# ---- design 1 ----
Figure 1. A small window of the routed layout (design 1).
The bar under the picture is 20 um long. Window x 18 to 68, y 18 to 68 um. Cells in grey, sequential cells in the stronger grey; small squares are vias.
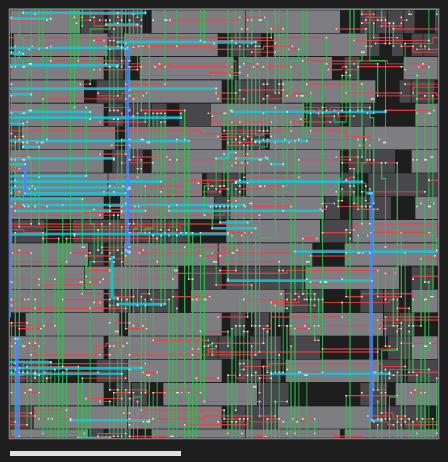

===== src/rtl/grf_wb_queue_pkg.sv =====
// Shared CPU constants used by the GRF write-back queue and its neighbours.
// Register zero is hard-wired, so writes to it are never queued or forwarded.
package grf_wb_queue_pkg;

    localparam int GRF_AW = 5;
    localparam int GRF_DW = 32;

    localparam logic [GRF_AW-1:0] GRF_REG_ZERO = 5'd0;

    // Entry word layout, shared with anything that packs queue entries: {pc, addr, data}.
    localparam int GRF_ENTRY_W = GRF_AW + 2 * GRF_DW;

endpackage


===== src/rtl/grf_wb_queue_if.sv =====
// Producer-side request channel and GRF write port of the write-back queue.
// Handshake: a request transfers on a clock edge where in_valid && in_ready; in_valid holds until then.
interface grf_wb_queue_if #(
    parameter int AW = 5,
    parameter int DW = 32
);

    logic          in_valid;
    logic          in_ready;
    logic [DW-1:0] in_pc;
    logic [AW-1:0] in_addr;
    logic [DW-1:0] in_data;

    logic          drain_en;
    logic          grf_we;
    logic [AW-1:0] grf_a3;
    logic [DW-1:0] grf_wd;
    logic [DW-1:0] grf_pc;

    modport master (
        output in_valid, in_pc, in_addr, in_data, drain_en,
        input  in_ready, grf_we, grf_a3, grf_wd, grf_pc
    );

    modport slave (
        input  in_valid, in_pc, in_addr, in_data, drain_en,
        output in_ready, grf_we, grf_a3, grf_wd, grf_pc
    );

endinterface


===== src/rtl/grf_wbq_match.sv =====
// Forwarding lookup over the queued entries: finds the youngest valid entry
// whose destination equals rd_addr_i (register zero never hits).
module grf_wbq_match
    import grf_wb_queue_pkg::*;
#(
    parameter int DEPTH = 4,
    parameter int AW    = GRF_AW,
    parameter int DW    = GRF_DW
) (
    input  logic [DEPTH-1:0][AW-1:0]   addr_vec_i,
    input  logic [DEPTH-1:0][DW-1:0]   data_vec_i,
    input  logic [$clog2(DEPTH)-1:0]   head_i,
    input  logic [$clog2(DEPTH):0]     count_i,
    input  logic [AW-1:0]              rd_addr_i,
    output logic                       hit_o,
    output logic [DW-1:0]              data_o
);

    localparam int PW = $clog2(DEPTH);
    localparam int CW = PW + 1;

    logic [PW-1:0] idx;

    // Walk oldest to youngest; a later match overrides, so the youngest wins.
    always_comb begin
        hit_o  = 1'b0;
        data_o = '0;
        idx    = '0;
        for (int k = 0; k < DEPTH; k++) begin
            idx = head_i + PW'(k);
            if ((CW'(k) < count_i) && (addr_vec_i[idx] == rd_addr_i) &&
                (rd_addr_i != AW'(GRF_REG_ZERO))) begin
                hit_o  = 1'b1;
                data_o = data_vec_i[idx];
            end
        end
    end

endmodule


===== src/rtl/grf_wb_queue.sv =====
// Write-back queue in front of the single GRF write port: buffers register writes,
// drains one per cycle when the port is free, and forwards still-queued values to readers.
module grf_wb_queue
    import grf_wb_queue_pkg::*;
#(
    parameter int DEPTH = 4,
    parameter int AW    = GRF_AW,
    parameter int DW    = GRF_DW
) (
    input  logic                       clk,
    input  logic                       reset,
    grf_wb_queue_if.slave              wbq,
    input  logic [AW-1:0]              rd_a1_i,
    input  logic [AW-1:0]              rd_a2_i,
    output logic                       hit1_o,
    output logic                       hit2_o,
    output logic [DW-1:0]              fwd1_o,
    output logic [DW-1:0]              fwd2_o,
    output logic                       full_o,
    output logic                       empty_o,
    output logic [$clog2(DEPTH):0]     dbg_count_o,
    output logic [$clog2(DEPTH)-1:0]   dbg_head_o,
    output logic [$clog2(DEPTH)-1:0]   dbg_tail_o
);

    localparam int PW = $clog2(DEPTH);
    localparam int CW = PW + 1;

    logic [PW-1:0] head_q, head_d;
    logic [PW-1:0] tail_q, tail_d;
    logic [CW-1:0] count_q, count_d;

    // Entry storage is deliberately not reset; count alone defines validity.
    logic [DEPTH-1:0][AW-1:0] addr_q;
    logic [DEPTH-1:0][DW-1:0] data_q;
    logic [DEPTH-1:0][DW-1:0] pc_q;

    logic full, empty;
    logic accept, store, drain;

    assign full  = (count_q == CW'(DEPTH));
    assign empty = (count_q == '0);

    // Writes to register zero are consumed but never stored.
    assign accept = wbq.in_valid && !full && !reset;
    assign store  = accept && (wbq.in_addr != AW'(GRF_REG_ZERO));
    assign drain  = !empty && wbq.drain_en && !reset;

    always_comb begin
        head_d  = head_q;
        tail_d  = tail_q;
        count_d = count_q;
        if (store) begin
            tail_d = tail_q + PW'(1);
        end
        if (drain) begin
            head_d = head_q + PW'(1);
        end
        case ({store, drain})
            2'b10:   count_d = count_q + CW'(1);
            2'b01:   count_d = count_q - CW'(1);
            default: count_d = count_q;
        endcase
    end

    always_ff @(posedge clk) begin
        if (reset) begin
            head_q  <= '0;
            tail_q  <= '0;
            count_q <= '0;
        end else begin
            head_q  <= head_d;
            tail_q  <= tail_d;
            count_q <= count_d;
        end
    end

    always_ff @(posedge clk) begin
        if (store) begin
            addr_q[tail_q] <= wbq.in_addr;
            data_q[tail_q] <= wbq.in_data;
            pc_q[tail_q]   <= wbq.in_pc;
        end
    end

    // No pass-through: in_ready depends on occupancy only.
    assign wbq.in_ready = !full;
    assign wbq.grf_we   = drain;
    assign wbq.grf_a3   = addr_q[head_q];
    assign wbq.grf_wd   = data_q[head_q];
    assign wbq.grf_pc   = pc_q[head_q];

    grf_wbq_match #(.DEPTH(DEPTH), .AW(AW), .DW(DW)) u_match1 (
        .addr_vec_i (addr_q),
        .data_vec_i (data_q),
        .head_i     (head_q),
        .count_i    (count_q),
        .rd_addr_i  (rd_a1_i),
        .hit_o      (hit1_o),
        .data_o     (fwd1_o)
    );

    grf_wbq_match #(.DEPTH(DEPTH), .AW(AW), .DW(DW)) u_match2 (
        .addr_vec_i (addr_q),
        .data_vec_i (data_q),
        .head_i     (head_q),
        .count_i    (count_q),
        .rd_addr_i  (rd_a2_i),
        .hit_o      (hit2_o),
        .data_o     (fwd2_o)
    );

    assign full_o      = full;
    assign empty_o     = empty;
    assign dbg_count_o = count_q;
    assign dbg_head_o  = head_q;
    assign dbg_tail_o  = tail_q;

endmodule


===== src/flat_wrapper.sv =====
// flat-port wrapper written by rule: the top's interface ports become plain ports
module grf_wb_queue_flat import grf_wb_queue_pkg::*;
#(
    parameter int DEPTH = 4,
    parameter int AW    = GRF_AW,
    parameter int DW    = GRF_DW
)
  (clk, reset, rd_a1_i, rd_a2_i, hit1_o, hit2_o, fwd1_o, fwd2_o, full_o, empty_o, dbg_count_o, dbg_head_o, dbg_tail_o, wbq_in_valid, wbq_in_pc, wbq_in_addr, wbq_in_data, wbq_drain_en, wbq_in_ready, wbq_grf_we, wbq_grf_a3, wbq_grf_wd, wbq_grf_pc);
  grf_wb_queue_if #(.AW(AW), .DW(DW)) wbq_i ();
  input  logic clk;
  input  logic reset;
  input  logic [AW-1:0] rd_a1_i;
  input  logic [AW-1:0] rd_a2_i;
  output logic hit1_o;
  output logic hit2_o;
  output logic [DW-1:0] fwd1_o;
  output logic [DW-1:0] fwd2_o;
  output logic full_o;
  output logic empty_o;
  output logic [$clog2(DEPTH):0] dbg_count_o;
  output logic [$clog2(DEPTH)-1:0] dbg_head_o;
  output logic [$clog2(DEPTH)-1:0] dbg_tail_o;
  input wire logic [$bits(wbq_i.in_valid)-1:0] wbq_in_valid;
  input wire logic [$bits(wbq_i.in_pc)-1:0] wbq_in_pc;
  input wire logic [$bits(wbq_i.in_addr)-1:0] wbq_in_addr;
  input wire logic [$bits(wbq_i.in_data)-1:0] wbq_in_data;
  input wire logic [$bits(wbq_i.drain_en)-1:0] wbq_drain_en;
  output wire logic [$bits(wbq_i.in_ready)-1:0] wbq_in_ready;
  output wire logic [$bits(wbq_i.grf_we)-1:0] wbq_grf_we;
  output wire logic [$bits(wbq_i.grf_a3)-1:0] wbq_grf_a3;
  output wire logic [$bits(wbq_i.grf_wd)-1:0] wbq_grf_wd;
  output wire logic [$bits(wbq_i.grf_pc)-1:0] wbq_grf_pc;
  assign wbq_i.in_valid = wbq_in_valid;
  assign wbq_i.in_pc = wbq_in_pc;
  assign wbq_i.in_addr = wbq_in_addr;
  assign wbq_i.in_data = wbq_in_data;
  assign wbq_i.drain_en = wbq_drain_en;
  assign wbq_in_ready = wbq_i.in_ready;
  assign wbq_grf_we = wbq_i.grf_we;
  assign wbq_grf_a3 = wbq_i.grf_a3;
  assign wbq_grf_wd = wbq_i.grf_wd;
  assign wbq_grf_pc = wbq_i.grf_pc;
  grf_wb_queue #(.DEPTH(DEPTH), .AW(AW), .DW(DW)) u_core (.clk(clk), .reset(reset), .wbq(wbq_i), .rd_a1_i(rd_a1_i), .rd_a2_i(rd_a2_i), .hit1_o(hit1_o), .hit2_o(hit2_o), .fwd1_o(fwd1_o), .fwd2_o(fwd2_o), .full_o(full_o), .empty_o(empty_o), .dbg_count_o(dbg_count_o), .dbg_head_o(dbg_head_o), .dbg_tail_o(dbg_tail_o));
endmodule

===== config.mk =====
export PLATFORM = sky130hd
export DESIGN_NAME = grf_wb_queue_flat
export DESIGN_NICKNAME = d
export VERILOG_FILES = /design/src/rtl/grf_wb_queue_pkg.sv /design/src/rtl/grf_wb_queue_if.sv /design/src/rtl/grf_wbq_match.sv /design/src/rtl/grf_wb_queue.sv /design/src/flat_wrapper.sv
export SDC_FILE = /design/constraint.sdc
export NUM_CORES = 1
export LEC_CHECK = 0
export ABC_AREA = 1
export CORE_UTILIZATION = 60
export DETAILED_ROUTE_END_ITERATION = 8
export PLACE_DENSITY = 0.86
export SETUP_SLACK_MARGIN = 0.2
export SYNTH_ARGS = -nofsm -noshare
export SYNTH_HDL_FRONTEND = slang
export SYNTH_SLANG_ARGS = --single-unit

===== constraint.sdc =====
create_clock -name clk -period 11.6 [get_ports clk]
set_input_delay 3.48 -clock clk [delete_from_list [all_inputs] [get_ports clk]]
set_output_delay 3.48 -clock clk [all_outputs]
set_load 0.005 [all_outputs]

# ---- design 2 ----
`src/rtl/float8_pack_pipe.sv`:
```
// binary32 -> FP8 (1/E/M) packer: two-stage valid/ready pipeline with RNE rounding,
// subnormal generation, overflow saturation and saturating overflow/NaN event counters.
module float8_pack_pipe #(
  parameter int E     = 4,
  parameter int M     = 3,
  parameter int BIAS  = (1 << (E - 1)) - 1,
  parameter int SAT   = 1,
  parameter int CNT_W = 16
) (
  input  logic             clk,
  input  logic             rst_n,
  input  logic             in_valid,
  output logic             in_ready,
  input  logic [31:0]      f32_in,
  output logic             out_valid,
  input  logic             out_ready,
  output logic [7:0]       fp8_out,
  output logic [3:0]       flags_out,
  input  logic             clr_cnt,
  output logic [CNT_W-1:0] ovf_cnt,
  output logic [CNT_W-1:0] nan_cnt
);

  typedef enum logic [2:0] {
    CLS_ZERO,
    CLS_SUB,
    CLS_NORM,
    CLS_INF,
    CLS_NAN
  } cls_t;

  localparam logic signed [9:0] EMIN     = 10'(1 - BIAS);
  localparam logic signed [9:0] EBIAS    = 10'(BIAS);
  localparam logic [9:0]        SH_CAP   = 10'(M + 2);
  localparam logic [9:0]        EXP_ONES = 10'((1 << E) - 1);

  // Overflow code: largest finite value when saturating, otherwise infinity.
  function automatic logic [7:0] ovf_code(input logic sign);
    if (SAT != 0) ovf_code = {sign, E'((1 << E) - 2), {M{1'b1}}};
    else          ovf_code = {sign, {E{1'b1}}, {M{1'b0}}};
  endfunction

  // Round a finite nonzero binary32 magnitude to FP8; returns {flags, code}.
  function automatic logic [11:0] round_pack(input logic sign, input logic signed [9:0] e,
                                             input logic [23:0] sig);
    logic [9:0]     sh;
    logic [23:0]    shifted;
    logic [23:0]    lost_mask;
    logic [M-1:0]   frac;
    logic           guard;
    logic           sticky;
    logic           inc;
    logic           inexact;
    logic [9:0]     exp_f;
    logic [M+9:0]   rounded;
    sh        = '0;
    shifted   = sig;
    lost_mask = '0;
    if (e >= EMIN) begin
      exp_f  = 10'(e + EBIAS);
      frac   = sig[22 -: M];
      guard  = sig[22-M];
      sticky = |sig[21-M:0];
    end else begin
      // Beyond M+2 every significand bit already lands below the guard position.
      sh = 10'(EMIN - e);
      if (sh > SH_CAP) sh = SH_CAP;
      shifted   = sig >> sh;
      lost_mask = (24'd1 << sh) - 24'd1;
      exp_f     = '0;
      frac      = shifted[22 -: M];
      guard     = shifted[22-M];
      sticky    = (|shifted[21-M:0]) | (|(sig & lost_mask));
    end
    inexact = guard | sticky;
    inc     = guard & (sticky | frac[0]);
    // Exponent and fraction added as one field so mantissa carries ripple into the exponent.
    rounded = {exp_f, frac} + {{(M+9){1'b0}}, inc};
    if (rounded[M+9:M] >= EXP_ONES)
      round_pack = {4'b0101, ovf_code(sign)};
    else if (rounded == '0)
      round_pack = {4'b0011, sign, 7'd0};
    else
      round_pack = {3'b000, inexact, sign, rounded[E+M-1:0]};
  endfunction

  logic advance;
  assign advance  = !out_valid | out_ready;
  assign in_ready = advance;

  // Stage 0 -> 1: classify and unbias
  cls_t              cls_p0;
  logic signed [9:0] exp_p0;
  logic [23:0]       sig_p0;

  always_comb begin
    cls_p0 = CLS_NORM;
    if (f32_in[30:23] == 8'h00)
      cls_p0 = (f32_in[22:0] == '0) ? CLS_ZERO : CLS_SUB;
    else if (f32_in[30:23] == 8'hFF)
      cls_p0 = (f32_in[22:0] == '0) ? CLS_INF : CLS_NAN;
    exp_p0 = $signed({2'b00, f32_in[30:23]}) - 10'sd127;
    sig_p0 = {1'b1, f32_in[22:0]};
  end

  logic              vld_p1;
  logic              sign_p1;
  cls_t              cls_p1;
  logic signed [9:0] exp_p1;
  logic [23:0]       sig_p1;

  always_ff @(posedge clk or negedge rst_n) begin
    if (!rst_n)       vld_p1 <= 1'b0;
    else if (advance) vld_p1 <= in_valid;
  end

  always_ff @(posedge clk) begin
    if (advance && in_valid) begin
      sign_p1 <= f32_in[31];
      cls_p1  <= cls_p0;
      exp_p1  <= exp_p0;
      sig_p1  <= sig_p0;
    end
  end

  // Stage 1 -> 2: round, pack, resolve specials
  logic [11:0] res_p1;

  always_comb begin
    res_p1 = '0;
    unique case (cls_p1)
      CLS_ZERO: res_p1 = {4'b0000, sign_p1, 7'd0};
      CLS_SUB:  res_p1 = {4'b0001, sign_p1, 7'd0};
      CLS_INF:  res_p1 = {4'b0000, sign_p1, {E{1'b1}}, {M{1'b0}}};
      CLS_NAN:  res_p1 = {4'b1000, sign_p1, {E{1'b1}}, 1'b1, {(M-1){1'b0}}};
      default:  res_p1 = round_pack(sign_p1, exp_p1, sig_p1);
    endcase
  end

  always_ff @(posedge clk or negedge rst_n) begin
    if (!rst_n) begin
      out_valid <= 1'b0;
      fp8_out   <= '0;
      flags_out <= '0;
    end else if (advance) begin
      out_valid <= vld_p1;
      if (vld_p1) begin
        fp8_out   <= res_p1[7:0];
        flags_out <= res_p1[11:8];
      end
    end
  end

  logic xfer;
  assign xfer = out_valid & out_ready;

  always_ff @(posedge clk or negedge rst_n) begin
    if (!rst_n) begin
      ovf_cnt <= '0;
      nan_cnt <= '0;
    end else if (clr_cnt) begin
      ovf_cnt <= '0;
      nan_cnt <= '0;
    end else begin
      if (xfer && flags_out[2] && (ovf_cnt != '1)) ovf_cnt <= ovf_cnt + CNT_W'(1);
      if (xfer && flags_out[3] && (nan_cnt != '1)) nan_cnt <= nan_cnt + CNT_W'(1);
    end
  end

endmodule
```
`config.mk`:
```
export PLATFORM = sky130hd
export DESIGN_NAME = float8_pack_pipe
export DESIGN_NICKNAME = d
export VERILOG_FILES = /design/src/rtl/float8_pack_pipe.sv
export SDC_FILE = /design/constraint.sdc
export NUM_CORES = 1
export LEC_CHECK = 0
export ABC_AREA = 0
export CORE_MARGIN = 4
export CORE_UTILIZATION = 30
export DETAILED_ROUTE_END_ITERATION = 7
export PLACE_DENSITY = 0.53
export SYNTH_ARGS = -nofsm -noshare
export SYNTH_HDL_FRONTEND = slang
export SYNTH_SLANG_ARGS = --single-unit
export TNS_END_PERCENT = 30
```
`constraint.sdc`:
```
create_clock -name clk -period 5.3 [get_ports clk]
set_input_delay 1.325 -clock clk [delete_from_list [all_inputs] [get_ports clk]]
set_output_delay 1.325 -clock clk [all_outputs]
set_load 0.005 [all_outputs]
```
# ---- design 3 ----
### src/rtl/float_normalizer_pkg.sv
// ============================================================================
// float_normalizer_pkg : shared types for the float normalizer / rounder path
// Revision: 1.0
// ============================================================================
`default_nettype none

package float_normalizer_pkg;

    typedef enum logic [2:0] {
        RNE = 3'd0,
        RTZ = 3'd1,
        RDN = 3'd2,
        RUP = 3'd3,
        RMM = 3'd4,
        DYN = 3'd7
    } round_mode_t;

    typedef enum logic [1:0] {
        NORM_IDLE  = 2'd0,
        NORM_SHIFT = 2'd1,
        NORM_DONE  = 2'd2
    } norm_state_t;

endpackage

`default_nettype wire

### src/rtl/float_normalizer_if.sv
// ============================================================================
// float_normalizer_if : operand-in / result-out handshake bundle
// Revision: 1.0
// ============================================================================
`default_nettype none

interface float_normalizer_if
    import float_normalizer_pkg::*;
#(
    parameter int N = 24,
    parameter int M = 48,
    parameter int E = 10
);
    logic              in_valid;
    logic              in_ready;
    logic              in_sign;
    logic [E-1:0]      in_exp;
    logic [M-1:0]      in_mant;
    round_mode_t       in_round_mode;

    logic              out_valid;
    logic              out_ready;
    logic              out_sign;
    logic [E-1:0]      out_exp;
    logic [N-1:0]      out_a;
    logic [1:0]        out_sticky;
    round_mode_t       out_round_mode;
    logic              out_zero;

    // Normalizer side
    modport slave (
        input  in_valid, in_sign, in_exp, in_mant, in_round_mode, out_ready,
        output in_ready, out_valid, out_sign, out_exp, out_a, out_sticky,
               out_round_mode, out_zero
    );

    // Producer / consumer side
    modport master (
        output in_valid, in_sign, in_exp, in_mant, in_round_mode, out_ready,
        input  in_ready, out_valid, out_sign, out_exp, out_a, out_sticky,
               out_round_mode, out_zero
    );
endinterface

`default_nettype wire

### src/rtl/float_normalizer.sv
// ============================================================================
// float_normalizer : iterative log-step left normalizer feeding float_rounder
// Optional macro FLOAT_NORM_SUBNORM_EN clamps the shift at the EMIN floor.
// Revision: 1.0
// ============================================================================
`default_nettype none

module float_normalizer
    import float_normalizer_pkg::*;
#(
    parameter int N    = 24,
    parameter int M    = 48,
    parameter int E    = 10,
    parameter int EMIN = -126
) (
    input  wire logic             clock,
    input  wire logic             reset_n,
    float_normalizer_if.slave     bus
);
    localparam int K  = $clog2(M);
    localparam int SW = (K > 1) ? $clog2(K) : 1;

    localparam logic [1:0] ST_IDLE  = 2'd0;
    localparam logic [1:0] ST_SHIFT = 2'd1;
    localparam logic [1:0] ST_DONE  = 2'd2;

    localparam logic signed [E:0] EMIN_X = EMIN[E:0];

    logic [1:0]           r_state;
    logic [SW-1:0]        r_step;
    logic [M-1:0]         r_mant;
    logic signed [E:0]    r_exp;
    logic                 r_sign;
    logic                 r_zero;
    round_mode_t          r_round_mode;

    logic [K:0]           w_sh;
    logic signed [E:0]    w_sh_e;
    logic signed [E:0]    w_exp_dec;
    logic [M-1:0]         w_top_mask;
    logic [M-1:0]         w_mant_shl;
    logic                 w_lz_ok;
    logic                 w_bud_ok;

    // Shift distance 2**step; a distance >= M makes the mask cover the whole window.
    always_comb begin
        w_sh       = (K+1)'(1) << r_step;
        w_sh_e     = signed'((E+1)'(w_sh));
        w_exp_dec  = r_exp - w_sh_e;
        w_top_mask = ~({M{1'b1}} >> w_sh);
        w_mant_shl = r_mant << w_sh;
        w_lz_ok    = ((r_mant & w_top_mask) == '0);
`ifdef FLOAT_NORM_SUBNORM_EN
        w_bud_ok   = (w_exp_dec >= EMIN_X);
`else
        w_bud_ok   = 1'b1;
`endif
    end

    always_ff @(posedge clock or negedge reset_n) begin
        if (!reset_n) begin
            r_state      <= ST_IDLE;
            r_step       <= '0;
            r_mant       <= '0;
            r_exp        <= '0;
            r_sign       <= 1'b0;
            r_zero       <= 1'b0;
            r_round_mode <= RNE;
        end else begin
            case (r_state)
                ST_IDLE: begin
                    if (bus.in_valid) begin
                        r_mant       <= bus.in_mant;
                        r_exp        <= {bus.in_exp[E-1], bus.in_exp};
                        r_sign       <= bus.in_sign;
                        r_zero       <= (bus.in_mant == '0);
                        r_round_mode <= bus.in_round_mode;
                        r_step       <= SW'(K - 1);
                        r_state      <= ST_SHIFT;
                    end
                end
                ST_SHIFT: begin
                    if (w_lz_ok && w_bud_ok) begin
                        r_mant <= w_mant_shl;
                        r_exp  <= w_exp_dec;
                    end
                    if (r_step == '0) begin
                        r_state <= ST_DONE;
                    end else begin
                        r_step <= r_step - SW'(1);
                    end
                end
                ST_DONE: begin
                    if (bus.out_ready) begin
                        r_state <= ST_IDLE;
                    end
                end
                default: r_state <= ST_IDLE;
            endcase
        end
    end

    assign bus.in_ready       = (r_state == ST_IDLE);
    assign bus.out_valid      = (r_state == ST_DONE);
    assign bus.out_sign       = r_sign;
    assign bus.out_a          = r_mant[M-1 -: N];
    assign bus.out_sticky     = {r_mant[M-N-1], |r_mant[M-N-2:0]};
    // An all-zero mantissa reports the floor exponent regardless of how far it slid.
    assign bus.out_exp        = r_zero ? EMIN_X[E-1:0] : r_exp[E-1:0];
    assign bus.out_round_mode = r_round_mode;
    assign bus.out_zero       = r_zero;

endmodule

`default_nettype wire
### src/flat_wrapper.sv
// flat-port wrapper written by rule: the top's interface ports become plain ports
module float_normalizer_flat import float_normalizer_pkg::*;
#(
    parameter int N    = 24,
    parameter int M    = 48,
    parameter int E    = 10,
    parameter int EMIN = -126
)
  (clock, reset_n, bus_in_valid, bus_in_sign, bus_in_exp, bus_in_mant, bus_in_round_mode, bus_out_ready, bus_in_ready, bus_out_valid, bus_out_sign, bus_out_exp, bus_out_a, bus_out_sticky, bus_out_round_mode, bus_out_zero);
  float_normalizer_if #(.N(N), .M(M), .E(E)) bus_i ();
  input  wire logic clock;
  input  wire logic reset_n;
  input wire logic [$bits(bus_i.in_valid)-1:0] bus_in_valid;
  input wire logic [$bits(bus_i.in_sign)-1:0] bus_in_sign;
  input wire logic [$bits(bus_i.in_exp)-1:0] bus_in_exp;
  input wire logic [$bits(bus_i.in_mant)-1:0] bus_in_mant;
  input wire logic [$bits(bus_i.in_round_mode)-1:0] bus_in_round_mode;
  input wire logic [$bits(bus_i.out_ready)-1:0] bus_out_ready;
  output wire logic [$bits(bus_i.in_ready)-1:0] bus_in_ready;
  output wire logic [$bits(bus_i.out_valid)-1:0] bus_out_valid;
  output wire logic [$bits(bus_i.out_sign)-1:0] bus_out_sign;
  output wire logic [$bits(bus_i.out_exp)-1:0] bus_out_exp;
  output wire logic [$bits(bus_i.out_a)-1:0] bus_out_a;
  output wire logic [$bits(bus_i.out_sticky)-1:0] bus_out_sticky;
  output wire logic [$bits(bus_i.out_round_mode)-1:0] bus_out_round_mode;
  output wire logic [$bits(bus_i.out_zero)-1:0] bus_out_zero;
  assign bus_i.in_valid = bus_in_valid;
  assign bus_i.in_sign = bus_in_sign;
  assign bus_i.in_exp = bus_in_exp;
  assign bus_i.in_mant = bus_in_mant;
  assign bus_i.in_round_mode = bus_in_round_mode;
  assign bus_i.out_ready = bus_out_ready;
  assign bus_in_ready = bus_i.in_ready;
  assign bus_out_valid = bus_i.out_valid;
  assign bus_out_sign = bus_i.out_sign;
  assign bus_out_exp = bus_i.out_exp;
  assign bus_out_a = bus_i.out_a;
  assign bus_out_sticky = bus_i.out_sticky;
  assign bus_out_round_mode = bus_i.out_round_mode;
  assign bus_out_zero = bus_i.out_zero;
  float_normalizer #(.N(N), .M(M), .E(E), .EMIN(EMIN)) u_core (.clock(clock), .reset_n(reset_n), .bus(bus_i));
endmodule
### config.mk
export PLATFORM = sky130hd
export DESIGN_NAME = float_normalizer_flat
export DESIGN_NICKNAME = d
export VERILOG_FILES = /design/src/rtl/float_normalizer_pkg.sv /design/src/rtl/float_normalizer_if.sv /design/src/rtl/float_normalizer.sv /design/src/flat_wrapper.sv
export SDC_FILE = /design/constraint.sdc
export NUM_CORES = 1
export LEC_CHECK = 0
export CAP_MARGIN = 25
export CORE_MARGIN = 8
export CORE_UTILIZATION = 40
export CTS_CLUSTER_SIZE = 30
export DETAILED_ROUTE_END_ITERATION = 12
export GPL_TIMING_DRIVEN = 0
export SLEW_MARGIN = 20
export SYNTH_ARGS = -nofsm -noshare
export SYNTH_HDL_FRONTEND = slang
export SYNTH_SLANG_ARGS = --single-unit
### constraint.sdc
create_clock -name clock -period 4.5 [get_ports clock]
set_input_delay 0.9 -clock clock [delete_from_list [all_inputs] [get_ports clock]]
set_output_delay 0.9 -clock clock [all_outputs]
set_load 0.1 [all_outputs]
Figure 2. Cell placement (design 1).
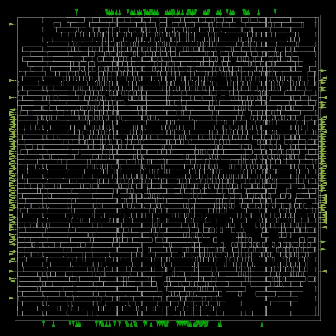
total of fill cells in the finished design: 1986
non-filler instance count after layout: 2622
fin util: 72.93%
floorplan row count: 61

Notes on Figure 1 above:
Key: met1 = red; met4 = blue; met3 = cyan; met2 = green
Most frequent: edfxtp_1 (50), nand3_1 (38), clkdlybuf4s50_1 (15). 135 logic cells have their middle in the window. Sequential cells in the window: 50. Netlist names of flops here include u_core.pc_q (47), u_core.data_q (3).

==> Flow_metrics.wiki, design 1 <==
=== Physical design figures ===
{| class="wikitable"
! Metric !! Value
|-
| Status || complete, no violations
|-
| RSZ-0062 raised after global routing || no
|-
| Setup Buffers After CTS || 0
|-
| Final setup violation count || 0
|-
| Commonest non-fill, non-tap cell in the layout || sky130_fd_sc_hd__nand2_1
|-
| Number of sinks on the clock net || 283
|-
| Bufs on Longest Clock Path || 3
|-
| Hold path start || u_core.dbg_tail_o[0]
|-
| Hold path endpoint || u_core.dbg_tail_o[0]
|-
| Die Size || 28900 um^2
|-
| Detailed route wirelength on metal2 || 23980 um
|-
| Leading post-synthesis cells by instance count || 495 x sky130_fd_sc_hd__nand2_1, 276 x sky130_fd_sc_hd__edfxtp_1, 230 x sky130_fd_sc_hd__nor2_1, 218 x sky130_fd_sc_hd__nand3_1, 187 x sky130_fd_sc_hd__inv_1
|-
| CP Buf/Inv Count || 3
|-
| Area occupied by multi-input gates || 7144 um^2
|-
| Endpoint of the most critical setup path || fwd1_o[27]
|-
| H-Tree Depth || 1
|-
| Sum of routed wire length over all layers || 51240 um
|-
| Wire length per cell || 19.54 um
|-
| Final period util || 89.21%
|-
| Post-Synthesis Cell Area || 16940 um^2
|-
| Number of cells in the yosys synthesis report || 2075
|-
| Number of buffers outside the clock class in the layout || 254
|-
| I/O pin count || 229
|-
| DRT Pass-1 Iters || 6
|-
| Area delta synth->final || 19.63%
|-
| Placed cells || 2566
|-
| Final clock-cell share || 4.928%
|-
| Met3 usage || 9.140%
|-
| Worst slew slack as a fraction of its limit || 23.41%
|-
| Number of tap instances || 378
|-
| Via density || 6.057
|-
| Data-path buffer share of cell area in the final layout || 12.29%
|-
| Count of warning messages emitted by the tools || 33
|-
| Worst-case setup slack after placement || 1.435 ns
|}
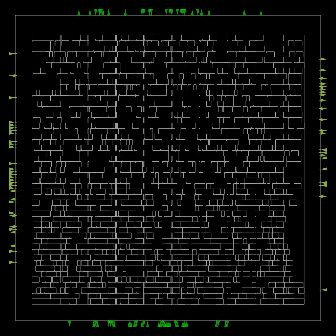
Figure 3: design 3, cell placement.
proportion of cell area occupied by registers: 18.85%
area of the core: 17960 um^2
floorplan row count: 49
total of fill cells in the finished design: 1777

Figure 4. Sequential cells grouped by signal name (design 3).
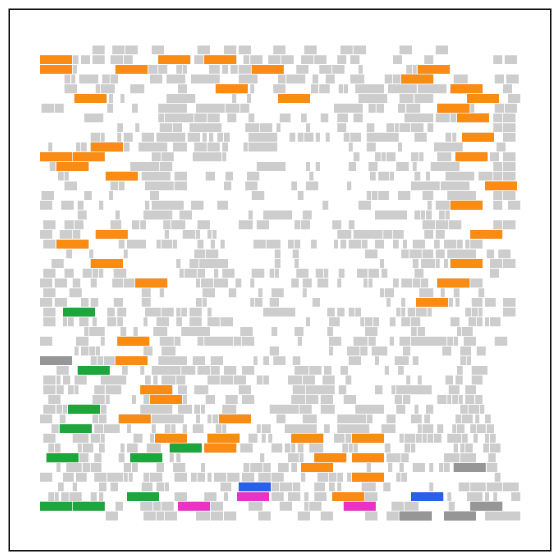
Key: u_core.r_mant = orange [sequential cells 48, where all over the die]; u_core.r_state = blue [sequential cells 2]; u_core.bus.out_round_mode = magenta [sequential cells 3]; u_core.r_exp = green [sequential cells 10, where lower left]
Another 5 sequential cells are not coloured.
fin util: 50.25%

==> Flow_metrics.wiki, design 3 <==
=== Physical design figures ===
{| class="wikitable"
! Metric !! Value
|-
| Status || complete, no violations
|-
| Post-synthesis chip area from yosys || 7318 um^2
|-
| Crit path from || u_core.r_step[2]
|-
| Leading post-synthesis cells by instance count || 87 x sky130_fd_sc_hd__nand2_1, 73 x sky130_fd_sc_hd__mux2i_1, 68 x sky130_fd_sc_hd__dfrtp_1, 52 x sky130_fd_sc_hd__o21ai_0, 43 x sky130_fd_sc_hd__a21oi_1
|-
| Number of resized instances in the post-cts repair step || 0
|-
| Max cap viols || 0
|-
| Initial antenna violation count || 0
|-
| Worst-case register-to-register setup slack || 0.09 ns
|-
| Wire length of the first global-routing pass || 53540 um
|-
| Root Buffer || sky130_fd_sc_hd__clkbuf_16
|-
| Library cell with the highest instance count after synthesis || sky130_fd_sc_hd__nand2_1
|-
| Initial core utilization || 40.74%
|-
| Clock Skews || 0.01233 ns
|-
| Top Metal Used || met4
|-
| Worst-case setup slack after placement || 0.03081 ns
|-
| Via count of the first global-routing pass || 7663
|-
| Flop and latch count out of synthesis || 68
|-
| Worst EP arrival || 4.64 ns
|-
| Detailed route wirelength on metal2 || 15760 um
|}
Figure 5. Wire density map (design 2).
The bar under the picture is 50 um long. The die is cut into 27 by 27 equal tiles; black is low, pale yellow is high, scaled to the fullest tile. Values are wire area over tile area, all layers added.
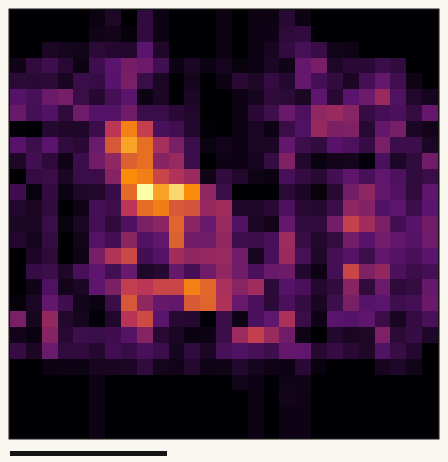
24% of the tiles are nearly empty. The fullest tile reaches 0.71. The mean over all tiles is 0.11. The densest ninth of the die: centre.

Figure 6. A small window of the routed layout (design 2).
The bar under the picture is 20 um long. Window x 9 to 59, y 9 to 59 um. Cells in grey, sequential cells in the stronger grey; small squares are vias.
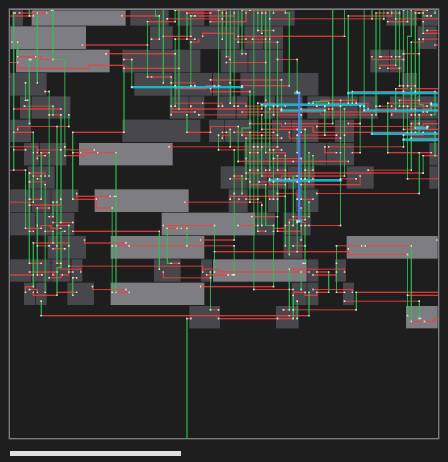
Key: met1 = red; met2 = green; met3 = cyan; met4 = blue
Sequential cells in the window: 10. 101 logic cells have their middle in the window. Most frequent: edfxtp_1 (10), xnor2_1 (9), nand2_1 (8). Netlist names of flops here include exp_p1 (9), cls_p1 (1).

==> Flow_metrics.wiki, design 2 <==
=== Physical design figures ===
{| class="wikitable"
! Metric !! Value
|-
| Top library cells by usage in the layout, fill and taps aside || 81 x sky130_fd_sc_hd__clkdlybuf4s50_1, 67 x sky130_fd_sc_hd__nor2_1, 46 x sky130_fd_sc_hd__dfrtp_1, 42 x sky130_fd_sc_hd__nand2_1, 36 x sky130_fd_sc_hd__edfxtp_1
|-
| Post-DP HPWL || 9475 um
|-
| Number of resized instances in the post-cts repair step || 0
|-
| Fin util || 39.39%
|-
| Depth of the most critical reg-to-reg path || 15
|-
| Bufs on Longest Clock Path || 2
|-
| Achievable Freq || 0.2101 GHz
|-
| Status || complete, no violations
|-
| Root Buffer || sky130_fd_sc_hd__clkbuf_16
|-
| Non-filler instance count after layout || 808
|-
| Dominant comb cell || simple AND/OR/NAND/NOR gates
|-
| Main flop type || sky130_fd_sc_hd__dfrtp_1
|-
| H-Tree Depth || 3
|-
| Max FFs per register || 23
|-
| Fraction of the yosys area taken by sequential cells || 45.36%
|-
| Library cell occupying the most area in the post-synthesis netlist || sky130_fd_sc_hd__dfrtp_1
|-
| Number of nets at floorplan || 554
|-
| Post-synth EDFFs || 36
|-
| Post-Synthesis Cell Area || 4921 um^2
|-
| Placement Cell Area || 5969 um^2
|-
| Final setup violation count || 0
|}

==> screenshots <==
Placed cells, one colour a class.
Fill, decap, tap and diode cells in grey.
(a)
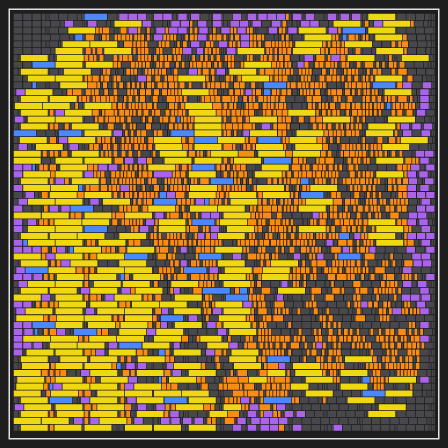
(b)
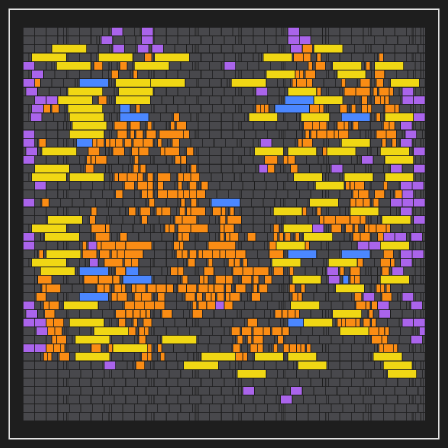
(c)
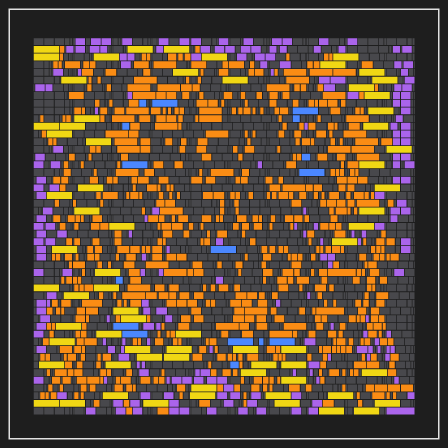
- fewest cells: (b)
- most sequential cells: (a)
For design 3, see (c).
For design 1, see (a).
For design 2, see (b).

Key to (b):
Key: flip-flops = yellow [cells 82, share of their area 37%]; other buffers and delay cells = purple [cells 86, share of their area 14%]; clock drivers and dummy loads = blue [cells 16, share of their area 5.5%]; all other logic = orange [cells 408, share of their area 43%]


# ---- design 4 ----
Figure 7. Placed cells, one colour a class (design 4).
Fill, decap, tap and diode cells in grey.
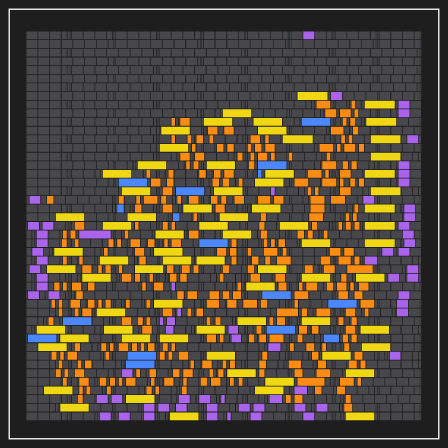

[src/rtl/led_chase_scorer_pkg.sv]
// rtl/led_chase_scorer_pkg.sv - shared state encoding, glyphs and BCD helper for the scorer
package led_chase_scorer_pkg;

   typedef enum logic [1:0] {
      ARMED     = 2'd0,
      LOCKED    = 2'd1,
      GAME_OVER = 2'd2
   } state_t;

   localparam int REFRESH_DIV_DEF = 50000;

   // Active-low segment patterns, bit order {g,f,e,d,c,b,a}
   localparam logic [6:0] SEG_0     = 7'b1000000;
   localparam logic [6:0] SEG_1     = 7'b1111001;
   localparam logic [6:0] SEG_2     = 7'b0100100;
   localparam logic [6:0] SEG_3     = 7'b0110000;
   localparam logic [6:0] SEG_4     = 7'b0011001;
   localparam logic [6:0] SEG_5     = 7'b0010010;
   localparam logic [6:0] SEG_6     = 7'b0000010;
   localparam logic [6:0] SEG_7     = 7'b1111000;
   localparam logic [6:0] SEG_8     = 7'b0000000;
   localparam logic [6:0] SEG_9     = 7'b0010000;
   localparam logic [6:0] SEG_E     = 7'b0000110;
   localparam logic [6:0] SEG_BLANK = 7'b1111111;

   // Nibble codes fed to the decoder for the non-numeric glyphs
   localparam logic [3:0] NIB_E     = 4'hE;
   localparam logic [3:0] NIB_BLANK = 4'hF;

   // Three-digit packed BCD increment that sticks at 999 instead of wrapping
   function automatic logic [11:0] bcd_inc(input logic [11:0] v);
      logic [11:0] r;
      r = v;
      if (v != 12'h999) begin
         if (v[3:0] == 4'd9) begin
            r[3:0] = 4'd0;
            if (v[7:4] == 4'd9) begin
               r[7:4]  = 4'd0;
               r[11:8] = v[11:8] + 4'd1;
            end else begin
               r[7:4] = v[7:4] + 4'd1;
            end
         end else begin
            r[3:0] = v[3:0] + 4'd1;
         end
      end
      return r;
   endfunction

endpackage

[src/rtl/led_chase_scorer_if.sv]
// rtl/led_chase_scorer_if.sv - game input/result bundle between the chaser top level and the scorer
interface led_chase_scorer_if;
   logic [23:0] led_vec;
   logic        hit;
   logic        round_clr;
   logic [11:0] score;
   logic [3:0]  misses;
   logic        game_over;

   modport master (
      output led_vec, hit, round_clr,
      input  score, misses, game_over
   );

   modport slave (
      input  led_vec, hit, round_clr,
      output score, misses, game_over
   );
endinterface

[src/rtl/led_chase_scorer_seg7_decode.sv]
// rtl/led_chase_scorer_seg7_decode.sv - nibble to active-low seven-segment glyph
module seg7_decode
   import led_chase_scorer_pkg::*;
(
   input  logic [3:0] nibble,
   output logic [6:0] seg
);

   // Digits 0..9, 'E' on code E, everything else blank
   always_comb begin
      case (nibble)
         4'd0:    seg = SEG_0;
         4'd1:    seg = SEG_1;
         4'd2:    seg = SEG_2;
         4'd3:    seg = SEG_3;
         4'd4:    seg = SEG_4;
         4'd5:    seg = SEG_5;
         4'd6:    seg = SEG_6;
         4'd7:    seg = SEG_7;
         4'd8:    seg = SEG_8;
         4'd9:    seg = SEG_9;
         NIB_E:   seg = SEG_E;
         default: seg = SEG_BLANK;
      endcase
   end

endmodule

[src/rtl/led_chase_scorer.sv]
// rtl/led_chase_scorer.sv - hit scoring FSM with BCD score, miss limit and 4-digit display scan
module led_chase_scorer
   import led_chase_scorer_pkg::*;
#(
   parameter int REFRESH_DIV = REFRESH_DIV_DEF,
   parameter int MAX_MISS    = 3
)
(
   input  logic                CLK,
   input  logic                RST,
   led_chase_scorer_if.slave   bus,
   output logic [3:0]          AN,
   output logic [6:0]          SEG
);

   localparam int             CW        = (REFRESH_DIV > 1) ? $clog2(REFRESH_DIV) : 1;
   localparam logic [CW-1:0]  TERM      = CW'(REFRESH_DIV - 1);
   localparam logic [3:0]     MISS_LAST = 4'(MAX_MISS - 1);

   state_t        state;
   state_t        state_nxt;
   logic [11:0]   score_q;
   logic [3:0]    miss_q;
   logic [23:0]   lock_val;
   logic          award;
   logic          miss;
   logic          led_any;
   logic          led_moved;
   logic          miss_ends;
   logic [CW-1:0] ref_cnt;
   logic [1:0]    dig_idx;
   logic [3:0]    dig_val;
   logic [6:0]    seg_c;

   // Qualifiers shared by the next-state and output decode
   always_comb begin
      led_any   = |bus.led_vec;
      led_moved = (bus.led_vec != lock_val);
      miss_ends = (miss_q == MISS_LAST);
   end

   // State register
   always_ff @(posedge CLK or posedge RST) begin
      if (RST) state <= ARMED;
      else     state <= state_nxt;
   end

   // Next state: round_clr dominates; the ending miss wins over a chaser step
   always_comb begin
      state_nxt = state;
      if (bus.round_clr) begin
         state_nxt = ARMED;
      end else begin
         case (state)
            ARMED: begin
               if (bus.hit) begin
                  if (led_any)        state_nxt = LOCKED;
                  else if (miss_ends) state_nxt = GAME_OVER;
               end
            end
            LOCKED: begin
               if (bus.hit && miss_ends) state_nxt = GAME_OVER;
               else if (led_moved)       state_nxt = ARMED;
            end
            GAME_OVER: state_nxt = GAME_OVER;
            default:   state_nxt = ARMED;
         endcase
      end
   end

   // Outputs of the FSM: point award and miss strobes, suppressed by round_clr
   always_comb begin
      award = 1'b0;
      miss  = 1'b0;
      if (!bus.round_clr) begin
         case (state)
            ARMED: begin
               award = bus.hit & led_any;
               miss  = bus.hit & ~led_any;
            end
            LOCKED:  miss = bus.hit;
            default: ;
         endcase
      end
   end

   // Score, miss counter and locked LED position
   always_ff @(posedge CLK or posedge RST) begin
      if (RST) begin
         score_q  <= 12'h000;
         miss_q   <= 4'd0;
         lock_val <= 24'd0;
      end else if (bus.round_clr) begin
         score_q  <= 12'h000;
         miss_q   <= 4'd0;
         lock_val <= 24'd0;
      end else begin
         if (award) begin
            score_q  <= bcd_inc(score_q);
            lock_val <= bus.led_vec;
         end
         if (miss) miss_q <= miss_q + 4'd1;
      end
   end

   assign bus.score     = score_q;
   assign bus.misses    = miss_q;
   assign bus.game_over = (state == GAME_OVER);

   // Refresh divider and digit slot index
   always_ff @(posedge CLK or posedge RST) begin
      if (RST) begin
         ref_cnt <= '0;
         dig_idx <= 2'd0;
      end else if (ref_cnt == TERM) begin
         ref_cnt <= '0;
         dig_idx <= dig_idx + 2'd1;
      end else begin
         ref_cnt <= ref_cnt + 1'b1;
      end
   end

   // Select the nibble shown in the current digit slot
   always_comb begin
      case (dig_idx)
         2'd0:    dig_val = score_q[3:0];
         2'd1:    dig_val = score_q[7:4];
         2'd2:    dig_val = (state == GAME_OVER) ? NIB_E : NIB_BLANK;
         default: dig_val = miss_q;
      endcase
   end

   seg7_decode u_seg7_decode (
      .nibble (dig_val),
      .seg    (seg_c)
   );

   // Registered anode and segment drive, blank while in reset
   always_ff @(posedge CLK or posedge RST) begin
      if (RST) begin
         AN  <= 4'b1111;
         SEG <= SEG_BLANK;
      end else begin
         AN  <= ~(4'b0001 << dig_idx);
         SEG <= seg_c;
      end
   end

endmodule

[src/flat_wrapper.sv]
// flat-port wrapper written by rule: the top's interface ports become plain ports
module led_chase_scorer_flat import led_chase_scorer_pkg::*;
#(
   parameter int REFRESH_DIV = REFRESH_DIV_DEF,
   parameter int MAX_MISS    = 3
)
  (CLK, RST, AN, SEG, bus_led_vec, bus_hit, bus_round_clr, bus_score, bus_misses, bus_game_over);
  led_chase_scorer_if bus_i ();
  input  logic CLK;
  input  logic RST;
  output logic [3:0] AN;
  output logic [6:0] SEG;
  input wire logic [$bits(bus_i.led_vec)-1:0] bus_led_vec;
  input wire logic [$bits(bus_i.hit)-1:0] bus_hit;
  input wire logic [$bits(bus_i.round_clr)-1:0] bus_round_clr;
  output wire logic [$bits(bus_i.score)-1:0] bus_score;
  output wire logic [$bits(bus_i.misses)-1:0] bus_misses;
  output wire logic [$bits(bus_i.game_over)-1:0] bus_game_over;
  assign bus_i.led_vec = bus_led_vec;
  assign bus_i.hit = bus_hit;
  assign bus_i.round_clr = bus_round_clr;
  assign bus_score = bus_i.score;
  assign bus_misses = bus_i.misses;
  assign bus_game_over = bus_i.game_over;
  led_chase_scorer #(.REFRESH_DIV(REFRESH_DIV), .MAX_MISS(MAX_MISS)) u_core (.CLK(CLK), .RST(RST), .bus(bus_i), .AN(AN), .SEG(SEG));
endmodule
[config.mk]
export PLATFORM = sky130hd
export DESIGN_NAME = led_chase_scorer_flat
export DESIGN_NICKNAME = d
export VERILOG_FILES = /design/src/rtl/led_chase_scorer_pkg.sv /design/src/rtl/led_chase_scorer_if.sv /design/src/rtl/led_chase_scorer_seg7_decode.sv /design/src/rtl/led_chase_scorer.sv /design/src/flat_wrapper.sv
export SDC_FILE = /design/constraint.sdc
export NUM_CORES = 1
export LEC_CHECK = 0
export CELL_PAD_IN_SITES_DETAIL_PLACEMENT = 1
export CELL_PAD_IN_SITES_GLOBAL_PLACEMENT = 1
export CORE_MARGIN = 5
export CORE_UTILIZATION = 25
export DETAILED_ROUTE_END_ITERATION = 8
export GPL_TIMING_DRIVEN = 0
export PLACE_DENSITY = 0.6
export SYNTH_ARGS = -nofsm -noshare
export SYNTH_HDL_FRONTEND = slang
export SYNTH_SLANG_ARGS = --single-unit
[constraint.sdc]
create_clock -name CLK -period 3.65 [get_ports CLK]
set_clock_uncertainty 0.1 [all_clocks]
set_input_delay 0.73 -clock CLK [delete_from_list [all_inputs] [get_ports CLK]]
set_output_delay 0.73 -clock CLK [all_outputs]
set_load 0.02 [all_outputs]
# ---- design 5 ----
$ cat config.mk
export PLATFORM = sky130hd
export DESIGN_NAME = imem_loader
export DESIGN_NICKNAME = d
export VERILOG_FILES = /design/src/rtl/imem_loader_pkg.sv /design/src/rtl/byte_packer.sv /design/src/rtl/imem_loader.sv
export SDC_FILE = /design/constraint.sdc
export NUM_CORES = 1
export LEC_CHECK = 0
export CELL_PAD_IN_SITES_DETAIL_PLACEMENT = 1
export CELL_PAD_IN_SITES_GLOBAL_PLACEMENT = 1
export CORE_ASPECT_RATIO = 1.5
export CORE_MARGIN = 5
export CORE_UTILIZATION = 30
export DETAILED_ROUTE_END_ITERATION = 8
export PLACE_DENSITY_LB_ADDON = 0.1
export SYNTH_ARGS = -nofsm -noshare
export SYNTH_HDL_FRONTEND = slang
export SYNTH_SLANG_ARGS = --single-unit
$ cat constraint.sdc
create_clock -name clk -period 2.25 [get_ports clk]
set_clock_uncertainty 0.1 [all_clocks]
set_input_delay 0.3375 -clock clk [delete_from_list [all_inputs] [get_ports clk]]
set_output_delay 0.3375 -clock clk [all_outputs]
set_load 0.02 [all_outputs]
$ cat src/rtl/imem_loader_pkg.sv
// Shared types and constants for the instruction-memory boot loader.
package imem_loader_pkg;

  typedef enum logic [2:0] {
    LEN_HI,
    LEN_LO,
    DATA,
    CSUM,
    DONE
  } state_t;

  localparam int BYTES_PER_WORD = 4;
  localparam int LEN_BYTES      = 2;

endpackage

$ cat src/rtl/byte_packer.sv
// Big-endian 4-byte shift assembler; word_valid flags the byte that completes a word,
// with the full word presented combinationally alongside it.
module byte_packer
  import imem_loader_pkg::*;
(
  input  logic        clk,
  input  logic        rst_n,
  input  logic        clear,
  input  logic        byte_valid,
  input  logic [7:0]  byte_in,
  output logic [31:0] word,
  output logic        word_valid
);

  localparam int IDX_W   = $clog2(BYTES_PER_WORD);
  localparam int SHIFT_W = 8 * (BYTES_PER_WORD - 1);

  logic [SHIFT_W-1:0] shift_q;
  logic [IDX_W-1:0]   idx_q;

  assign word_valid = byte_valid && (idx_q == IDX_W'(BYTES_PER_WORD - 1));
  assign word       = {shift_q, byte_in};

  always_ff @(posedge clk or negedge rst_n) begin
    if (!rst_n) begin
      shift_q <= '0;
      idx_q   <= '0;
    end else if (clear) begin
      shift_q <= '0;
      idx_q   <= '0;
    end else if (byte_valid) begin
      shift_q <= {shift_q[SHIFT_W-9:0], byte_in};
      idx_q   <= word_valid ? '0 : idx_q + IDX_W'(1);
    end
  end

endmodule

$ cat src/rtl/imem_loader.sv
// Framed byte-stream boot loader for the instruction memory; holds the CPU until loaded.
// Optional trailing XOR checksum byte is enabled by defining IMEM_LOADER_CSUM_EN.
module imem_loader
  import imem_loader_pkg::*;
#(
  parameter int ADDR_W = 8
) (
  input  logic              clk,
  input  logic              rst_n,
  input  logic              start,
  input  logic              in_valid,
  input  logic [7:0]        in_data,
  output logic              in_ready,
  output logic              im_we,
  output logic [ADDR_W-1:0] im_addr,
  output logic [31:0]       im_wdata,
  output logic              cpu_hold,
  output logic              done,
  output logic              error,
  output logic [ADDR_W:0]   words_loaded
);

  localparam int LEN_W = 8 * LEN_BYTES;

`ifdef IMEM_LOADER_CSUM_EN
  localparam state_t AFTER_DATA = CSUM;
`else
  localparam state_t AFTER_DATA = DONE;
`endif

  state_t             state_q, state_d;
  logic [LEN_W-1:0]   len_q;
  logic [LEN_W-1:0]   word_idx_q;
  logic               ovf_q;
  logic               xfer;
  logic               data_byte;
  logic               len_zero;
  logic               last_word;
  logic               word_ovf;
  logic               word_valid;
  logic [31:0]        packed_word;
  logic               finish;
  logic               fin_err;
`ifdef IMEM_LOADER_CSUM_EN
  logic [7:0]         csum_q;
`else
  logic               last_q;
`endif

  // A byte offered alongside start is dropped so the new frame begins cleanly.
  assign in_ready  = (state_q != DONE);
  assign xfer      = in_valid && in_ready && !start;
  assign data_byte = (state_q == DATA) && xfer;
  assign len_zero  = ({len_q[LEN_W-9:0], in_data} == '0);
  assign last_word = word_valid && (word_idx_q == len_q - LEN_W'(1));
  assign word_ovf  = ((word_idx_q >> ADDR_W) != '0);

  byte_packer u_packer (
    .clk        (clk),
    .rst_n      (rst_n),
    .clear      (start),
    .byte_valid (data_byte),
    .byte_in    (in_data),
    .word       (packed_word),
    .word_valid (word_valid)
  );

  always_ff @(posedge clk or negedge rst_n) begin
    if (!rst_n) state_q <= LEN_HI;
    else        state_q <= state_d;
  end

  always_comb begin
    state_d = state_q;
    if (start) begin
      state_d = LEN_HI;
    end else begin
      case (state_q)
        LEN_HI:  if (xfer) state_d = LEN_LO;
        LEN_LO:  if (xfer) state_d = len_zero ? AFTER_DATA : DATA;
        DATA:    if (last_word) state_d = AFTER_DATA;
        CSUM:    if (xfer) state_d = DONE;
        DONE:    state_d = DONE;
        default: state_d = LEN_HI;
      endcase
    end
  end

  // Without a checksum the status lands one cycle after the last write, via last_q.
  always_comb begin
    finish  = 1'b0;
    fin_err = ovf_q;
`ifdef IMEM_LOADER_CSUM_EN
    finish  = (state_q == CSUM) && xfer;
    fin_err = ovf_q || (in_data != csum_q);
`else
    finish  = ((state_q == LEN_LO) && xfer && len_zero) || last_q;
`endif
  end

  always_ff @(posedge clk or negedge rst_n) begin
    if (!rst_n) begin
      len_q        <= '0;
      word_idx_q   <= '0;
      ovf_q        <= 1'b0;
      im_we        <= 1'b0;
      im_addr      <= '0;
      im_wdata     <= '0;
      words_loaded <= '0;
      done         <= 1'b0;
      error        <= 1'b0;
      cpu_hold     <= 1'b1;
`ifdef IMEM_LOADER_CSUM_EN
      csum_q       <= '0;
`else
      last_q       <= 1'b0;
`endif
    end else if (start) begin
      len_q        <= '0;
      word_idx_q   <= '0;
      ovf_q        <= 1'b0;
      im_we        <= 1'b0;
      im_addr      <= '0;
      im_wdata     <= '0;
      words_loaded <= '0;
      done         <= 1'b0;
      error        <= 1'b0;
      cpu_hold     <= 1'b1;
`ifdef IMEM_LOADER_CSUM_EN
      csum_q       <= '0;
`else
      last_q       <= 1'b0;
`endif
    end else begin
      im_we <= 1'b0;
`ifndef IMEM_LOADER_CSUM_EN
      last_q <= 1'b0;
`endif
      if (((state_q == LEN_HI) || (state_q == LEN_LO)) && xfer)
        len_q <= {len_q[LEN_W-9:0], in_data};
`ifdef IMEM_LOADER_CSUM_EN
      if (data_byte)
        csum_q <= csum_q ^ in_data;
`endif
      // Words beyond the memory depth are consumed but never written.
      if (word_valid) begin
        word_idx_q <= word_idx_q + LEN_W'(1);
        if (word_ovf) begin
          ovf_q <= 1'b1;
        end else begin
          im_we        <= 1'b1;
          im_addr      <= word_idx_q[ADDR_W-1:0];
          im_wdata     <= packed_word;
          words_loaded <= words_loaded + (ADDR_W + 1)'(1);
        end
`ifndef IMEM_LOADER_CSUM_EN
        if (last_word)
          last_q <= 1'b1;
`endif
      end
      if (finish) begin
        done     <= 1'b1;
        error    <= fin_err;
        cpu_hold <= fin_err;
      end
    end
  end

endmodule

# ---- design 6 ----
==> config.mk <==
export PLATFORM = sky130hd
export DESIGN_NAME = alu_shift_sequencer_flat
export DESIGN_NICKNAME = d
export VERILOG_FILES = /design/src/rtl/alu_shift_sequencer_if.sv /design/src/rtl/alu_shift_sequencer.sv /design/src/flat_wrapper.sv
export SDC_FILE = /design/constraint.sdc
export NUM_CORES = 1
export LEC_CHECK = 0
export ABC_AREA = 0
export CAP_MARGIN = 20
export CORE_MARGIN = 2
export CORE_UTILIZATION = 36
export DETAILED_ROUTE_END_ITERATION = 12
export PLACE_DENSITY = 0.85
export SYNTH_ARGS = -nofsm -noshare
export SYNTH_HDL_FRONTEND = slang
export SYNTH_SLANG_ARGS = --single-unit
export TNS_END_PERCENT = 5
==> constraint.sdc <==
create_clock -name clock -period 1.52 [get_ports clock]
set_clock_uncertainty 0.1 [all_clocks]
set_input_delay 0.152 -clock clock [delete_from_list [all_inputs] [get_ports clock]]
set_output_delay 0.152 -clock clock [all_outputs]
set_load 0.005 [all_outputs]
==> src/rtl/alu_shift_sequencer_if.sv <==
// alu_shift_sequencer_if: request/response bundle between control and the shift sequencer
interface alu_shift_sequencer_if #(
    parameter int WIDTH      = 32,
    parameter int COUNT_BITS = 5
);
    logic                  start;
    logic [3:0]            op;
    logic [WIDTH-1:0]      operand_a;
    logic [WIDTH-1:0]      operand_b;
    logic [COUNT_BITS-1:0] count;
    logic                  carry_in;
    logic                  busy;
    logic                  done;
    logic [WIDTH-1:0]      result;
    logic                  carry_out;
    logic                  zero_out;
    logic                  neg_out;
    logic                  over_out;
    modport master (
        output start, op, operand_a, operand_b, count, carry_in,
        input  busy, done, result, carry_out, zero_out, neg_out, over_out
    );
    modport slave (
        input  start, op, operand_a, operand_b, count, carry_in,
        output busy, done, result, carry_out, zero_out, neg_out, over_out
    );
endinterface

==> src/rtl/alu_shift_sequencer.sv <==
// alu_shift_sequencer: repeats the ALU's 1-bit shift ops to build N-bit shifts; other ops pass once.
// Optional feature macro ALU_SEQ_EARLY_EXIT_EN: finish a shift as soon as the accumulator reaches zero.
module alu_shift_sequencer #(
    parameter int WIDTH      = 32,
    parameter int COUNT_BITS = 5
) (
    input  logic                  clock,
    input  logic                  reset_n,
    alu_shift_sequencer_if.slave  bus,
    output logic [3:0]            alu_op_o,
    output logic [WIDTH-1:0]      alu_reg2_o,
    output logic [WIDTH-1:0]      alu_reg3_o,
    output logic                  alu_carry_in_o,
    input  logic [WIDTH-1:0]      alu_result_i,
    input  logic                  alu_carry_i,
    input  logic                  alu_zero_i,
    input  logic                  alu_neg_i,
    input  logic                  alu_over_i
);
    // Encoding must match the alu's op input.
    typedef enum logic [3:0] {
        OP_ADD, OP_ADDC, OP_SUB, OP_SUBC, OP_AND, OP_OR, OP_XOR, OP_NOT,
        OP_LOGIC_LEFT, OP_LOGIC_RIGHT, OP_ARITH_LEFT, OP_ARITH_RIGHT
    } t_alu_op;
    typedef enum logic [1:0] {IDLE, RUN, FIN} t_state;

    t_state                state_q, state_d;
    t_alu_op               op_q, req_op;
    logic [WIDTH-1:0]      acc_q, b_q;
    logic [COUNT_BITS-1:0] cnt_q;
    logic                  cin_q, carry_q, zero_q, neg_q, over_q;
    logic                  req_shift, run_shift, run, early;

    function automatic logic is_shift(t_alu_op o);
        return o inside {OP_LOGIC_LEFT, OP_LOGIC_RIGHT, OP_ARITH_LEFT, OP_ARITH_RIGHT};
    endfunction

    assign req_op    = t_alu_op'(bus.op);
    assign req_shift = is_shift(req_op);
    assign run_shift = is_shift(op_q);
    assign run       = state_q == RUN;

`ifdef ALU_SEQ_EARLY_EXIT_EN
    // Once a shift has produced zero every further step yields zero, so stop now.
    assign early = run && run_shift && alu_result_i == '0 && cnt_q > COUNT_BITS'(1);
`else
    assign early = 1'b0;
`endif

    // Next state: zero-count shifts skip RUN; non-shift ops spend exactly one cycle in RUN.
    always_comb begin
        state_d = state_q;
        case (state_q)
            IDLE:    if (bus.start) state_d = (req_shift && bus.count == '0) ? FIN : RUN;
            RUN:     if (!run_shift || cnt_q == COUNT_BITS'(1) || early) state_d = FIN;
            default: state_d = IDLE;
        endcase
    end

    // ALU drive: the accumulator feeds reg2 while running; idle defaults otherwise.
    always_comb begin
        alu_op_o       = run ? op_q : OP_ADD;
        alu_reg2_o     = run ? acc_q : '0;
        alu_reg3_o     = (run && !run_shift) ? b_q : '0;
        alu_carry_in_o = run && cin_q;
    end

    assign bus.busy      = state_q != IDLE;
    assign bus.done      = state_q == FIN;
    assign bus.result    = acc_q;
    assign bus.carry_out = carry_q;
    assign bus.zero_out  = zero_q;
    assign bus.neg_out   = neg_q;
    assign bus.over_out  = over_q;

    // Latch the request on acceptance, then fold each ALU step back into the accumulator and flags.
    always_ff @(posedge clock or negedge reset_n) begin
        if (!reset_n) begin
            state_q <= IDLE;
            op_q    <= OP_ADD;
            acc_q   <= '0;
            b_q     <= '0;
            cnt_q   <= '0;
            cin_q   <= 1'b0;
            carry_q <= 1'b0;
            zero_q  <= 1'b0;
            neg_q   <= 1'b0;
            over_q  <= 1'b0;
        end else begin
            state_q <= state_d;
            if (state_q == IDLE && bus.start) begin
                op_q    <= req_op;
                acc_q   <= bus.operand_a;
                b_q     <= bus.operand_b;
                cnt_q   <= bus.count;
                cin_q   <= bus.carry_in;
                carry_q <= bus.carry_in;
                zero_q  <= bus.operand_a == '0;
                neg_q   <= bus.operand_a[WIDTH-1];
                over_q  <= 1'b0;
            end else if (run) begin
                acc_q   <= alu_result_i;
                carry_q <= alu_carry_i && !early;
                zero_q  <= alu_zero_i;
                neg_q   <= alu_neg_i;
                over_q  <= run_shift ? (over_q | alu_over_i) : alu_over_i;
                cnt_q   <= cnt_q - COUNT_BITS'(1);
            end
        end
    end
endmodule
==> src/flat_wrapper.sv <==
// flat-port wrapper written by rule: the top's interface ports become plain ports
module alu_shift_sequencer_flat 
#(
    parameter int WIDTH      = 32,
    parameter int COUNT_BITS = 5
)
  (clock, reset_n, alu_op_o, alu_reg2_o, alu_reg3_o, alu_carry_in_o, alu_result_i, alu_carry_i, alu_zero_i, alu_neg_i, alu_over_i, bus_start, bus_op, bus_operand_a, bus_operand_b, bus_count, bus_carry_in, bus_busy, bus_done, bus_result, bus_carry_out, bus_zero_out, bus_neg_out, bus_over_out);
  alu_shift_sequencer_if #(.WIDTH(WIDTH), .COUNT_BITS(COUNT_BITS)) bus_i ();
  input  logic clock;
  input  logic reset_n;
  output logic [3:0] alu_op_o;
  output logic [WIDTH-1:0] alu_reg2_o;
  output logic [WIDTH-1:0] alu_reg3_o;
  output logic alu_carry_in_o;
  input  logic [WIDTH-1:0] alu_result_i;
  input  logic alu_carry_i;
  input  logic alu_zero_i;
  input  logic alu_neg_i;
  input  logic alu_over_i;
  input wire logic [$bits(bus_i.start)-1:0] bus_start;
  input wire logic [$bits(bus_i.op)-1:0] bus_op;
  input wire logic [$bits(bus_i.operand_a)-1:0] bus_operand_a;
  input wire logic [$bits(bus_i.operand_b)-1:0] bus_operand_b;
  input wire logic [$bits(bus_i.count)-1:0] bus_count;
  input wire logic [$bits(bus_i.carry_in)-1:0] bus_carry_in;
  output wire logic [$bits(bus_i.busy)-1:0] bus_busy;
  output wire logic [$bits(bus_i.done)-1:0] bus_done;
  output wire logic [$bits(bus_i.result)-1:0] bus_result;
  output wire logic [$bits(bus_i.carry_out)-1:0] bus_carry_out;
  output wire logic [$bits(bus_i.zero_out)-1:0] bus_zero_out;
  output wire logic [$bits(bus_i.neg_out)-1:0] bus_neg_out;
  output wire logic [$bits(bus_i.over_out)-1:0] bus_over_out;
  assign bus_i.start = bus_start;
  assign bus_i.op = bus_op;
  assign bus_i.operand_a = bus_operand_a;
  assign bus_i.operand_b = bus_operand_b;
  assign bus_i.count = bus_count;
  assign bus_i.carry_in = bus_carry_in;
  assign bus_busy = bus_i.busy;
  assign bus_done = bus_i.done;
  assign bus_result = bus_i.result;
  assign bus_carry_out = bus_i.carry_out;
  assign bus_zero_out = bus_i.zero_out;
  assign bus_neg_out = bus_i.neg_out;
  assign bus_over_out = bus_i.over_out;
  alu_shift_sequencer #(.WIDTH(WIDTH), .COUNT_BITS(COUNT_BITS)) u_core (.clock(clock), .reset_n(reset_n), .bus(bus_i), .alu_op_o(alu_op_o), .alu_reg2_o(alu_reg2_o), .alu_reg3_o(alu_reg3_o), .alu_carry_in_o(alu_carry_in_o), .alu_result_i(alu_result_i), .alu_carry_i(alu_carry_i), .alu_zero_i(alu_zero_i), .alu_neg_i(alu_neg_i), .alu_over_i(alu_over_i));
endmodule
Figure 8. A small window of the routed layout (design 4).
The bar under the picture is 20 um long. Window x 9 to 59, y 9 to 59 um. Cells in grey, sequential cells in the stronger grey; small squares are vias.
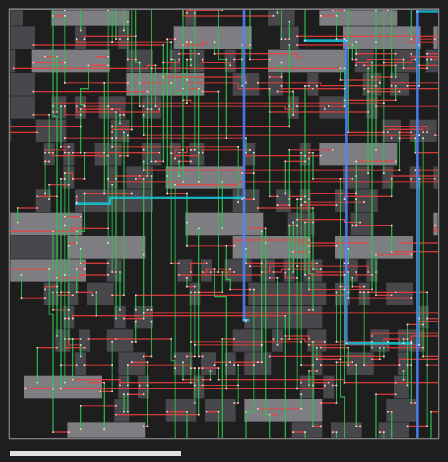
Key: met3 = cyan; met2 = green; met4 = blue; met1 = red
Sequential cells in the window: 18. Most frequent: nand2_1 (36), dfrtp_1 (18). 125 logic cells have their middle in the window. Netlist names of flops here include u_core.lock_val (16).

Notes on Figure 7 above:
Key: other buffers and delay cells = purple [cells 69, share of their area 14%]; all other logic = orange [cells 307, share of their area 42%]; flip-flops = yellow [cells 71, share of their area 38%]; clock drivers and dummy loads = blue [cells 16, share of their area 6.9%]

==> Flow_metrics.wiki, design 4 <==
=== Physical design figures ===
{| class="wikitable"
! Metric !! Value
|-
| Number of cells in the yosys synthesis report || 392
|-
| Largest net degree at the start of global routing || 64
|-
| Mux area share || 2.973%
|-
| Number of resized instances in the post-cts repair step || 0
|-
| Layout cell share with drive strength beyond 1 || 11.02%
|-
| Clock tree from TritonCTS || done
|-
| DRT met1 WL || 4909 um
|-
| Leak || 2.197 nW
|-
| Fin crit period || 2.859 ns
|-
| Post-synth EDFFs || 0
|-
| Tightest Hold Check Type || reg -> reg
|-
| Maximum fanout along the worst path || 10
|-
| Clock buffer cells || 14
|-
| Final period util || 78.32%
|-
| Worst EP arrival || 3.01 ns
|-
| Critical R2R Launch || u_core.dig_idx[0]
|-
| I/O pin count || 56
|-
| Status || complete, no violations
|-
| CP Buf/Inv Count || 3
|-
| Top library cells by usage in the layout, fill and taps aside || 61 x sky130_fd_sc_hd__nand2_1, 60 x sky130_fd_sc_hd__dfrtp_1, 54 x sky130_fd_sc_hd__clkdlybuf4s50_1, 37 x sky130_fd_sc_hd__a21oi_1, 29 x sky130_fd_sc_hd__xor2_1
|-
| Die Size || 18070 um^2
|-
| Setup slack of the critical path after layout || 0.7912 ns
|-
| Placed cells || 635
|-
| Max FFs per register || 24
|-
| Worst Tran Pin Value || 0.6129 ns
|-
| Achievable Freq || 0.3498 GHz
|-
| Area occupied by multi-input gates || 1906 um^2
|-
| Hold Path Stages || 1
|-
| Crit path from || bus_led_vec[5]
|-
| Area of all placed cells without fillers || 5007 um^2
|}
Figure 9. A small window of the routed layout (design 6).
The bar under the picture is 20 um long. Window x 2 to 52, y 2 to 52 um. Cells in grey, sequential cells in the stronger grey; small squares are vias.
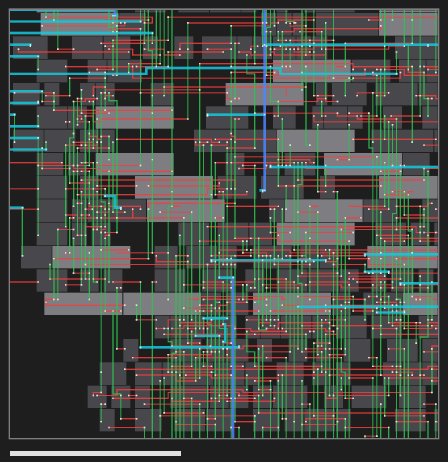
Key: met3 = cyan; met1 = red; met2 = green; met4 = blue
Netlist names of flops here include u_core.bus.result (11), u_core.cnt_q (2). Sequential cells in the window: 18. Most frequent: clkdlybuf4s50_1 (28), o22ai_1 (23), dfrtp_1 (18). 169 logic cells have their middle in the window.

==> Flow_metrics.wiki, design 6 <==
=== Physical design figures ===
{| class="wikitable"
! Metric !! Value
|-
| Kind of end point of the critical path || flop
|-
| Crit. path cell count || 7
|-
| Placement Cell Area || 6518 um^2
|-
| Family with the most delay on the worst path || buffers and inverters
|-
| Number of multi-input combinational cells || 267
|-
| Area occupied by multi-input gates || 2038 um^2
|-
| Worst voltage drop across the vdd grid || 0.8605 mV
|-
| Main flop type || sky130_fd_sc_hd__dfrtp_1
|-
| Final setup violation count || 149
|-
| Port bufs || 219
|-
| Fin util || 64.59%
|-
| Violated checks || negative setup slack
|-
| Via density || 5.346
|-
| Setup slack of the critical path after layout || -0.3680 ns
|-
| Commonest non-fill, non-tap cell in the layout || sky130_fd_sc_hd__clkdlybuf4s50_1
|-
| Status || complete, but fails checks
|-
| Die Size || 12070 um^2
|-
| Final clock-cell share || 2.811%
|-
| Initial antenna violation count || 0
|-
| Complex-gate fraction of the synthesized area || 18.97%
|-
| Sequential cell area || 2002 um^2
|-
| Final period util || 124.2%
|-
| Grt peak-use layer || met2
|-
| Worst Tran Pin Value || 0.4299 ns
|-
| CTS Hold Bufs || 1
|-
| GRT Total Usage || 23.71%
|-
| Sum of routed wire length over all layers || 14690 um
|-
| Worst-case setup slack after placement || -0.2542 ns
|-
| Post-DP HPWL || 9851 um
|-
| Type of the setup path with the least slack || reg -> reg
|-
| Number of tap instances || 140
|-
| Power of the combinational group || 0.00777 W
|-
| Worst-case register-to-register setup slack || -0.37 ns
|-
| Die Width || 109.9 um
|-
| Flip-flop and latch count || 80
|-
| Data-path buffer share of cell area in the final layout || 36.92%
|}
Figure 10. A small window of the routed layout (design 5).
The bar under the picture is 20 um long. Window x 6 to 56, y 20 to 70 um. Cells in grey, sequential cells in the stronger grey; small squares are vias.
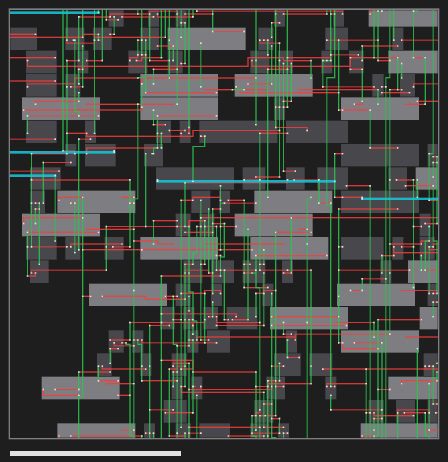
Key: met3 = cyan; met2 = green; met1 = red
Sequential cells in the window: 22. 116 logic cells have their middle in the window. Netlist names of flops here include im_wdata (9), words_loaded (7), len_q (3). Most frequent: dfrtp_1 (22), nand2_1 (19), o21ai_0 (17).

==> Flow_metrics.wiki, design 5 <==
=== Physical design figures ===
{| class="wikitable"
! Metric !! Value
|-
| Area of all placed cells without fillers || 7904 um^2
|-
| Final setup violation count || 2
|-
| Post-DP HPWL || 12710 um
|-
| Number of cells in the yosys synthesis report || 633
|-
| Data-path buffer share of cell area in the final layout || 17.10%
|-
| Status || complete, but fails checks
|-
| Max cap viols || 0
|-
| Violated checks || negative setup slack
|-
| Worst voltage drop across the vdd grid || 0.4799 mV
|-
| Unique cell type count in the Yosys netlist || 56
|-
| Top-area cell type share of the netlist area || 50.35%
|-
| Port bufs || 65
|-
| Num CTS Buffers || 17
|-
| Setup Buffers After CTS || 2
|-
| Setup slack of the critical path after layout || -0.09559 ns
|}

==> gallery <==
Cell placement.
panel A
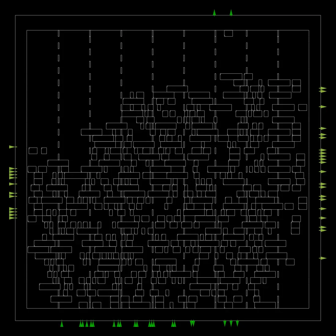
panel B
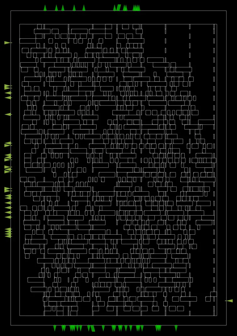
panel C
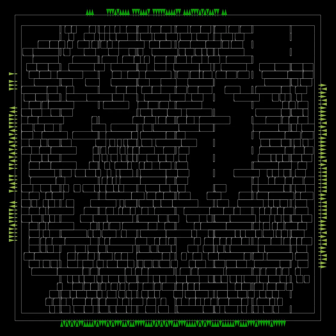
- fewest cells: panel A
panel C -> design 6
panel B -> design 5
panel A -> design 4


# ---- design 7 ----
Figure 11. A small window of the routed layout (design 7).
The bar under the picture is 20 um long. Window x 0 to 50, y 0 to 50 um. Cells in grey, sequential cells in the stronger grey; small squares are vias.
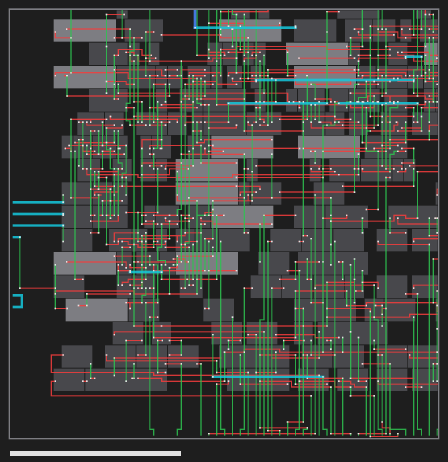

**config.mk**
```make
export PLATFORM = sky130hd
export DESIGN_NAME = i2c_interface_arbiter
export DESIGN_NICKNAME = d
export VERILOG_FILES = /design/src/rtl/i2c_interface_arbiter.sv
export SDC_FILE = /design/constraint.sdc
export NUM_CORES = 1
export LEC_CHECK = 0
export CORE_MARGIN = 5
export CORE_UTILIZATION = 44
export CTS_CLUSTER_SIZE = 28
export DETAILED_ROUTE_END_ITERATION = 12
export MAX_ROUTING_LAYER = met4
export PLACE_DENSITY_LB_ADDON = 0.2
export SYNTH_ARGS = -nofsm -noshare
export SYNTH_HDL_FRONTEND = slang
export SYNTH_SLANG_ARGS = --single-unit
```
**constraint.sdc**
```tcl
create_clock -name clk_i -period 5.4 [get_ports clk_i]
set_input_delay 1.08 -clock clk_i [delete_from_list [all_inputs] [get_ports clk_i]]
set_output_delay 1.08 -clock clk_i [all_outputs]
set_load 0.005 [all_outputs]
```
**src/rtl/i2c_interface_arbiter.sv**
```systemverilog
// Round-robin arbiter sharing one controller-side I2C FIFO pair among NUM_REQ requesters.
// A grant is held for a whole transaction: command packet out, then response drain back.
module i2c_interface_arbiter #(
  parameter int NUM_REQ     = 4,
  parameter int RSP_IDLE    = 16,
  parameter int RSP_TIMEOUT = 1024
) (
  input  logic                 clk_i,
  input  logic                 rst_i,
  input  logic [NUM_REQ-1:0]   req_i,
  output logic [NUM_REQ-1:0]   grant_o,
  input  logic [8*NUM_REQ-1:0] req_dat_i,
  input  logic [NUM_REQ-1:0]   req_wr_i,
  output logic [NUM_REQ-1:0]   req_full_o,
  input  logic [NUM_REQ-1:0]   req_packet_i,
  output logic [7:0]           req_dat_o,
  input  logic [NUM_REQ-1:0]   req_rd_i,
  output logic [NUM_REQ-1:0]   req_empty_o,
  output logic [7:0]           dat_o,
  output logic                 wr_o,
  input  logic                 full_i,
  output logic                 packet_o,
  input  logic [7:0]           dat_i,
  output logic                 rd_o,
  input  logic                 empty_i,
  output logic                 timeout_o
);

  localparam int OW = $clog2(NUM_REQ);
  localparam int IW = $clog2(RSP_IDLE);
  localparam int TW = $clog2(RSP_TIMEOUT);

  typedef enum logic [1:0] {ST_IDLE, ST_WRITE, ST_READ} state_t;

  state_t             state_q, state_d;
  logic [OW-1:0]      owner_q, owner_d;
  logic [OW-1:0]      last_q, last_d;
  logic [NUM_REQ-1:0] grant_q, grant_d;
  logic               timeout_q, timeout_d;
  logic               got_data_q, got_data_d;
  logic [IW-1:0]      idle_cnt_q, idle_cnt_d;
  logic [TW-1:0]      to_cnt_q, to_cnt_d;

  logic               pick_valid;
  logic [OW-1:0]      pick_idx;
  logic [OW-1:0]      cand;
  logic               fwd_w;
  logic               fwd_r;
  logic [NUM_REQ-1:0] own_sel;
  logic [7:0]         dat_arr [NUM_REQ];

  // Search starts just after the previous owner, so a releasing requester goes to the back.
  always_comb begin
    pick_valid = 1'b0;
    pick_idx   = '0;
    cand       = '0;
    for (int i = 1; i <= NUM_REQ; i++) begin
      cand = OW'((int'(last_q) + i) % NUM_REQ);
      if (!pick_valid && req_i[cand]) begin
        pick_valid = 1'b1;
        pick_idx   = cand;
      end
    end
  end

  assign fwd_w = ~rst_i & (state_q == ST_WRITE);
  assign fwd_r = ~rst_i & (state_q == ST_READ);

  generate
    for (genvar gi = 0; gi < NUM_REQ; gi++) begin : g_req
      assign own_sel[gi]     = (owner_q == OW'(gi));
      assign dat_arr[gi]     = req_dat_i[8*gi +: 8];
      assign req_full_o[gi]  = (fwd_w & own_sel[gi]) ? full_i  : 1'b1;
      assign req_empty_o[gi] = (fwd_r & own_sel[gi]) ? empty_i : 1'b1;
    end
  endgenerate

  assign dat_o     = fwd_w ? dat_arr[owner_q] : 8'h00;
  assign wr_o      = fwd_w & req_wr_i[owner_q];
  assign packet_o  = fwd_w & req_packet_i[owner_q];
  assign rd_o      = fwd_r & req_rd_i[owner_q] & ~empty_i;
  assign req_dat_o = dat_i;
  assign grant_o   = grant_q;
  assign timeout_o = timeout_q;

  always_comb begin
    state_d    = state_q;
    owner_d    = owner_q;
    last_d     = last_q;
    grant_d    = grant_q;
    timeout_d  = 1'b0;
    got_data_d = got_data_q;
    idle_cnt_d = idle_cnt_q;
    to_cnt_d   = to_cnt_q;
    case (state_q)
      ST_IDLE: begin
        grant_d = '0;
        if (pick_valid) begin
          owner_d           = pick_idx;
          grant_d[pick_idx] = 1'b1;
          state_d           = ST_WRITE;
        end
      end
      ST_WRITE: begin
        if (req_packet_i[owner_q]) begin
          state_d    = ST_READ;
          got_data_d = 1'b0;
          idle_cnt_d = '0;
          to_cnt_d   = '0;
        end
      end
      ST_READ: begin
        if (!empty_i) begin
          got_data_d = 1'b1;
          idle_cnt_d = '0;
        end else if (idle_cnt_q != '1) begin
          idle_cnt_d = idle_cnt_q + 1'b1;
        end
        if (!got_data_q && to_cnt_q != '1) begin
          to_cnt_d = to_cnt_q + 1'b1;
        end
        // Quiet gap after a response ends normally; no response at all is abandoned.
        if (got_data_q && empty_i && idle_cnt_q == IW'(RSP_IDLE - 1)) begin
          state_d = ST_IDLE;
          grant_d = '0;
          last_d  = owner_q;
        end else if (!got_data_q && to_cnt_q == TW'(RSP_TIMEOUT - 1)) begin
          state_d   = ST_IDLE;
          grant_d   = '0;
          last_d    = owner_q;
          timeout_d = 1'b1;
        end
      end
      default: begin
        state_d = ST_IDLE;
        grant_d = '0;
      end
    endcase
  end

  always_ff @(posedge clk_i) begin
    if (rst_i) begin
      state_q    <= ST_IDLE;
      owner_q    <= '0;
      last_q     <= OW'(NUM_REQ - 1);
      grant_q    <= '0;
      timeout_q  <= 1'b0;
      got_data_q <= 1'b0;
      idle_cnt_q <= '0;
      to_cnt_q   <= '0;
    end else begin
      state_q    <= state_d;
      owner_q    <= owner_d;
      last_q     <= last_d;
      grant_q    <= grant_d;
      timeout_q  <= timeout_d;
      got_data_q <= got_data_d;
      idle_cnt_q <= idle_cnt_d;
      to_cnt_q   <= to_cnt_d;
    end
  end

endmodule

```
# ---- design 8 ----
### src/rtl/wb_arbiter_ctrl.sv
// Round-robin writeback arbiter: one buffered entry per requester, one register-file write per cycle.
// Optional per-channel wait counters are built only when WB_PERF_CNT_EN is defined.
module wb_arbiter_ctrl #(
  parameter int REQ_CHANNELS = 2,
  parameter int VEC_W        = 512,
  parameter int RID_W        = 3,
  parameter int VREG_W       = 6
) (
  input  logic                           clk,
  input  logic                           rst,
  input  logic [REQ_CHANNELS-1:0]        req_valid,
  output logic [REQ_CHANNELS-1:0]        req_ready,
  input  logic [REQ_CHANNELS*RID_W-1:0]  req_rid,
  input  logic [REQ_CHANNELS*VREG_W-1:0] req_vreg,
  input  logic [REQ_CHANNELS*VEC_W-1:0]  req_data,
  input  logic                           wb_hold,
  output logic                           rf_wen,
  output logic [RID_W+6-1:0]             rf_waddr,
  output logic [VEC_W-1:0]               rf_wdata,
  output logic                           wb_valid,
  output logic [RID_W-1:0]               wb_rid,
  output logic [VREG_W-1:0]              wb_vreg,
  output logic [REQ_CHANNELS*16-1:0]     perf_wait_cnt
);

  localparam int PTR_W = (REQ_CHANNELS > 1) ? $clog2(REQ_CHANNELS) : 1;
  localparam int AW    = RID_W + 6;

  logic [REQ_CHANNELS-1:0] buf_valid;
  logic [RID_W-1:0]        buf_rid  [REQ_CHANNELS];
  logic [VREG_W-1:0]       buf_vreg [REQ_CHANNELS];
  logic [VEC_W-1:0]        buf_data [REQ_CHANNELS];

  logic [PTR_W-1:0]        rr_ptr;
  logic [REQ_CHANNELS-1:0] gnt;
  logic [REQ_CHANNELS-1:0] accept;
  logic                    gnt_any;
  logic [PTR_W-1:0]        gnt_idx;
  logic [AW-1:0]           waddr_next;

  // First buffered channel at or after rr_ptr wins; wb_hold suppresses every grant.
  always_comb begin
    int idx;
    idx     = 0;
    gnt     = '0;
    gnt_any = 1'b0;
    gnt_idx = '0;
    if (!wb_hold) begin
      for (int k = 0; k < REQ_CHANNELS; k++) begin
        idx = int'(rr_ptr) + k;
        if (idx >= REQ_CHANNELS) idx = idx - REQ_CHANNELS;
        if (!gnt_any && buf_valid[idx]) begin
          gnt_any = 1'b1;
          gnt_idx = PTR_W'(idx);
        end
      end
    end
    if (gnt_any) gnt[gnt_idx] = 1'b1;
  end

  // A channel being drained this cycle can refill in the same cycle.
  always_comb begin
    req_ready = ~buf_valid | gnt;
    accept    = req_valid & req_ready;
  end

  always_ff @(posedge clk) begin
    if (rst) begin
      buf_valid <= '0;
    end else begin
      for (int i = 0; i < REQ_CHANNELS; i++) begin
        if (accept[i]) begin
          buf_valid[i] <= 1'b1;
          buf_rid[i]   <= req_rid[i*RID_W +: RID_W];
          buf_vreg[i]  <= req_vreg[i*VREG_W +: VREG_W];
          buf_data[i]  <= req_data[i*VEC_W +: VEC_W];
        end else if (gnt[i]) begin
          buf_valid[i] <= 1'b0;
        end
      end
    end
  end

  always_ff @(posedge clk) begin
    if (rst) begin
      rr_ptr <= '0;
    end else if (gnt_any) begin
      if (int'(gnt_idx) == REQ_CHANNELS - 1) rr_ptr <= '0;
      else                                   rr_ptr <= gnt_idx + PTR_W'(1);
    end
  end

  // Register-file address is rid in the upper bits, vreg zero-extended into the low six.
  always_comb begin
    waddr_next = '0;
    if (gnt_any) begin
      waddr_next = (AW'(buf_rid[gnt_idx]) << 6) | AW'(buf_vreg[gnt_idx]);
    end
  end

  always_ff @(posedge clk) begin
    if (rst) begin
      rf_wen   <= 1'b0;
      wb_valid <= 1'b0;
      rf_waddr <= '0;
      rf_wdata <= '0;
      wb_rid   <= '0;
      wb_vreg  <= '0;
    end else begin
      rf_wen   <= gnt_any;
      wb_valid <= gnt_any;
      if (gnt_any) begin
        rf_waddr <= waddr_next;
        rf_wdata <= buf_data[gnt_idx];
        wb_rid   <= buf_rid[gnt_idx];
        wb_vreg  <= buf_vreg[gnt_idx];
      end
    end
  end

`ifdef WB_PERF_CNT_EN
  logic [15:0] wait_cnt [REQ_CHANNELS];

  // Counts cycles an entry sits buffered without a grant; sticks at all-ones.
  always_ff @(posedge clk) begin
    if (rst) begin
      for (int i = 0; i < REQ_CHANNELS; i++) wait_cnt[i] <= '0;
    end else begin
      for (int i = 0; i < REQ_CHANNELS; i++) begin
        if (buf_valid[i] && !gnt[i] && (wait_cnt[i] != 16'hFFFF)) begin
          wait_cnt[i] <= wait_cnt[i] + 16'd1;
        end
      end
    end
  end

  always_comb begin
    perf_wait_cnt = '0;
    for (int i = 0; i < REQ_CHANNELS; i++) perf_wait_cnt[i*16 +: 16] = wait_cnt[i];
  end
`else
  assign perf_wait_cnt = '0;
`endif

endmodule

### config.mk
export PLATFORM = sky130hd
export DESIGN_NAME = wb_arbiter_ctrl
export DESIGN_NICKNAME = d
export VERILOG_FILES = /design/src/rtl/wb_arbiter_ctrl.sv
export SDC_FILE = /design/constraint.sdc
export NUM_CORES = 2
export LEC_CHECK = 0
export CORE_AREA = 2 2 628 630
export CTS_BUF_LIST = sky130_fd_sc_hd__clkbuf_8
export DETAILED_ROUTE_END_ITERATION = 6
export DIE_AREA = 0 0 630 632
export GPL_TIMING_DRIVEN = 0
export SLEW_MARGIN = 10
export SYNTH_ARGS = -nofsm -noshare
export SYNTH_HDL_FRONTEND = slang
export SYNTH_SLANG_ARGS = --single-unit
### constraint.sdc
create_clock -name clk -period 64.6 [get_ports clk]
set_input_delay 9.69 -clock clk [delete_from_list [all_inputs] [get_ports clk]]
set_output_delay 9.69 -clock clk [all_outputs]
set_load 0.01 [all_outputs]
# ---- design 9 ----
[src/rtl/MIDI.sv]
// Shared MIDI types and constants for the note parser and its consumers.
// Latency: none (declarations only).
// Backpressure: none (declarations only).
package MIDI;

    typedef enum logic {
        OFF = 1'b0,
        ON  = 1'b1
    } note_status_t;

    typedef struct packed {
        note_status_t status;
        logic [6:0]   note_number;
        logic [6:0]   velocity;
    } note_change_t;

    // Channel voice status nibbles
    localparam logic [3:0] NOTE_OFF = 4'h8;
    localparam logic [3:0] NOTE_ON  = 4'h9;
    localparam logic [3:0] CONTROL  = 4'hB;
    localparam logic [3:0] PROGRAM  = 4'hC;
    localparam logic [3:0] PRESSURE = 4'hD;

    // Controllers that silence whatever is sounding
    localparam logic [6:0] ALL_SOUND_OFF = 7'd120;
    localparam logic [6:0] ALL_NOTES_OFF = 7'd123;

endpackage

[src/rtl/midi_byte_classifier.sv]
// Combinational decode of one MIDI byte into class and expected data length.
// Latency: 0 cycles (pure combinational).
// Backpressure: none; decodes whatever byte is presented.
module midi_byte_classifier
    import MIDI::*;
(
    input  logic [7:0] rx_byte,
    output logic       is_realtime,
    output logic       is_status,
    output logic       is_data,
    output logic [1:0] data_len
);

    // Class flags plus the number of data bytes a status byte introduces
    always_comb begin
        is_data     = ~rx_byte[7];
        is_realtime = (rx_byte[7:3] == 5'b11111);
        is_status   = rx_byte[7] & ~is_realtime;
        data_len    = 2'd0;
        if (is_status) begin
            if (rx_byte[7:4] != 4'hF) begin
                data_len = ((rx_byte[7:4] == PROGRAM) || (rx_byte[7:4] == PRESSURE)) ? 2'd1 : 2'd2;
            end else begin
                unique case (rx_byte[3:0])
                    4'h1, 4'h3: data_len = 2'd1;
                    4'h2:       data_len = 2'd2;
                    default:    data_len = 2'd0;
                endcase
            end
        end
    end

endmodule

[src/rtl/midi_note_parser.sv]
// MIDI byte stream to monophonic note on/off events with running status and last-note priority.
// Latency: 1 cycle from the completing rx_valid byte to note_ready / error.
// Backpressure: none; accepts a byte every cycle, events are single-cycle strobes.
module midi_note_parser
    import MIDI::*;
#(
    parameter int unsigned CHANNEL = 0,
    parameter int unsigned OMNI    = 0,
    parameter int unsigned NOTE_LO = 21,
    parameter int unsigned NOTE_HI = 108
)(
    input  logic         clock_50_000_000,
    input  logic         reset,
    input  logic [7:0]   rx_byte,
    input  logic         rx_valid,
    output note_change_t note,
    output logic         note_ready,
    output logic         error
);

    typedef enum logic [1:0] {IDLE, WAIT_D1, WAIT_D2, SKIP_SYSEX} state_t;

    state_t       state_q, state_d;
    logic [7:0]   rs_q, rs_d;
    logic [6:0]   d1_q, d1_d;
    logic         two_q, two_d;
    logic [6:0]   held_q, held_d;
    logic         held_valid_q, held_valid_d;
    note_change_t note_q, note_d;
    logic         note_ready_q, note_ready_d;
    logic         error_q, error_d;

    logic       is_realtime, is_status, is_data;
    logic [1:0] data_len;
    logic       complete;
    logic       chan_match;
    logic       in_range;
    logic [6:0] vel;

    midi_byte_classifier u_classifier (
        .rx_byte     (rx_byte),
        .is_realtime (is_realtime),
        .is_status   (is_status),
        .is_data     (is_data),
        .data_len    (data_len)
    );

    assign vel        = rx_byte[6:0];
    assign chan_match = (OMNI != 0) || (rs_q[3:0] == 4'(CHANNEL));
    assign in_range   = (32'(d1_q) >= NOTE_LO) && (32'(d1_q) <= NOTE_HI);

    // Next-state, message assembly and event generation for one received byte
    always_comb begin
        state_d      = state_q;
        rs_d         = rs_q;
        d1_d         = d1_q;
        two_d        = two_q;
        held_d       = held_q;
        held_valid_d = held_valid_q;
        note_d       = note_q;
        note_ready_d = 1'b0;
        error_d      = 1'b0;
        complete     = 1'b0;

        if (rx_valid && !is_realtime) begin
            if (is_status) begin
                // System common messages reuse the data-collection states with rs
                // cleared; rs[7]==0 then marks the collected bytes as discarded.
                two_d = (data_len == 2'd2);
                if (rx_byte[7:4] != 4'hF) begin
                    rs_d    = rx_byte;
                    state_d = WAIT_D1;
                end else begin
                    rs_d = '0;
                    if (rx_byte == 8'hF0)
                        state_d = SKIP_SYSEX;
                    else if (data_len != 2'd0)
                        state_d = WAIT_D1;
                    else
                        state_d = IDLE;
                end
            end else if (is_data) begin
                unique case (state_q)
                    IDLE:    error_d = 1'b1;
                    WAIT_D1: begin
                        if (two_q) begin
                            d1_d    = rx_byte[6:0];
                            state_d = WAIT_D2;
                        end else begin
                            complete = 1'b1;
                        end
                    end
                    WAIT_D2: complete = 1'b1;
                    default: ;
                endcase
            end
        end

        if (complete) begin
            state_d = rs_q[7] ? WAIT_D1 : IDLE;
            // Only two-byte messages can produce events, so d1_q is always valid here
            if (rs_q[7] && chan_match) begin
                case (rs_q[7:4])
                    NOTE_ON, NOTE_OFF: begin
                        if ((rs_q[7:4] == NOTE_ON) && (vel != 7'd0)) begin
                            if (in_range) begin
                                note_d       = '{status: ON, note_number: d1_q, velocity: vel};
                                note_ready_d = 1'b1;
                                held_d       = d1_q;
                                held_valid_d = 1'b1;
                            end
                        end else if (held_valid_q && (d1_q == held_q)) begin
                            note_d       = '{status: OFF, note_number: d1_q, velocity: vel};
                            note_ready_d = 1'b1;
                            held_valid_d = 1'b0;
                        end
                    end
                    CONTROL: begin
                        if (held_valid_q && ((d1_q == ALL_SOUND_OFF) || (d1_q == ALL_NOTES_OFF))) begin
                            note_d       = '{status: OFF, note_number: held_q, velocity: 7'd0};
                            note_ready_d = 1'b1;
                            held_valid_d = 1'b0;
                        end
                    end
                    default: ;
                endcase
            end
        end
    end

    // State and output registers
    always_ff @(posedge clock_50_000_000 or posedge reset) begin
        if (reset) begin
            state_q      <= IDLE;
            rs_q         <= '0;
            d1_q         <= '0;
            two_q        <= 1'b0;
            held_q       <= '0;
            held_valid_q <= 1'b0;
            note_q       <= '{status: OFF, note_number: 7'd0, velocity: 7'd0};
            note_ready_q <= 1'b0;
            error_q      <= 1'b0;
        end else begin
            state_q      <= state_d;
            rs_q         <= rs_d;
            d1_q         <= d1_d;
            two_q        <= two_d;
            held_q       <= held_d;
            held_valid_q <= held_valid_d;
            note_q       <= note_d;
            note_ready_q <= note_ready_d;
            error_q      <= error_d;
        end
    end

    assign note       = note_q;
    assign note_ready = note_ready_q;
    assign error      = error_q;

endmodule
[config.mk]
export PLATFORM = sky130hd
export DESIGN_NAME = midi_note_parser
export DESIGN_NICKNAME = d
export VERILOG_FILES = /design/src/rtl/MIDI.sv /design/src/rtl/midi_byte_classifier.sv /design/src/rtl/midi_note_parser.sv
export SDC_FILE = /design/constraint.sdc
export NUM_CORES = 1
export LEC_CHECK = 0
export CAP_MARGIN = 10
export CORE_ASPECT_RATIO = 0.8
export CORE_MARGIN = 5
export CORE_UTILIZATION = 54
export CTS_CLUSTER_DIAMETER = 40
export DETAILED_ROUTE_END_ITERATION = 12
export PLACE_DENSITY = 0.75
export REMOVE_ABC_BUFFERS = 1
export SYNTH_ARGS = -nofsm -noshare
export SYNTH_HDL_FRONTEND = slang
export SYNTH_SLANG_ARGS = --single-unit
[constraint.sdc]
create_clock -name clock_50_000_000 -period 2.7 [get_ports clock_50_000_000]
set_clock_uncertainty 0.1 [all_clocks]
set_input_delay 0.54 -clock clock_50_000_000 [delete_from_list [all_inputs] [get_ports clock_50_000_000]]
set_output_delay 0.54 -clock clock_50_000_000 [all_outputs]
set_load 0.02 [all_outputs]
# ---- design 10 ----
===== config.mk =====
export PLATFORM = sky130hd
export DESIGN_NAME = seg_scan_driver_flat
export DESIGN_NICKNAME = d
export VERILOG_FILES = /design/src/rtl/seg_scan_driver_if.sv /design/src/rtl/seg_scan_driver.sv /design/src/flat_wrapper.sv
export SDC_FILE = /design/constraint.sdc
export NUM_CORES = 1
export LEC_CHECK = 0
export CAP_MARGIN = 20
export CORE_UTILIZATION = 47
export CTS_BUF_LIST = sky130_fd_sc_hd__clkbuf_16
export DETAILED_ROUTE_END_ITERATION = 16
export MAX_ROUTING_LAYER = met4
export PLACE_DENSITY = 0.75
export SLEW_MARGIN = 5
export SYNTH_ARGS = -nofsm -noshare
export SYNTH_HDL_FRONTEND = slang
export SYNTH_SLANG_ARGS = --single-unit
export TNS_END_PERCENT = 10

===== constraint.sdc =====
create_clock -name clk -period 3.2 [get_ports clk]
set_input_delay 0.64 -clock clk [delete_from_list [all_inputs] [get_ports clk]]
set_output_delay 0.64 -clock clk [all_outputs]
set_load 0.05 [all_outputs]

===== src/rtl/seg_scan_driver_if.sv =====
// Bundle between the display selector and the 8-digit scan driver.
// The master side supplies the patterns, enables and LEDs. The slave side drives the display pins.
interface seg_scan_driver_if;
  logic [7:0] seg_a, seg_b, seg_c, seg_d, seg_e, seg_f, seg_g, seg_h;
  logic [7:0] dig_en;
  logic [7:0] led_in;
  logic [7:0] seg_out;
  logic [7:0] dig_sel;
  logic [7:0] led_out;
  logic       frame_tick;

  modport master (
    output seg_a, seg_b, seg_c, seg_d, seg_e, seg_f, seg_g, seg_h, dig_en, led_in,
    input  seg_out, dig_sel, led_out, frame_tick
  );

  modport slave (
    input  seg_a, seg_b, seg_c, seg_d, seg_e, seg_f, seg_g, seg_h, dig_en, led_in,
    output seg_out, dig_sel, led_out, frame_tick
  );
endinterface


===== src/rtl/seg_scan_driver.sv =====
// Time-multiplexed 8-digit seven-segment scanner with a per-slot blanking interval.
// Inputs are snapshotted once per frame, so a digit never tears partway through a frame.
module seg_scan_driver #(
  parameter int unsigned CLK_DIV        = 50000,
  parameter int unsigned BLANK_CYCLES   = 1000,
  parameter bit          SEG_ACTIVE_LOW = 1'b1,
  parameter bit          DIG_ACTIVE_LOW = 1'b1
) (
  input  logic              clk,
  input  logic              rst_n,
  seg_scan_driver_if.slave  bus
);
  localparam int unsigned     CW       = $clog2(CLK_DIV);
  localparam logic [CW-1:0]   CNT_LAST = CW'(CLK_DIV - 1);
  localparam logic [0:0]      ST_BLANK = 1'b0;
  localparam logic [0:0]      ST_SHOW  = 1'b1;
  localparam logic [7:0]      SEG_OFF  = SEG_ACTIVE_LOW ? 8'hFF : 8'h00;
  localparam logic [7:0]      DIG_OFF  = DIG_ACTIVE_LOW ? 8'hFF : 8'h00;

  logic [CW-1:0]   cnt_q, cnt_d;
  logic [2:0]      idx_q, idx_d;
  logic [7:0][7:0] pat_q, pat_d, pat_in;
  logic [7:0]      en_q, en_d;
  logic [7:0]      led_q, led_d;
  logic [7:0]      seg_q, seg_d;
  logic [7:0]      dig_q, dig_d;
  logic            tick_q;
  logic            snap;
  logic [0:0]      state;

  assign pat_in = {bus.seg_h, bus.seg_g, bus.seg_f, bus.seg_e,
                   bus.seg_d, bus.seg_c, bus.seg_b, bus.seg_a};

  always_comb begin
    snap  = (cnt_q == '0) && (idx_q == 3'd0);
    cnt_d = (cnt_q == CNT_LAST) ? '0 : cnt_q + 1'b1;
    idx_d = (cnt_q == CNT_LAST) ? idx_q + 3'd1 : idx_q;
    pat_d = snap ? pat_in     : pat_q;
    en_d  = snap ? bus.dig_en : en_q;
    led_d = snap ? bus.led_in : led_q;
    state = (int'(cnt_q) >= int'(BLANK_CYCLES)) ? ST_SHOW : ST_BLANK;
    seg_d = SEG_OFF;
    dig_d = DIG_OFF;
    // Use the post-snapshot shadow, so digit 0 already shows fresh data when there is no blanking.
    if (state == ST_SHOW && en_d[idx_q]) begin
      seg_d = pat_d[idx_q] ^ SEG_OFF;
      dig_d = (8'h01 << idx_q) ^ DIG_OFF;
    end
  end

  always_ff @(posedge clk) begin
    if (!rst_n) begin
      cnt_q  <= '0;
      idx_q  <= 3'd0;
      pat_q  <= '0;
      en_q   <= 8'h00;
      led_q  <= 8'h00;
      seg_q  <= SEG_OFF;
      dig_q  <= DIG_OFF;
      tick_q <= 1'b0;
    end else begin
      cnt_q  <= cnt_d;
      idx_q  <= idx_d;
      pat_q  <= pat_d;
      en_q   <= en_d;
      led_q  <= led_d;
      seg_q  <= seg_d;
      dig_q  <= dig_d;
      tick_q <= snap;
    end
  end

  assign bus.seg_out    = seg_q;
  assign bus.dig_sel    = dig_q;
  assign bus.led_out    = led_q;
  assign bus.frame_tick = tick_q;
endmodule


===== src/flat_wrapper.sv =====
// flat-port wrapper written by rule: the top's interface ports become plain ports
module seg_scan_driver_flat 
#(
  parameter int unsigned CLK_DIV        = 50000,
  parameter int unsigned BLANK_CYCLES   = 1000,
  parameter bit          SEG_ACTIVE_LOW = 1'b1,
  parameter bit          DIG_ACTIVE_LOW = 1'b1
)
  (clk, rst_n, bus_seg_a, bus_seg_b, bus_seg_c, bus_seg_d, bus_seg_e, bus_seg_f, bus_seg_g, bus_seg_h, bus_dig_en, bus_led_in, bus_seg_out, bus_dig_sel, bus_led_out, bus_frame_tick);
  seg_scan_driver_if bus_i ();
  input  logic clk;
  input  logic rst_n;
  input wire logic [$bits(bus_i.seg_a)-1:0] bus_seg_a;
  input wire logic [$bits(bus_i.seg_b)-1:0] bus_seg_b;
  input wire logic [$bits(bus_i.seg_c)-1:0] bus_seg_c;
  input wire logic [$bits(bus_i.seg_d)-1:0] bus_seg_d;
  input wire logic [$bits(bus_i.seg_e)-1:0] bus_seg_e;
  input wire logic [$bits(bus_i.seg_f)-1:0] bus_seg_f;
  input wire logic [$bits(bus_i.seg_g)-1:0] bus_seg_g;
  input wire logic [$bits(bus_i.seg_h)-1:0] bus_seg_h;
  input wire logic [$bits(bus_i.dig_en)-1:0] bus_dig_en;
  input wire logic [$bits(bus_i.led_in)-1:0] bus_led_in;
  output wire logic [$bits(bus_i.seg_out)-1:0] bus_seg_out;
  output wire logic [$bits(bus_i.dig_sel)-1:0] bus_dig_sel;
  output wire logic [$bits(bus_i.led_out)-1:0] bus_led_out;
  output wire logic [$bits(bus_i.frame_tick)-1:0] bus_frame_tick;
  assign bus_i.seg_a = bus_seg_a;
  assign bus_i.seg_b = bus_seg_b;
  assign bus_i.seg_c = bus_seg_c;
  assign bus_i.seg_d = bus_seg_d;
  assign bus_i.seg_e = bus_seg_e;
  assign bus_i.seg_f = bus_seg_f;
  assign bus_i.seg_g = bus_seg_g;
  assign bus_i.seg_h = bus_seg_h;
  assign bus_i.dig_en = bus_dig_en;
  assign bus_i.led_in = bus_led_in;
  assign bus_seg_out = bus_i.seg_out;
  assign bus_dig_sel = bus_i.dig_sel;
  assign bus_led_out = bus_i.led_out;
  assign bus_frame_tick = bus_i.frame_tick;
  seg_scan_driver #(.CLK_DIV(CLK_DIV), .BLANK_CYCLES(BLANK_CYCLES), .SEG_ACTIVE_LOW(SEG_ACTIVE_LOW), .DIG_ACTIVE_LOW(DIG_ACTIVE_LOW)) u_core (.clk(clk), .rst_n(rst_n), .bus(bus_i));
endmodule

Figure 12. Sequential cells grouped by signal name (design 8).
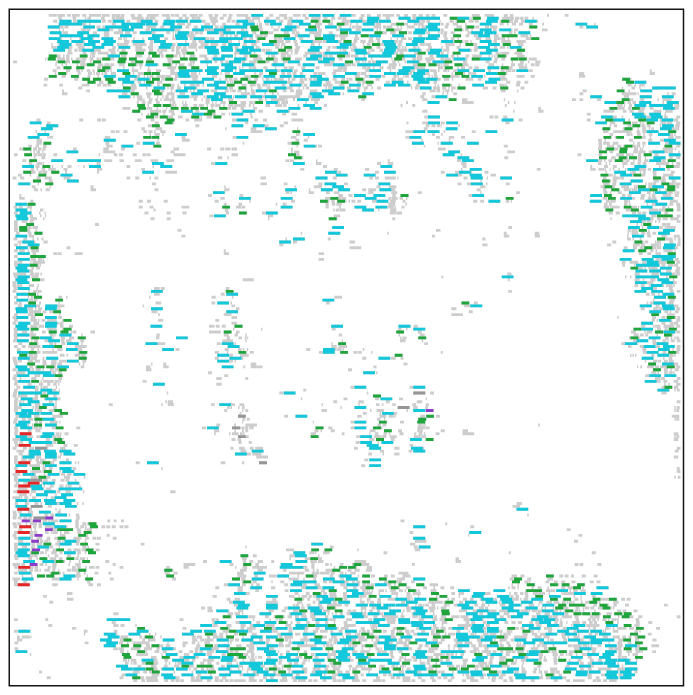
Key: rf_waddr = purple [sequential cells 9, where lower left]; buf_data = cyan [sequential cells 1024, where all over the die]; buf_vreg = red [sequential cells 12]; rf_wdata = green [sequential cells 512, where all over the die]
Another 10 sequential cells are not coloured.
Sequential cell area: 41800 um^2
Seq group: 0.00116 W
proportion of cell area occupied by registers: 47.60%
fin util: 22.44%

==> Flow_metrics.wiki, design 8 <==
=== Physical design figures ===
{| class="wikitable"
! Metric !! Value
|-
| Dominant comb cell || AND-OR/OR-AND gates
|-
| Endpoint of the most critical setup path || req_ready[1]
|-
| DRT met1 WL || 138900 um
|-
| Area delta synth->final || 51.63%
|-
| Crit. path cell count || 6
|-
| Status || complete, no violations
|-
| Biggest Area Class || flip-flops and latches
|-
| Setup tns final || 0 ns
|-
| Number of buffers outside the clock class in the layout || 2122
|-
| Detailed route wirelength on metal2 || 174900 um
|-
| Sum of overflow across all layers after global routing || 0
|-
| Proportion of total power due to net switching || 28.65%
|-
| Total power || 0.002536 W
|-
| Bufs on Longest Clock Path || 4
|-
| Number of antenna diodes || 75
|-
| Clock buffer cells || 324
|-
| Portion of total power attributed to the clock network || 40.8%
|-
| Kind of end point of the critical path || output port
|-
| Sum of routed wire length over all layers || 379200 um
|-
| Largest cells by area after synthesis || sky130_fd_sc_hd__edfxtp_1 54%, sky130_fd_sc_hd__dfxtp_1 18%, sky130_fd_sc_hd__a2111oi_0 8.5%, sky130_fd_sc_hd__a2111oi_1 8.3%, sky130_fd_sc_hd__nor2_1 3.4%
|-
| Largest stage delay, worst path || 0.74 ns
|-
| Number of DRC markers in iteration 0 || 4281
|-
| Power of the combinational group || 0.000336 W
|-
| Root Buffer || sky130_fd_sc_hd__clkbuf_8
|-
| Count of mapped cells out of synthesis || 4116
|-
| Clock tree from TritonCTS || done
|-
| Top-area cell type share of the netlist area || 54.03%
|-
| Critical path cell sequence || clkdlybuf4s50_1 > buf_4 > buf_4 > clkbuf_1 > o21ai_0 > clkdlybuf4s50_1
|-
| Psw || 0.0007267 W
|-
| I/O pin count || 1613
|-
| Setup slack of the critical path after layout || 42.33 ns
|-
| Synthesis warning total || 0
|-
| Port bufs || 1579
|-
| Placer's final routability congestion estimate || 0.9390
|-
| Post-synthesis chip area from yosys || 57910 um^2
|-
| Routed via count || 46690
|-
| Post-Synthesis Cell Area || 57910 um^2
|-
| Die Width || 630 um
|-
| Flop and latch count out of synthesis || 1567
|-
| Type of the setup path with the least slack || in -> out
|-
| Initial core utilization || 14.80%
|-
| Area of the core || 391400 um^2
|-
| Total of fill cells in the finished design || 41840
|}
Figure 13. Wire density map (design 7).
The bar under the picture is 20 um long. The die is cut into 15 by 15 equal tiles; black is low, pale yellow is high, scaled to the fullest tile. Values are wire area over tile area, all layers added.
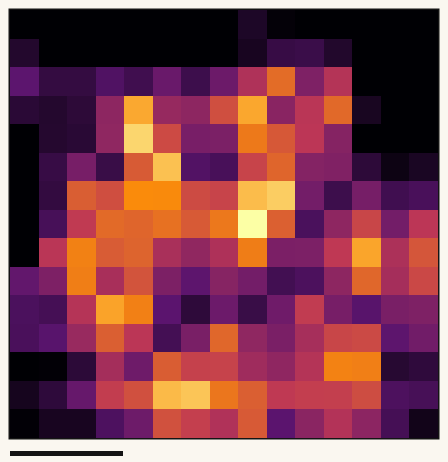
29% of the tiles are over half the peak. The fullest tile reaches 0.42. The mean over all tiles is 0.14. The densest ninth of the die: centre.

About Figure 11:
Key: met3 = cyan; met4 = blue; met1 = red; met2 = green
Sequential cells in the window: 13. Netlist names of flops here include grant_o (4), last_q (2), owner_q (2). Most frequent: clkdlybuf4s50_1 (40), dfxtp_1 (13), nand2_1 (12). 150 logic cells have their middle in the window.

==> Flow_metrics.wiki, design 7 <==
=== Physical design figures ===
{| class="wikitable"
! Metric !! Value
|-
| Status || complete, no violations
|-
| Xor/xnor share of the synthesized area || 2.789%
|-
| Proportion of total power due to net switching || 37.41%
|-
| Largest cells by area after synthesis || sky130_fd_sc_hd__dfxtp_1 28%, sky130_fd_sc_hd__mux4_2 8.4%, sky130_fd_sc_hd__nand2_1 5.0%, sky130_fd_sc_hd__mux4_1 4.2%, sky130_fd_sc_hd__ha_1 4.0%
|-
| Largest stage delay, worst path || 0.75 ns
|-
| Worst Tran Pin Value || 0.9841 ns
|-
| Clk power || 0.000126 W
|-
| Number of sinks on the clock net || 26
|-
| Cell-internal power || 0.0004691 W
|-
| Wire length per cell || 15.20 um
|-
| Placement Cell Area || 2596 um^2
|-
| Power of the combinational group || 0.000369 W
|-
| Sum of overflow across all layers after global routing || 0
|-
| Detailed route wirelength on metal2 || 2413 um
|-
| Fin crit period || 4.413 ns
|-
| Worst slew slack as a fraction of its limit || 34.39%
|-
| Area of all placed cells without fillers || 2651 um^2
|-
| Die Size || 5691 um^2
|-
| CTS Hold Bufs || 0
|-
| Floorplan row count || 23
|-
| Post-synthesis chip area from yosys || 1884 um^2
|-
| Dominant comb cell || simple AND/OR/NAND/NOR gates
|-
| Met3 usage || 2.507%
|-
| DRT met1 WL || 2389 um
|-
| Number of tap instances || 50
|-
| Worst EP arrival || 3.33 ns
|-
| Largest power group || combinational logic
|-
| Die Width || 75.44 um
|-
| Initial antenna violation count || 0
|-
| Max cap viols || 0
|-
| Leading post-synthesis cells by instance count || 26 x sky130_fd_sc_hd__dfxtp_1, 25 x sky130_fd_sc_hd__nand2_1, 19 x sky130_fd_sc_hd__nor2_1, 10 x sky130_fd_sc_hd__and3_1, 10 x sky130_fd_sc_hd__nand3_1
|-
| CP Buf/Inv Count || 3
|-
| Met2 GRT Util || 31.26%
|}
Figure 14. Placed cells, one colour a class (design 10).
Fill, decap, tap and diode cells in grey.
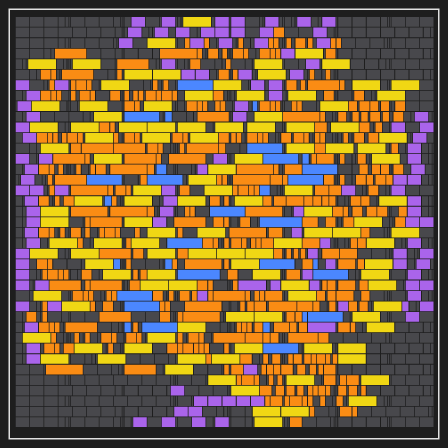
Key: flip-flops = yellow [cells 116, share of their area 33%]; other buffers and delay cells = purple [cells 119, share of their area 17%]; all other logic = orange [cells 415, share of their area 43%]; clock drivers and dummy loads = blue [cells 31, share of their area 7.7%]

Figure 15. Sequential cells grouped by signal name (design 10).
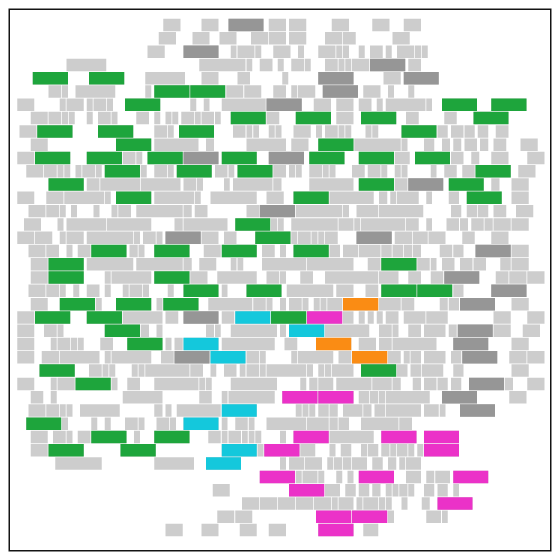
Key: u_core.pat_q = green [sequential cells 64]; u_core.cnt_q = magenta [sequential cells 16]; u_core.idx_q = orange [sequential cells 3]; u_core.en_q = cyan [sequential cells 8]
Another 25 sequential cells are not coloured.

==> Flow_metrics.wiki, design 10 <==
=== Physical design figures ===
{| class="wikitable"
! Metric !! Value
|-
| Area of the core || 11470 um^2
|-
| Placer's final routability congestion estimate || 0.8232
|-
| Worst slew slack as a fraction of its limit || 50.80%
|-
| Unique cell type count in the Yosys netlist || 44
|-
| Status || complete, no violations
|-
| Via count of the first global-routing pass || 4680
|-
| Post-Synthesis Cell Area || 5535 um^2
|-
| Maximum fanout along the worst path || 31
|-
| Biggest Area Class || combinational gates
|-
| Power of the combinational group || 0.000674 W
|-
| Placement Cell Area || 6690 um^2
|-
| Kind of end point of the critical path || flop
|-
| Commonest non-fill, non-tap cell in the layout || sky130_fd_sc_hd__nand2_1
|-
| Root Buffer || sky130_fd_sc_hd__clkbuf_16
|-
| Number of antenna diodes || 0
|-
| Total of fill cells in the finished design || 905
|-
| Die Width || 110.5 um
|-
| Setup Buffers After CTS || 0
|-
| Die extent in y || 110.5 um
|-
| Die Size || 12220 um^2
|-
| Area occupied by multi-input gates || 3004 um^2
|-
| Clk power || 0.00176 W
|-
| Net count of the finished layout || 759
|-
| Critical path cell sequence || or4_4 > or3_4 > nor2_8 > buf_4 > mux4_1 > a22o_1 > o211ai_2
|-
| Clock slew at reported path FFs || 0.05 ns
|-
| DRT met1 WL || 5610 um
|-
| Met3 usage || 5.488%
|-
| Top Metal Used || met4
|-
| Largest stage delay, worst path || 0.60 ns
|-
| Seq group || 0.00159 W
|-
| CP Buf/Inv Count || 1
|-
| Number of cells in the yosys synthesis report || 572
|-
| Post-synth EDFFs || 0
|}
Figure 16. Placed cells, one colour a class (design 9).
Fill, decap, tap and diode cells in grey.
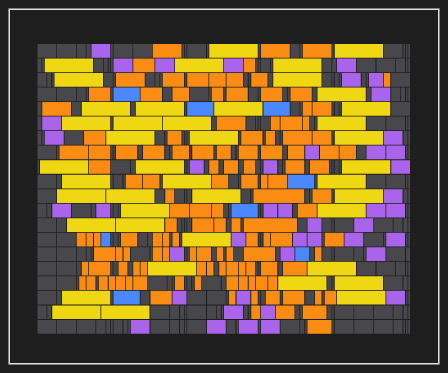
Key: clock drivers and dummy loads = blue [cells 8, share of their area 3.7%]; all other logic = orange [cells 128, share of their area 41%]; flip-flops = yellow [cells 42, share of their area 41%]; other buffers and delay cells = purple [cells 43, share of their area 15%]
floorplan row count: 20
proportion of cell area occupied by registers: 39.59%
area of all placed cells without fillers: 2655 um^2
fin util: 69.80%

==> Flow_metrics.wiki, design 9 <==
=== Physical design figures ===
{| class="wikitable"
! Metric !! Value
|-
| Main flop type || sky130_fd_sc_hd__dfrtp_1
|-
| Biggest Area Class || flip-flops and latches
|-
| Achievable Freq || 0.3736 GHz
|-
| Clock buffer cells || 6
|-
| Portion of total power attributed to the clock network || 23.6%
|-
| Initial antenna violation count || 0
|-
| Non-filler instance count after layout || 276
|-
| Largest cells by area after synthesis || sky130_fd_sc_hd__dfrtp_1 49%, sky130_fd_sc_hd__mux2_2 12%, sky130_fd_sc_hd__mux2_4 4.9%, sky130_fd_sc_hd__nand2_1 3.9%, sky130_fd_sc_hd__a22o_2 3.3%
|-
| Final setup violation count || 0
|-
| Final-layout worst hold slack || 0.3874 ns
|-
| Area occupied by multi-input gates || 1030 um^2
|-
| Sequential cell area || 1051 um^2
|-
| Complex-gate fraction of the synthesized area || 12.54%
|-
| Cell-internal power || 0.001202 W
|-
| Hold path endpoint || rs_q[0]
|-
| Hold path start || rs_q[0]
|-
| Synthesis warning total || 0
|-
| Hold Path Stages || 2
|-
| Crit path from || rx_byte[1]
|-
| Worst EP arrival || 2.81 ns
|-
| Worst voltage drop across the vdd grid || 0.3985 mV
|-
| Status || complete, no violations
|-
| DRT Pass-1 Iters || 4
|-
| DRC violations left || 0
|-
| Count of warning messages emitted by the tools || 27
|-
| Seq group || 0.000863 W
|-
| Post-Synthesis Mean Instance Area || 12.01 um^2
|-
| Part of the power in registers || 47.8%
|-
| Net count of the finished layout || 234
|-
| Clock slew at reported path FFs || 0.08 ns
|-
| CP Buf/Inv Count || 2
|}

==> gallery <==
Cell placement.
image #1
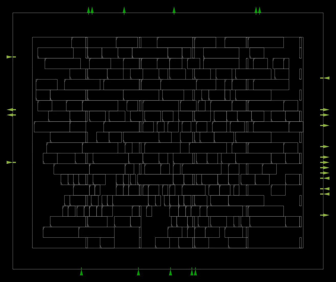
image #2
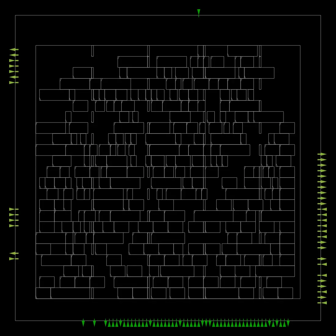
image #3
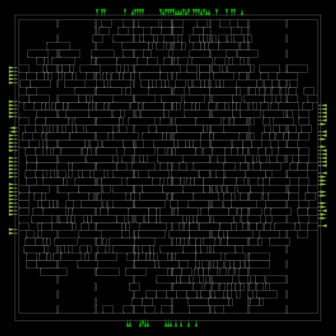
image #4
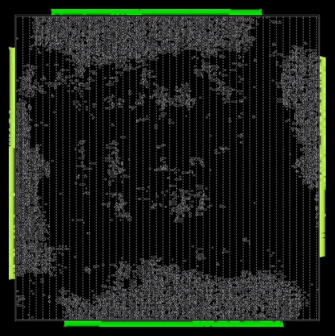
Image #3 is design 10.
Image #1 is design 9.
Image #2 is design 7.
Image #4 is design 8.
- fewest cells: image #1
- most sequential cells: image #4



## Gallery

Sequential cells grouped by signal name.
Plate I
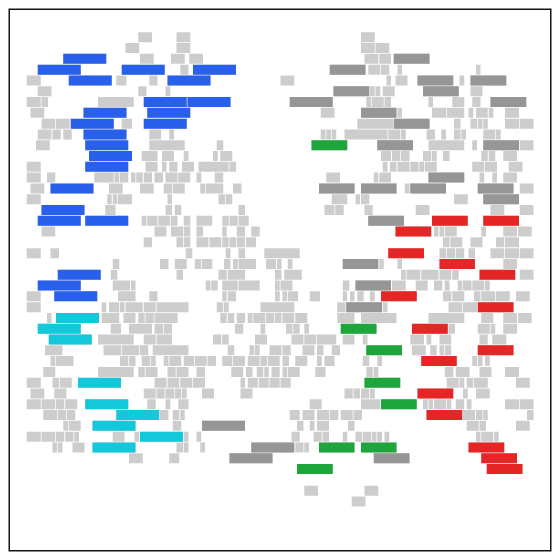
Plate II
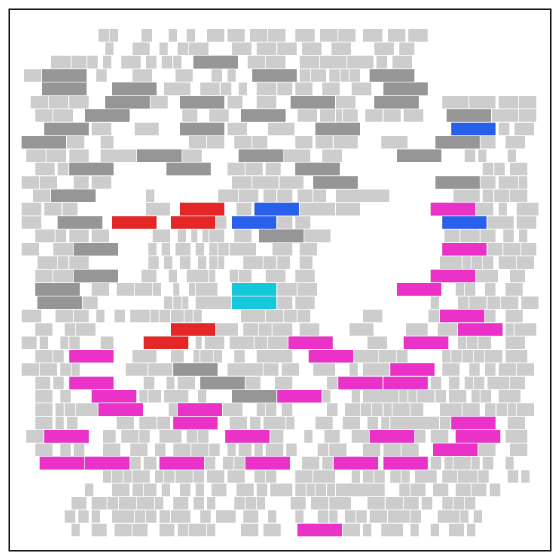
Plate III
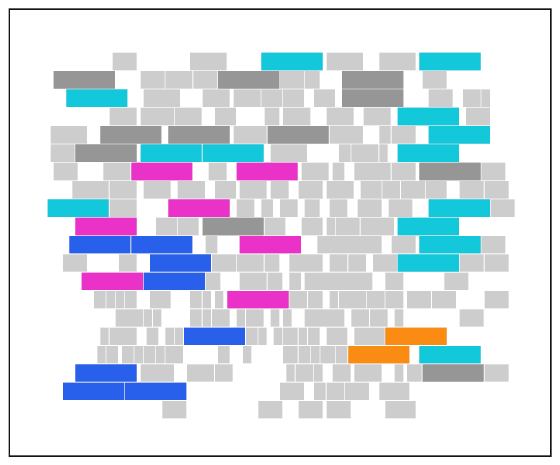
Plate IV
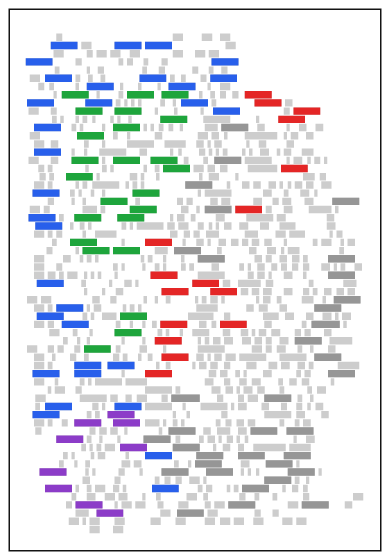
Plate V
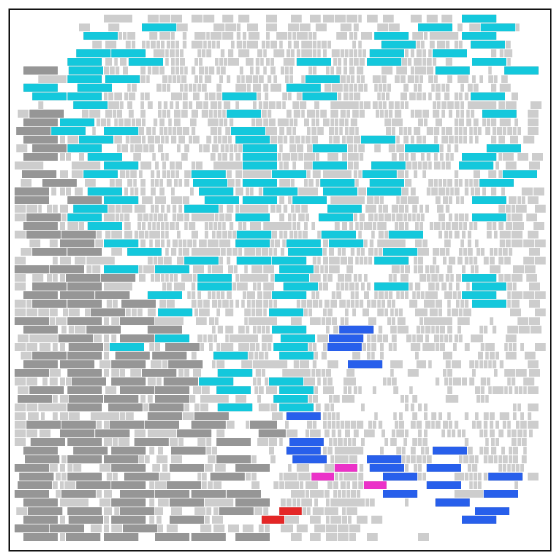
Plate VI
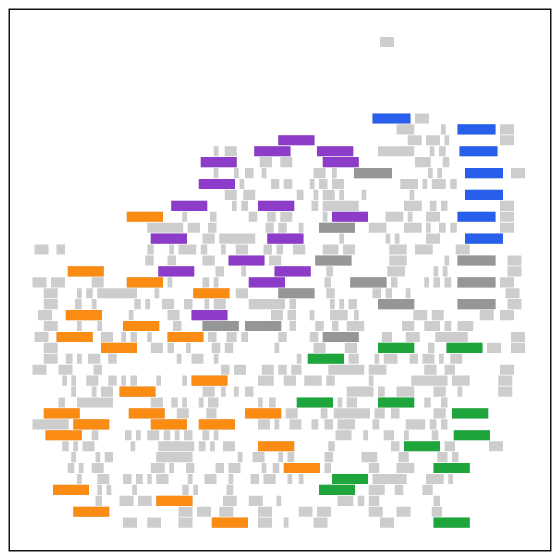
Plate III -> design 9
Plate VI -> design 4
Plate IV -> design 5
Plate I -> design 2
Plate V -> design 1
Plate II -> design 6
Of these, fewest cells: Plate III
Of these, most sequential cells: Plate V

Key to Plate VI:
Key: u_core.ref_cnt = purple [sequential cells 16]; u_core.bus.score = green [sequential cells 12, where lower right]; u_core.SEG = blue [sequential cells 7]; u_core.lock_val = orange [sequential cells 24]
Another 12 sequential cells are not coloured.


==> layout pictures side by side <==
Wire density map.
shot_01.png
The bar under the picture is 200 um long. The die is cut into 32 by 32 equal tiles; black is low, pale yellow is high, scaled to the fullest tile. Values are wire area over tile area, all layers added.
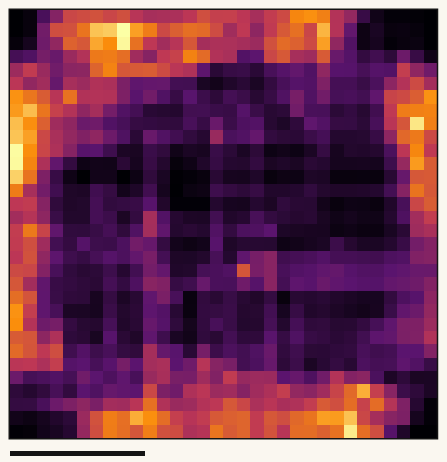
shot_02.png
The bar under the picture is 20 um long. The die is cut into 22 by 22 equal tiles; black is low, pale yellow is high, scaled to the fullest tile. Values are wire area over tile area, all layers added.
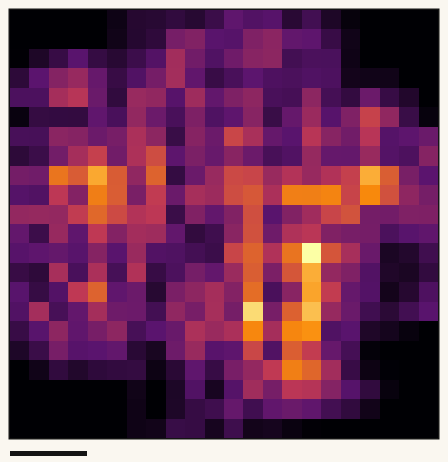
shot_03.png
The bar under the picture is 50 um long. The die is cut into 34 by 34 equal tiles; black is low, pale yellow is high, scaled to the fullest tile. Values are wire area over tile area, all layers added.
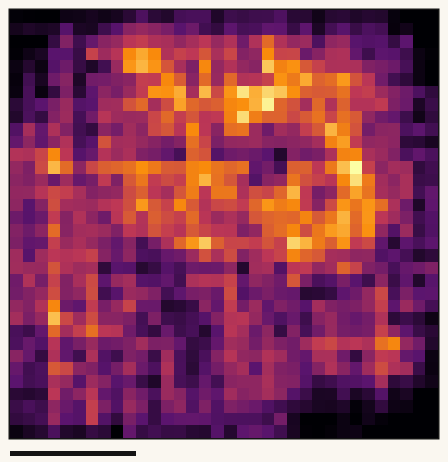
shot_04.png
The bar under the picture is 50 um long. The die is cut into 27 by 27 equal tiles; black is low, pale yellow is high, scaled to the fullest tile. Values are wire area over tile area, all layers added.
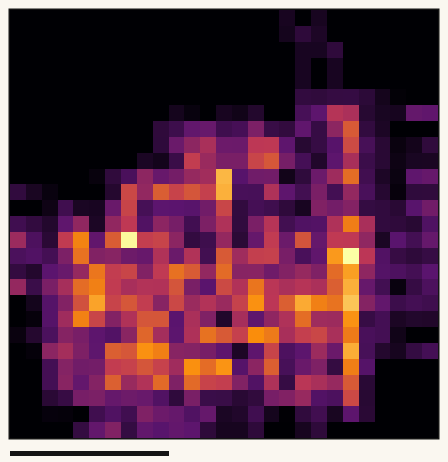
shot_05.png
The bar under the picture is 20 um long. The die is cut into 16 by 13 equal tiles; black is low, pale yellow is high, scaled to the fullest tile. Values are wire area over tile area, all layers added.
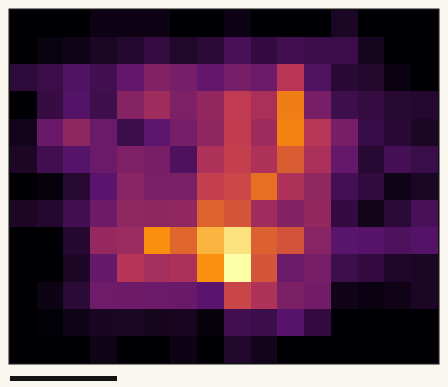
shot_06.png
The bar under the picture is 20 um long. The die is cut into 22 by 22 equal tiles; black is low, pale yellow is high, scaled to the fullest tile. Values are wire area over tile area, all layers added.
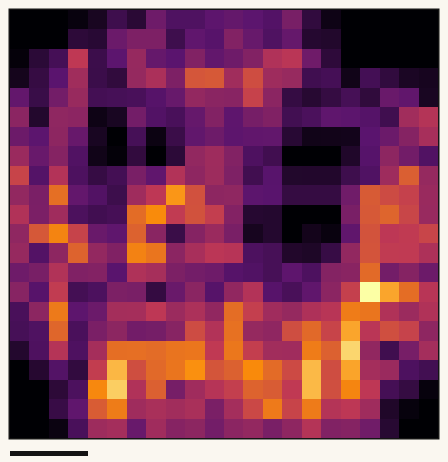
shot_06.png: design 6
shot_02.png: design 10
shot_03.png: design 1
shot_05.png: design 9
shot_04.png: design 4
shot_01.png: design 8
The one with the smallest die is shot_05.png.

Key to shot_03.png:
The emptiest ninth of the die: lower right. 24% of the tiles are over half the peak. The mean over all tiles is 0.31.

Power is estimated from default activity; no workload was simulated.
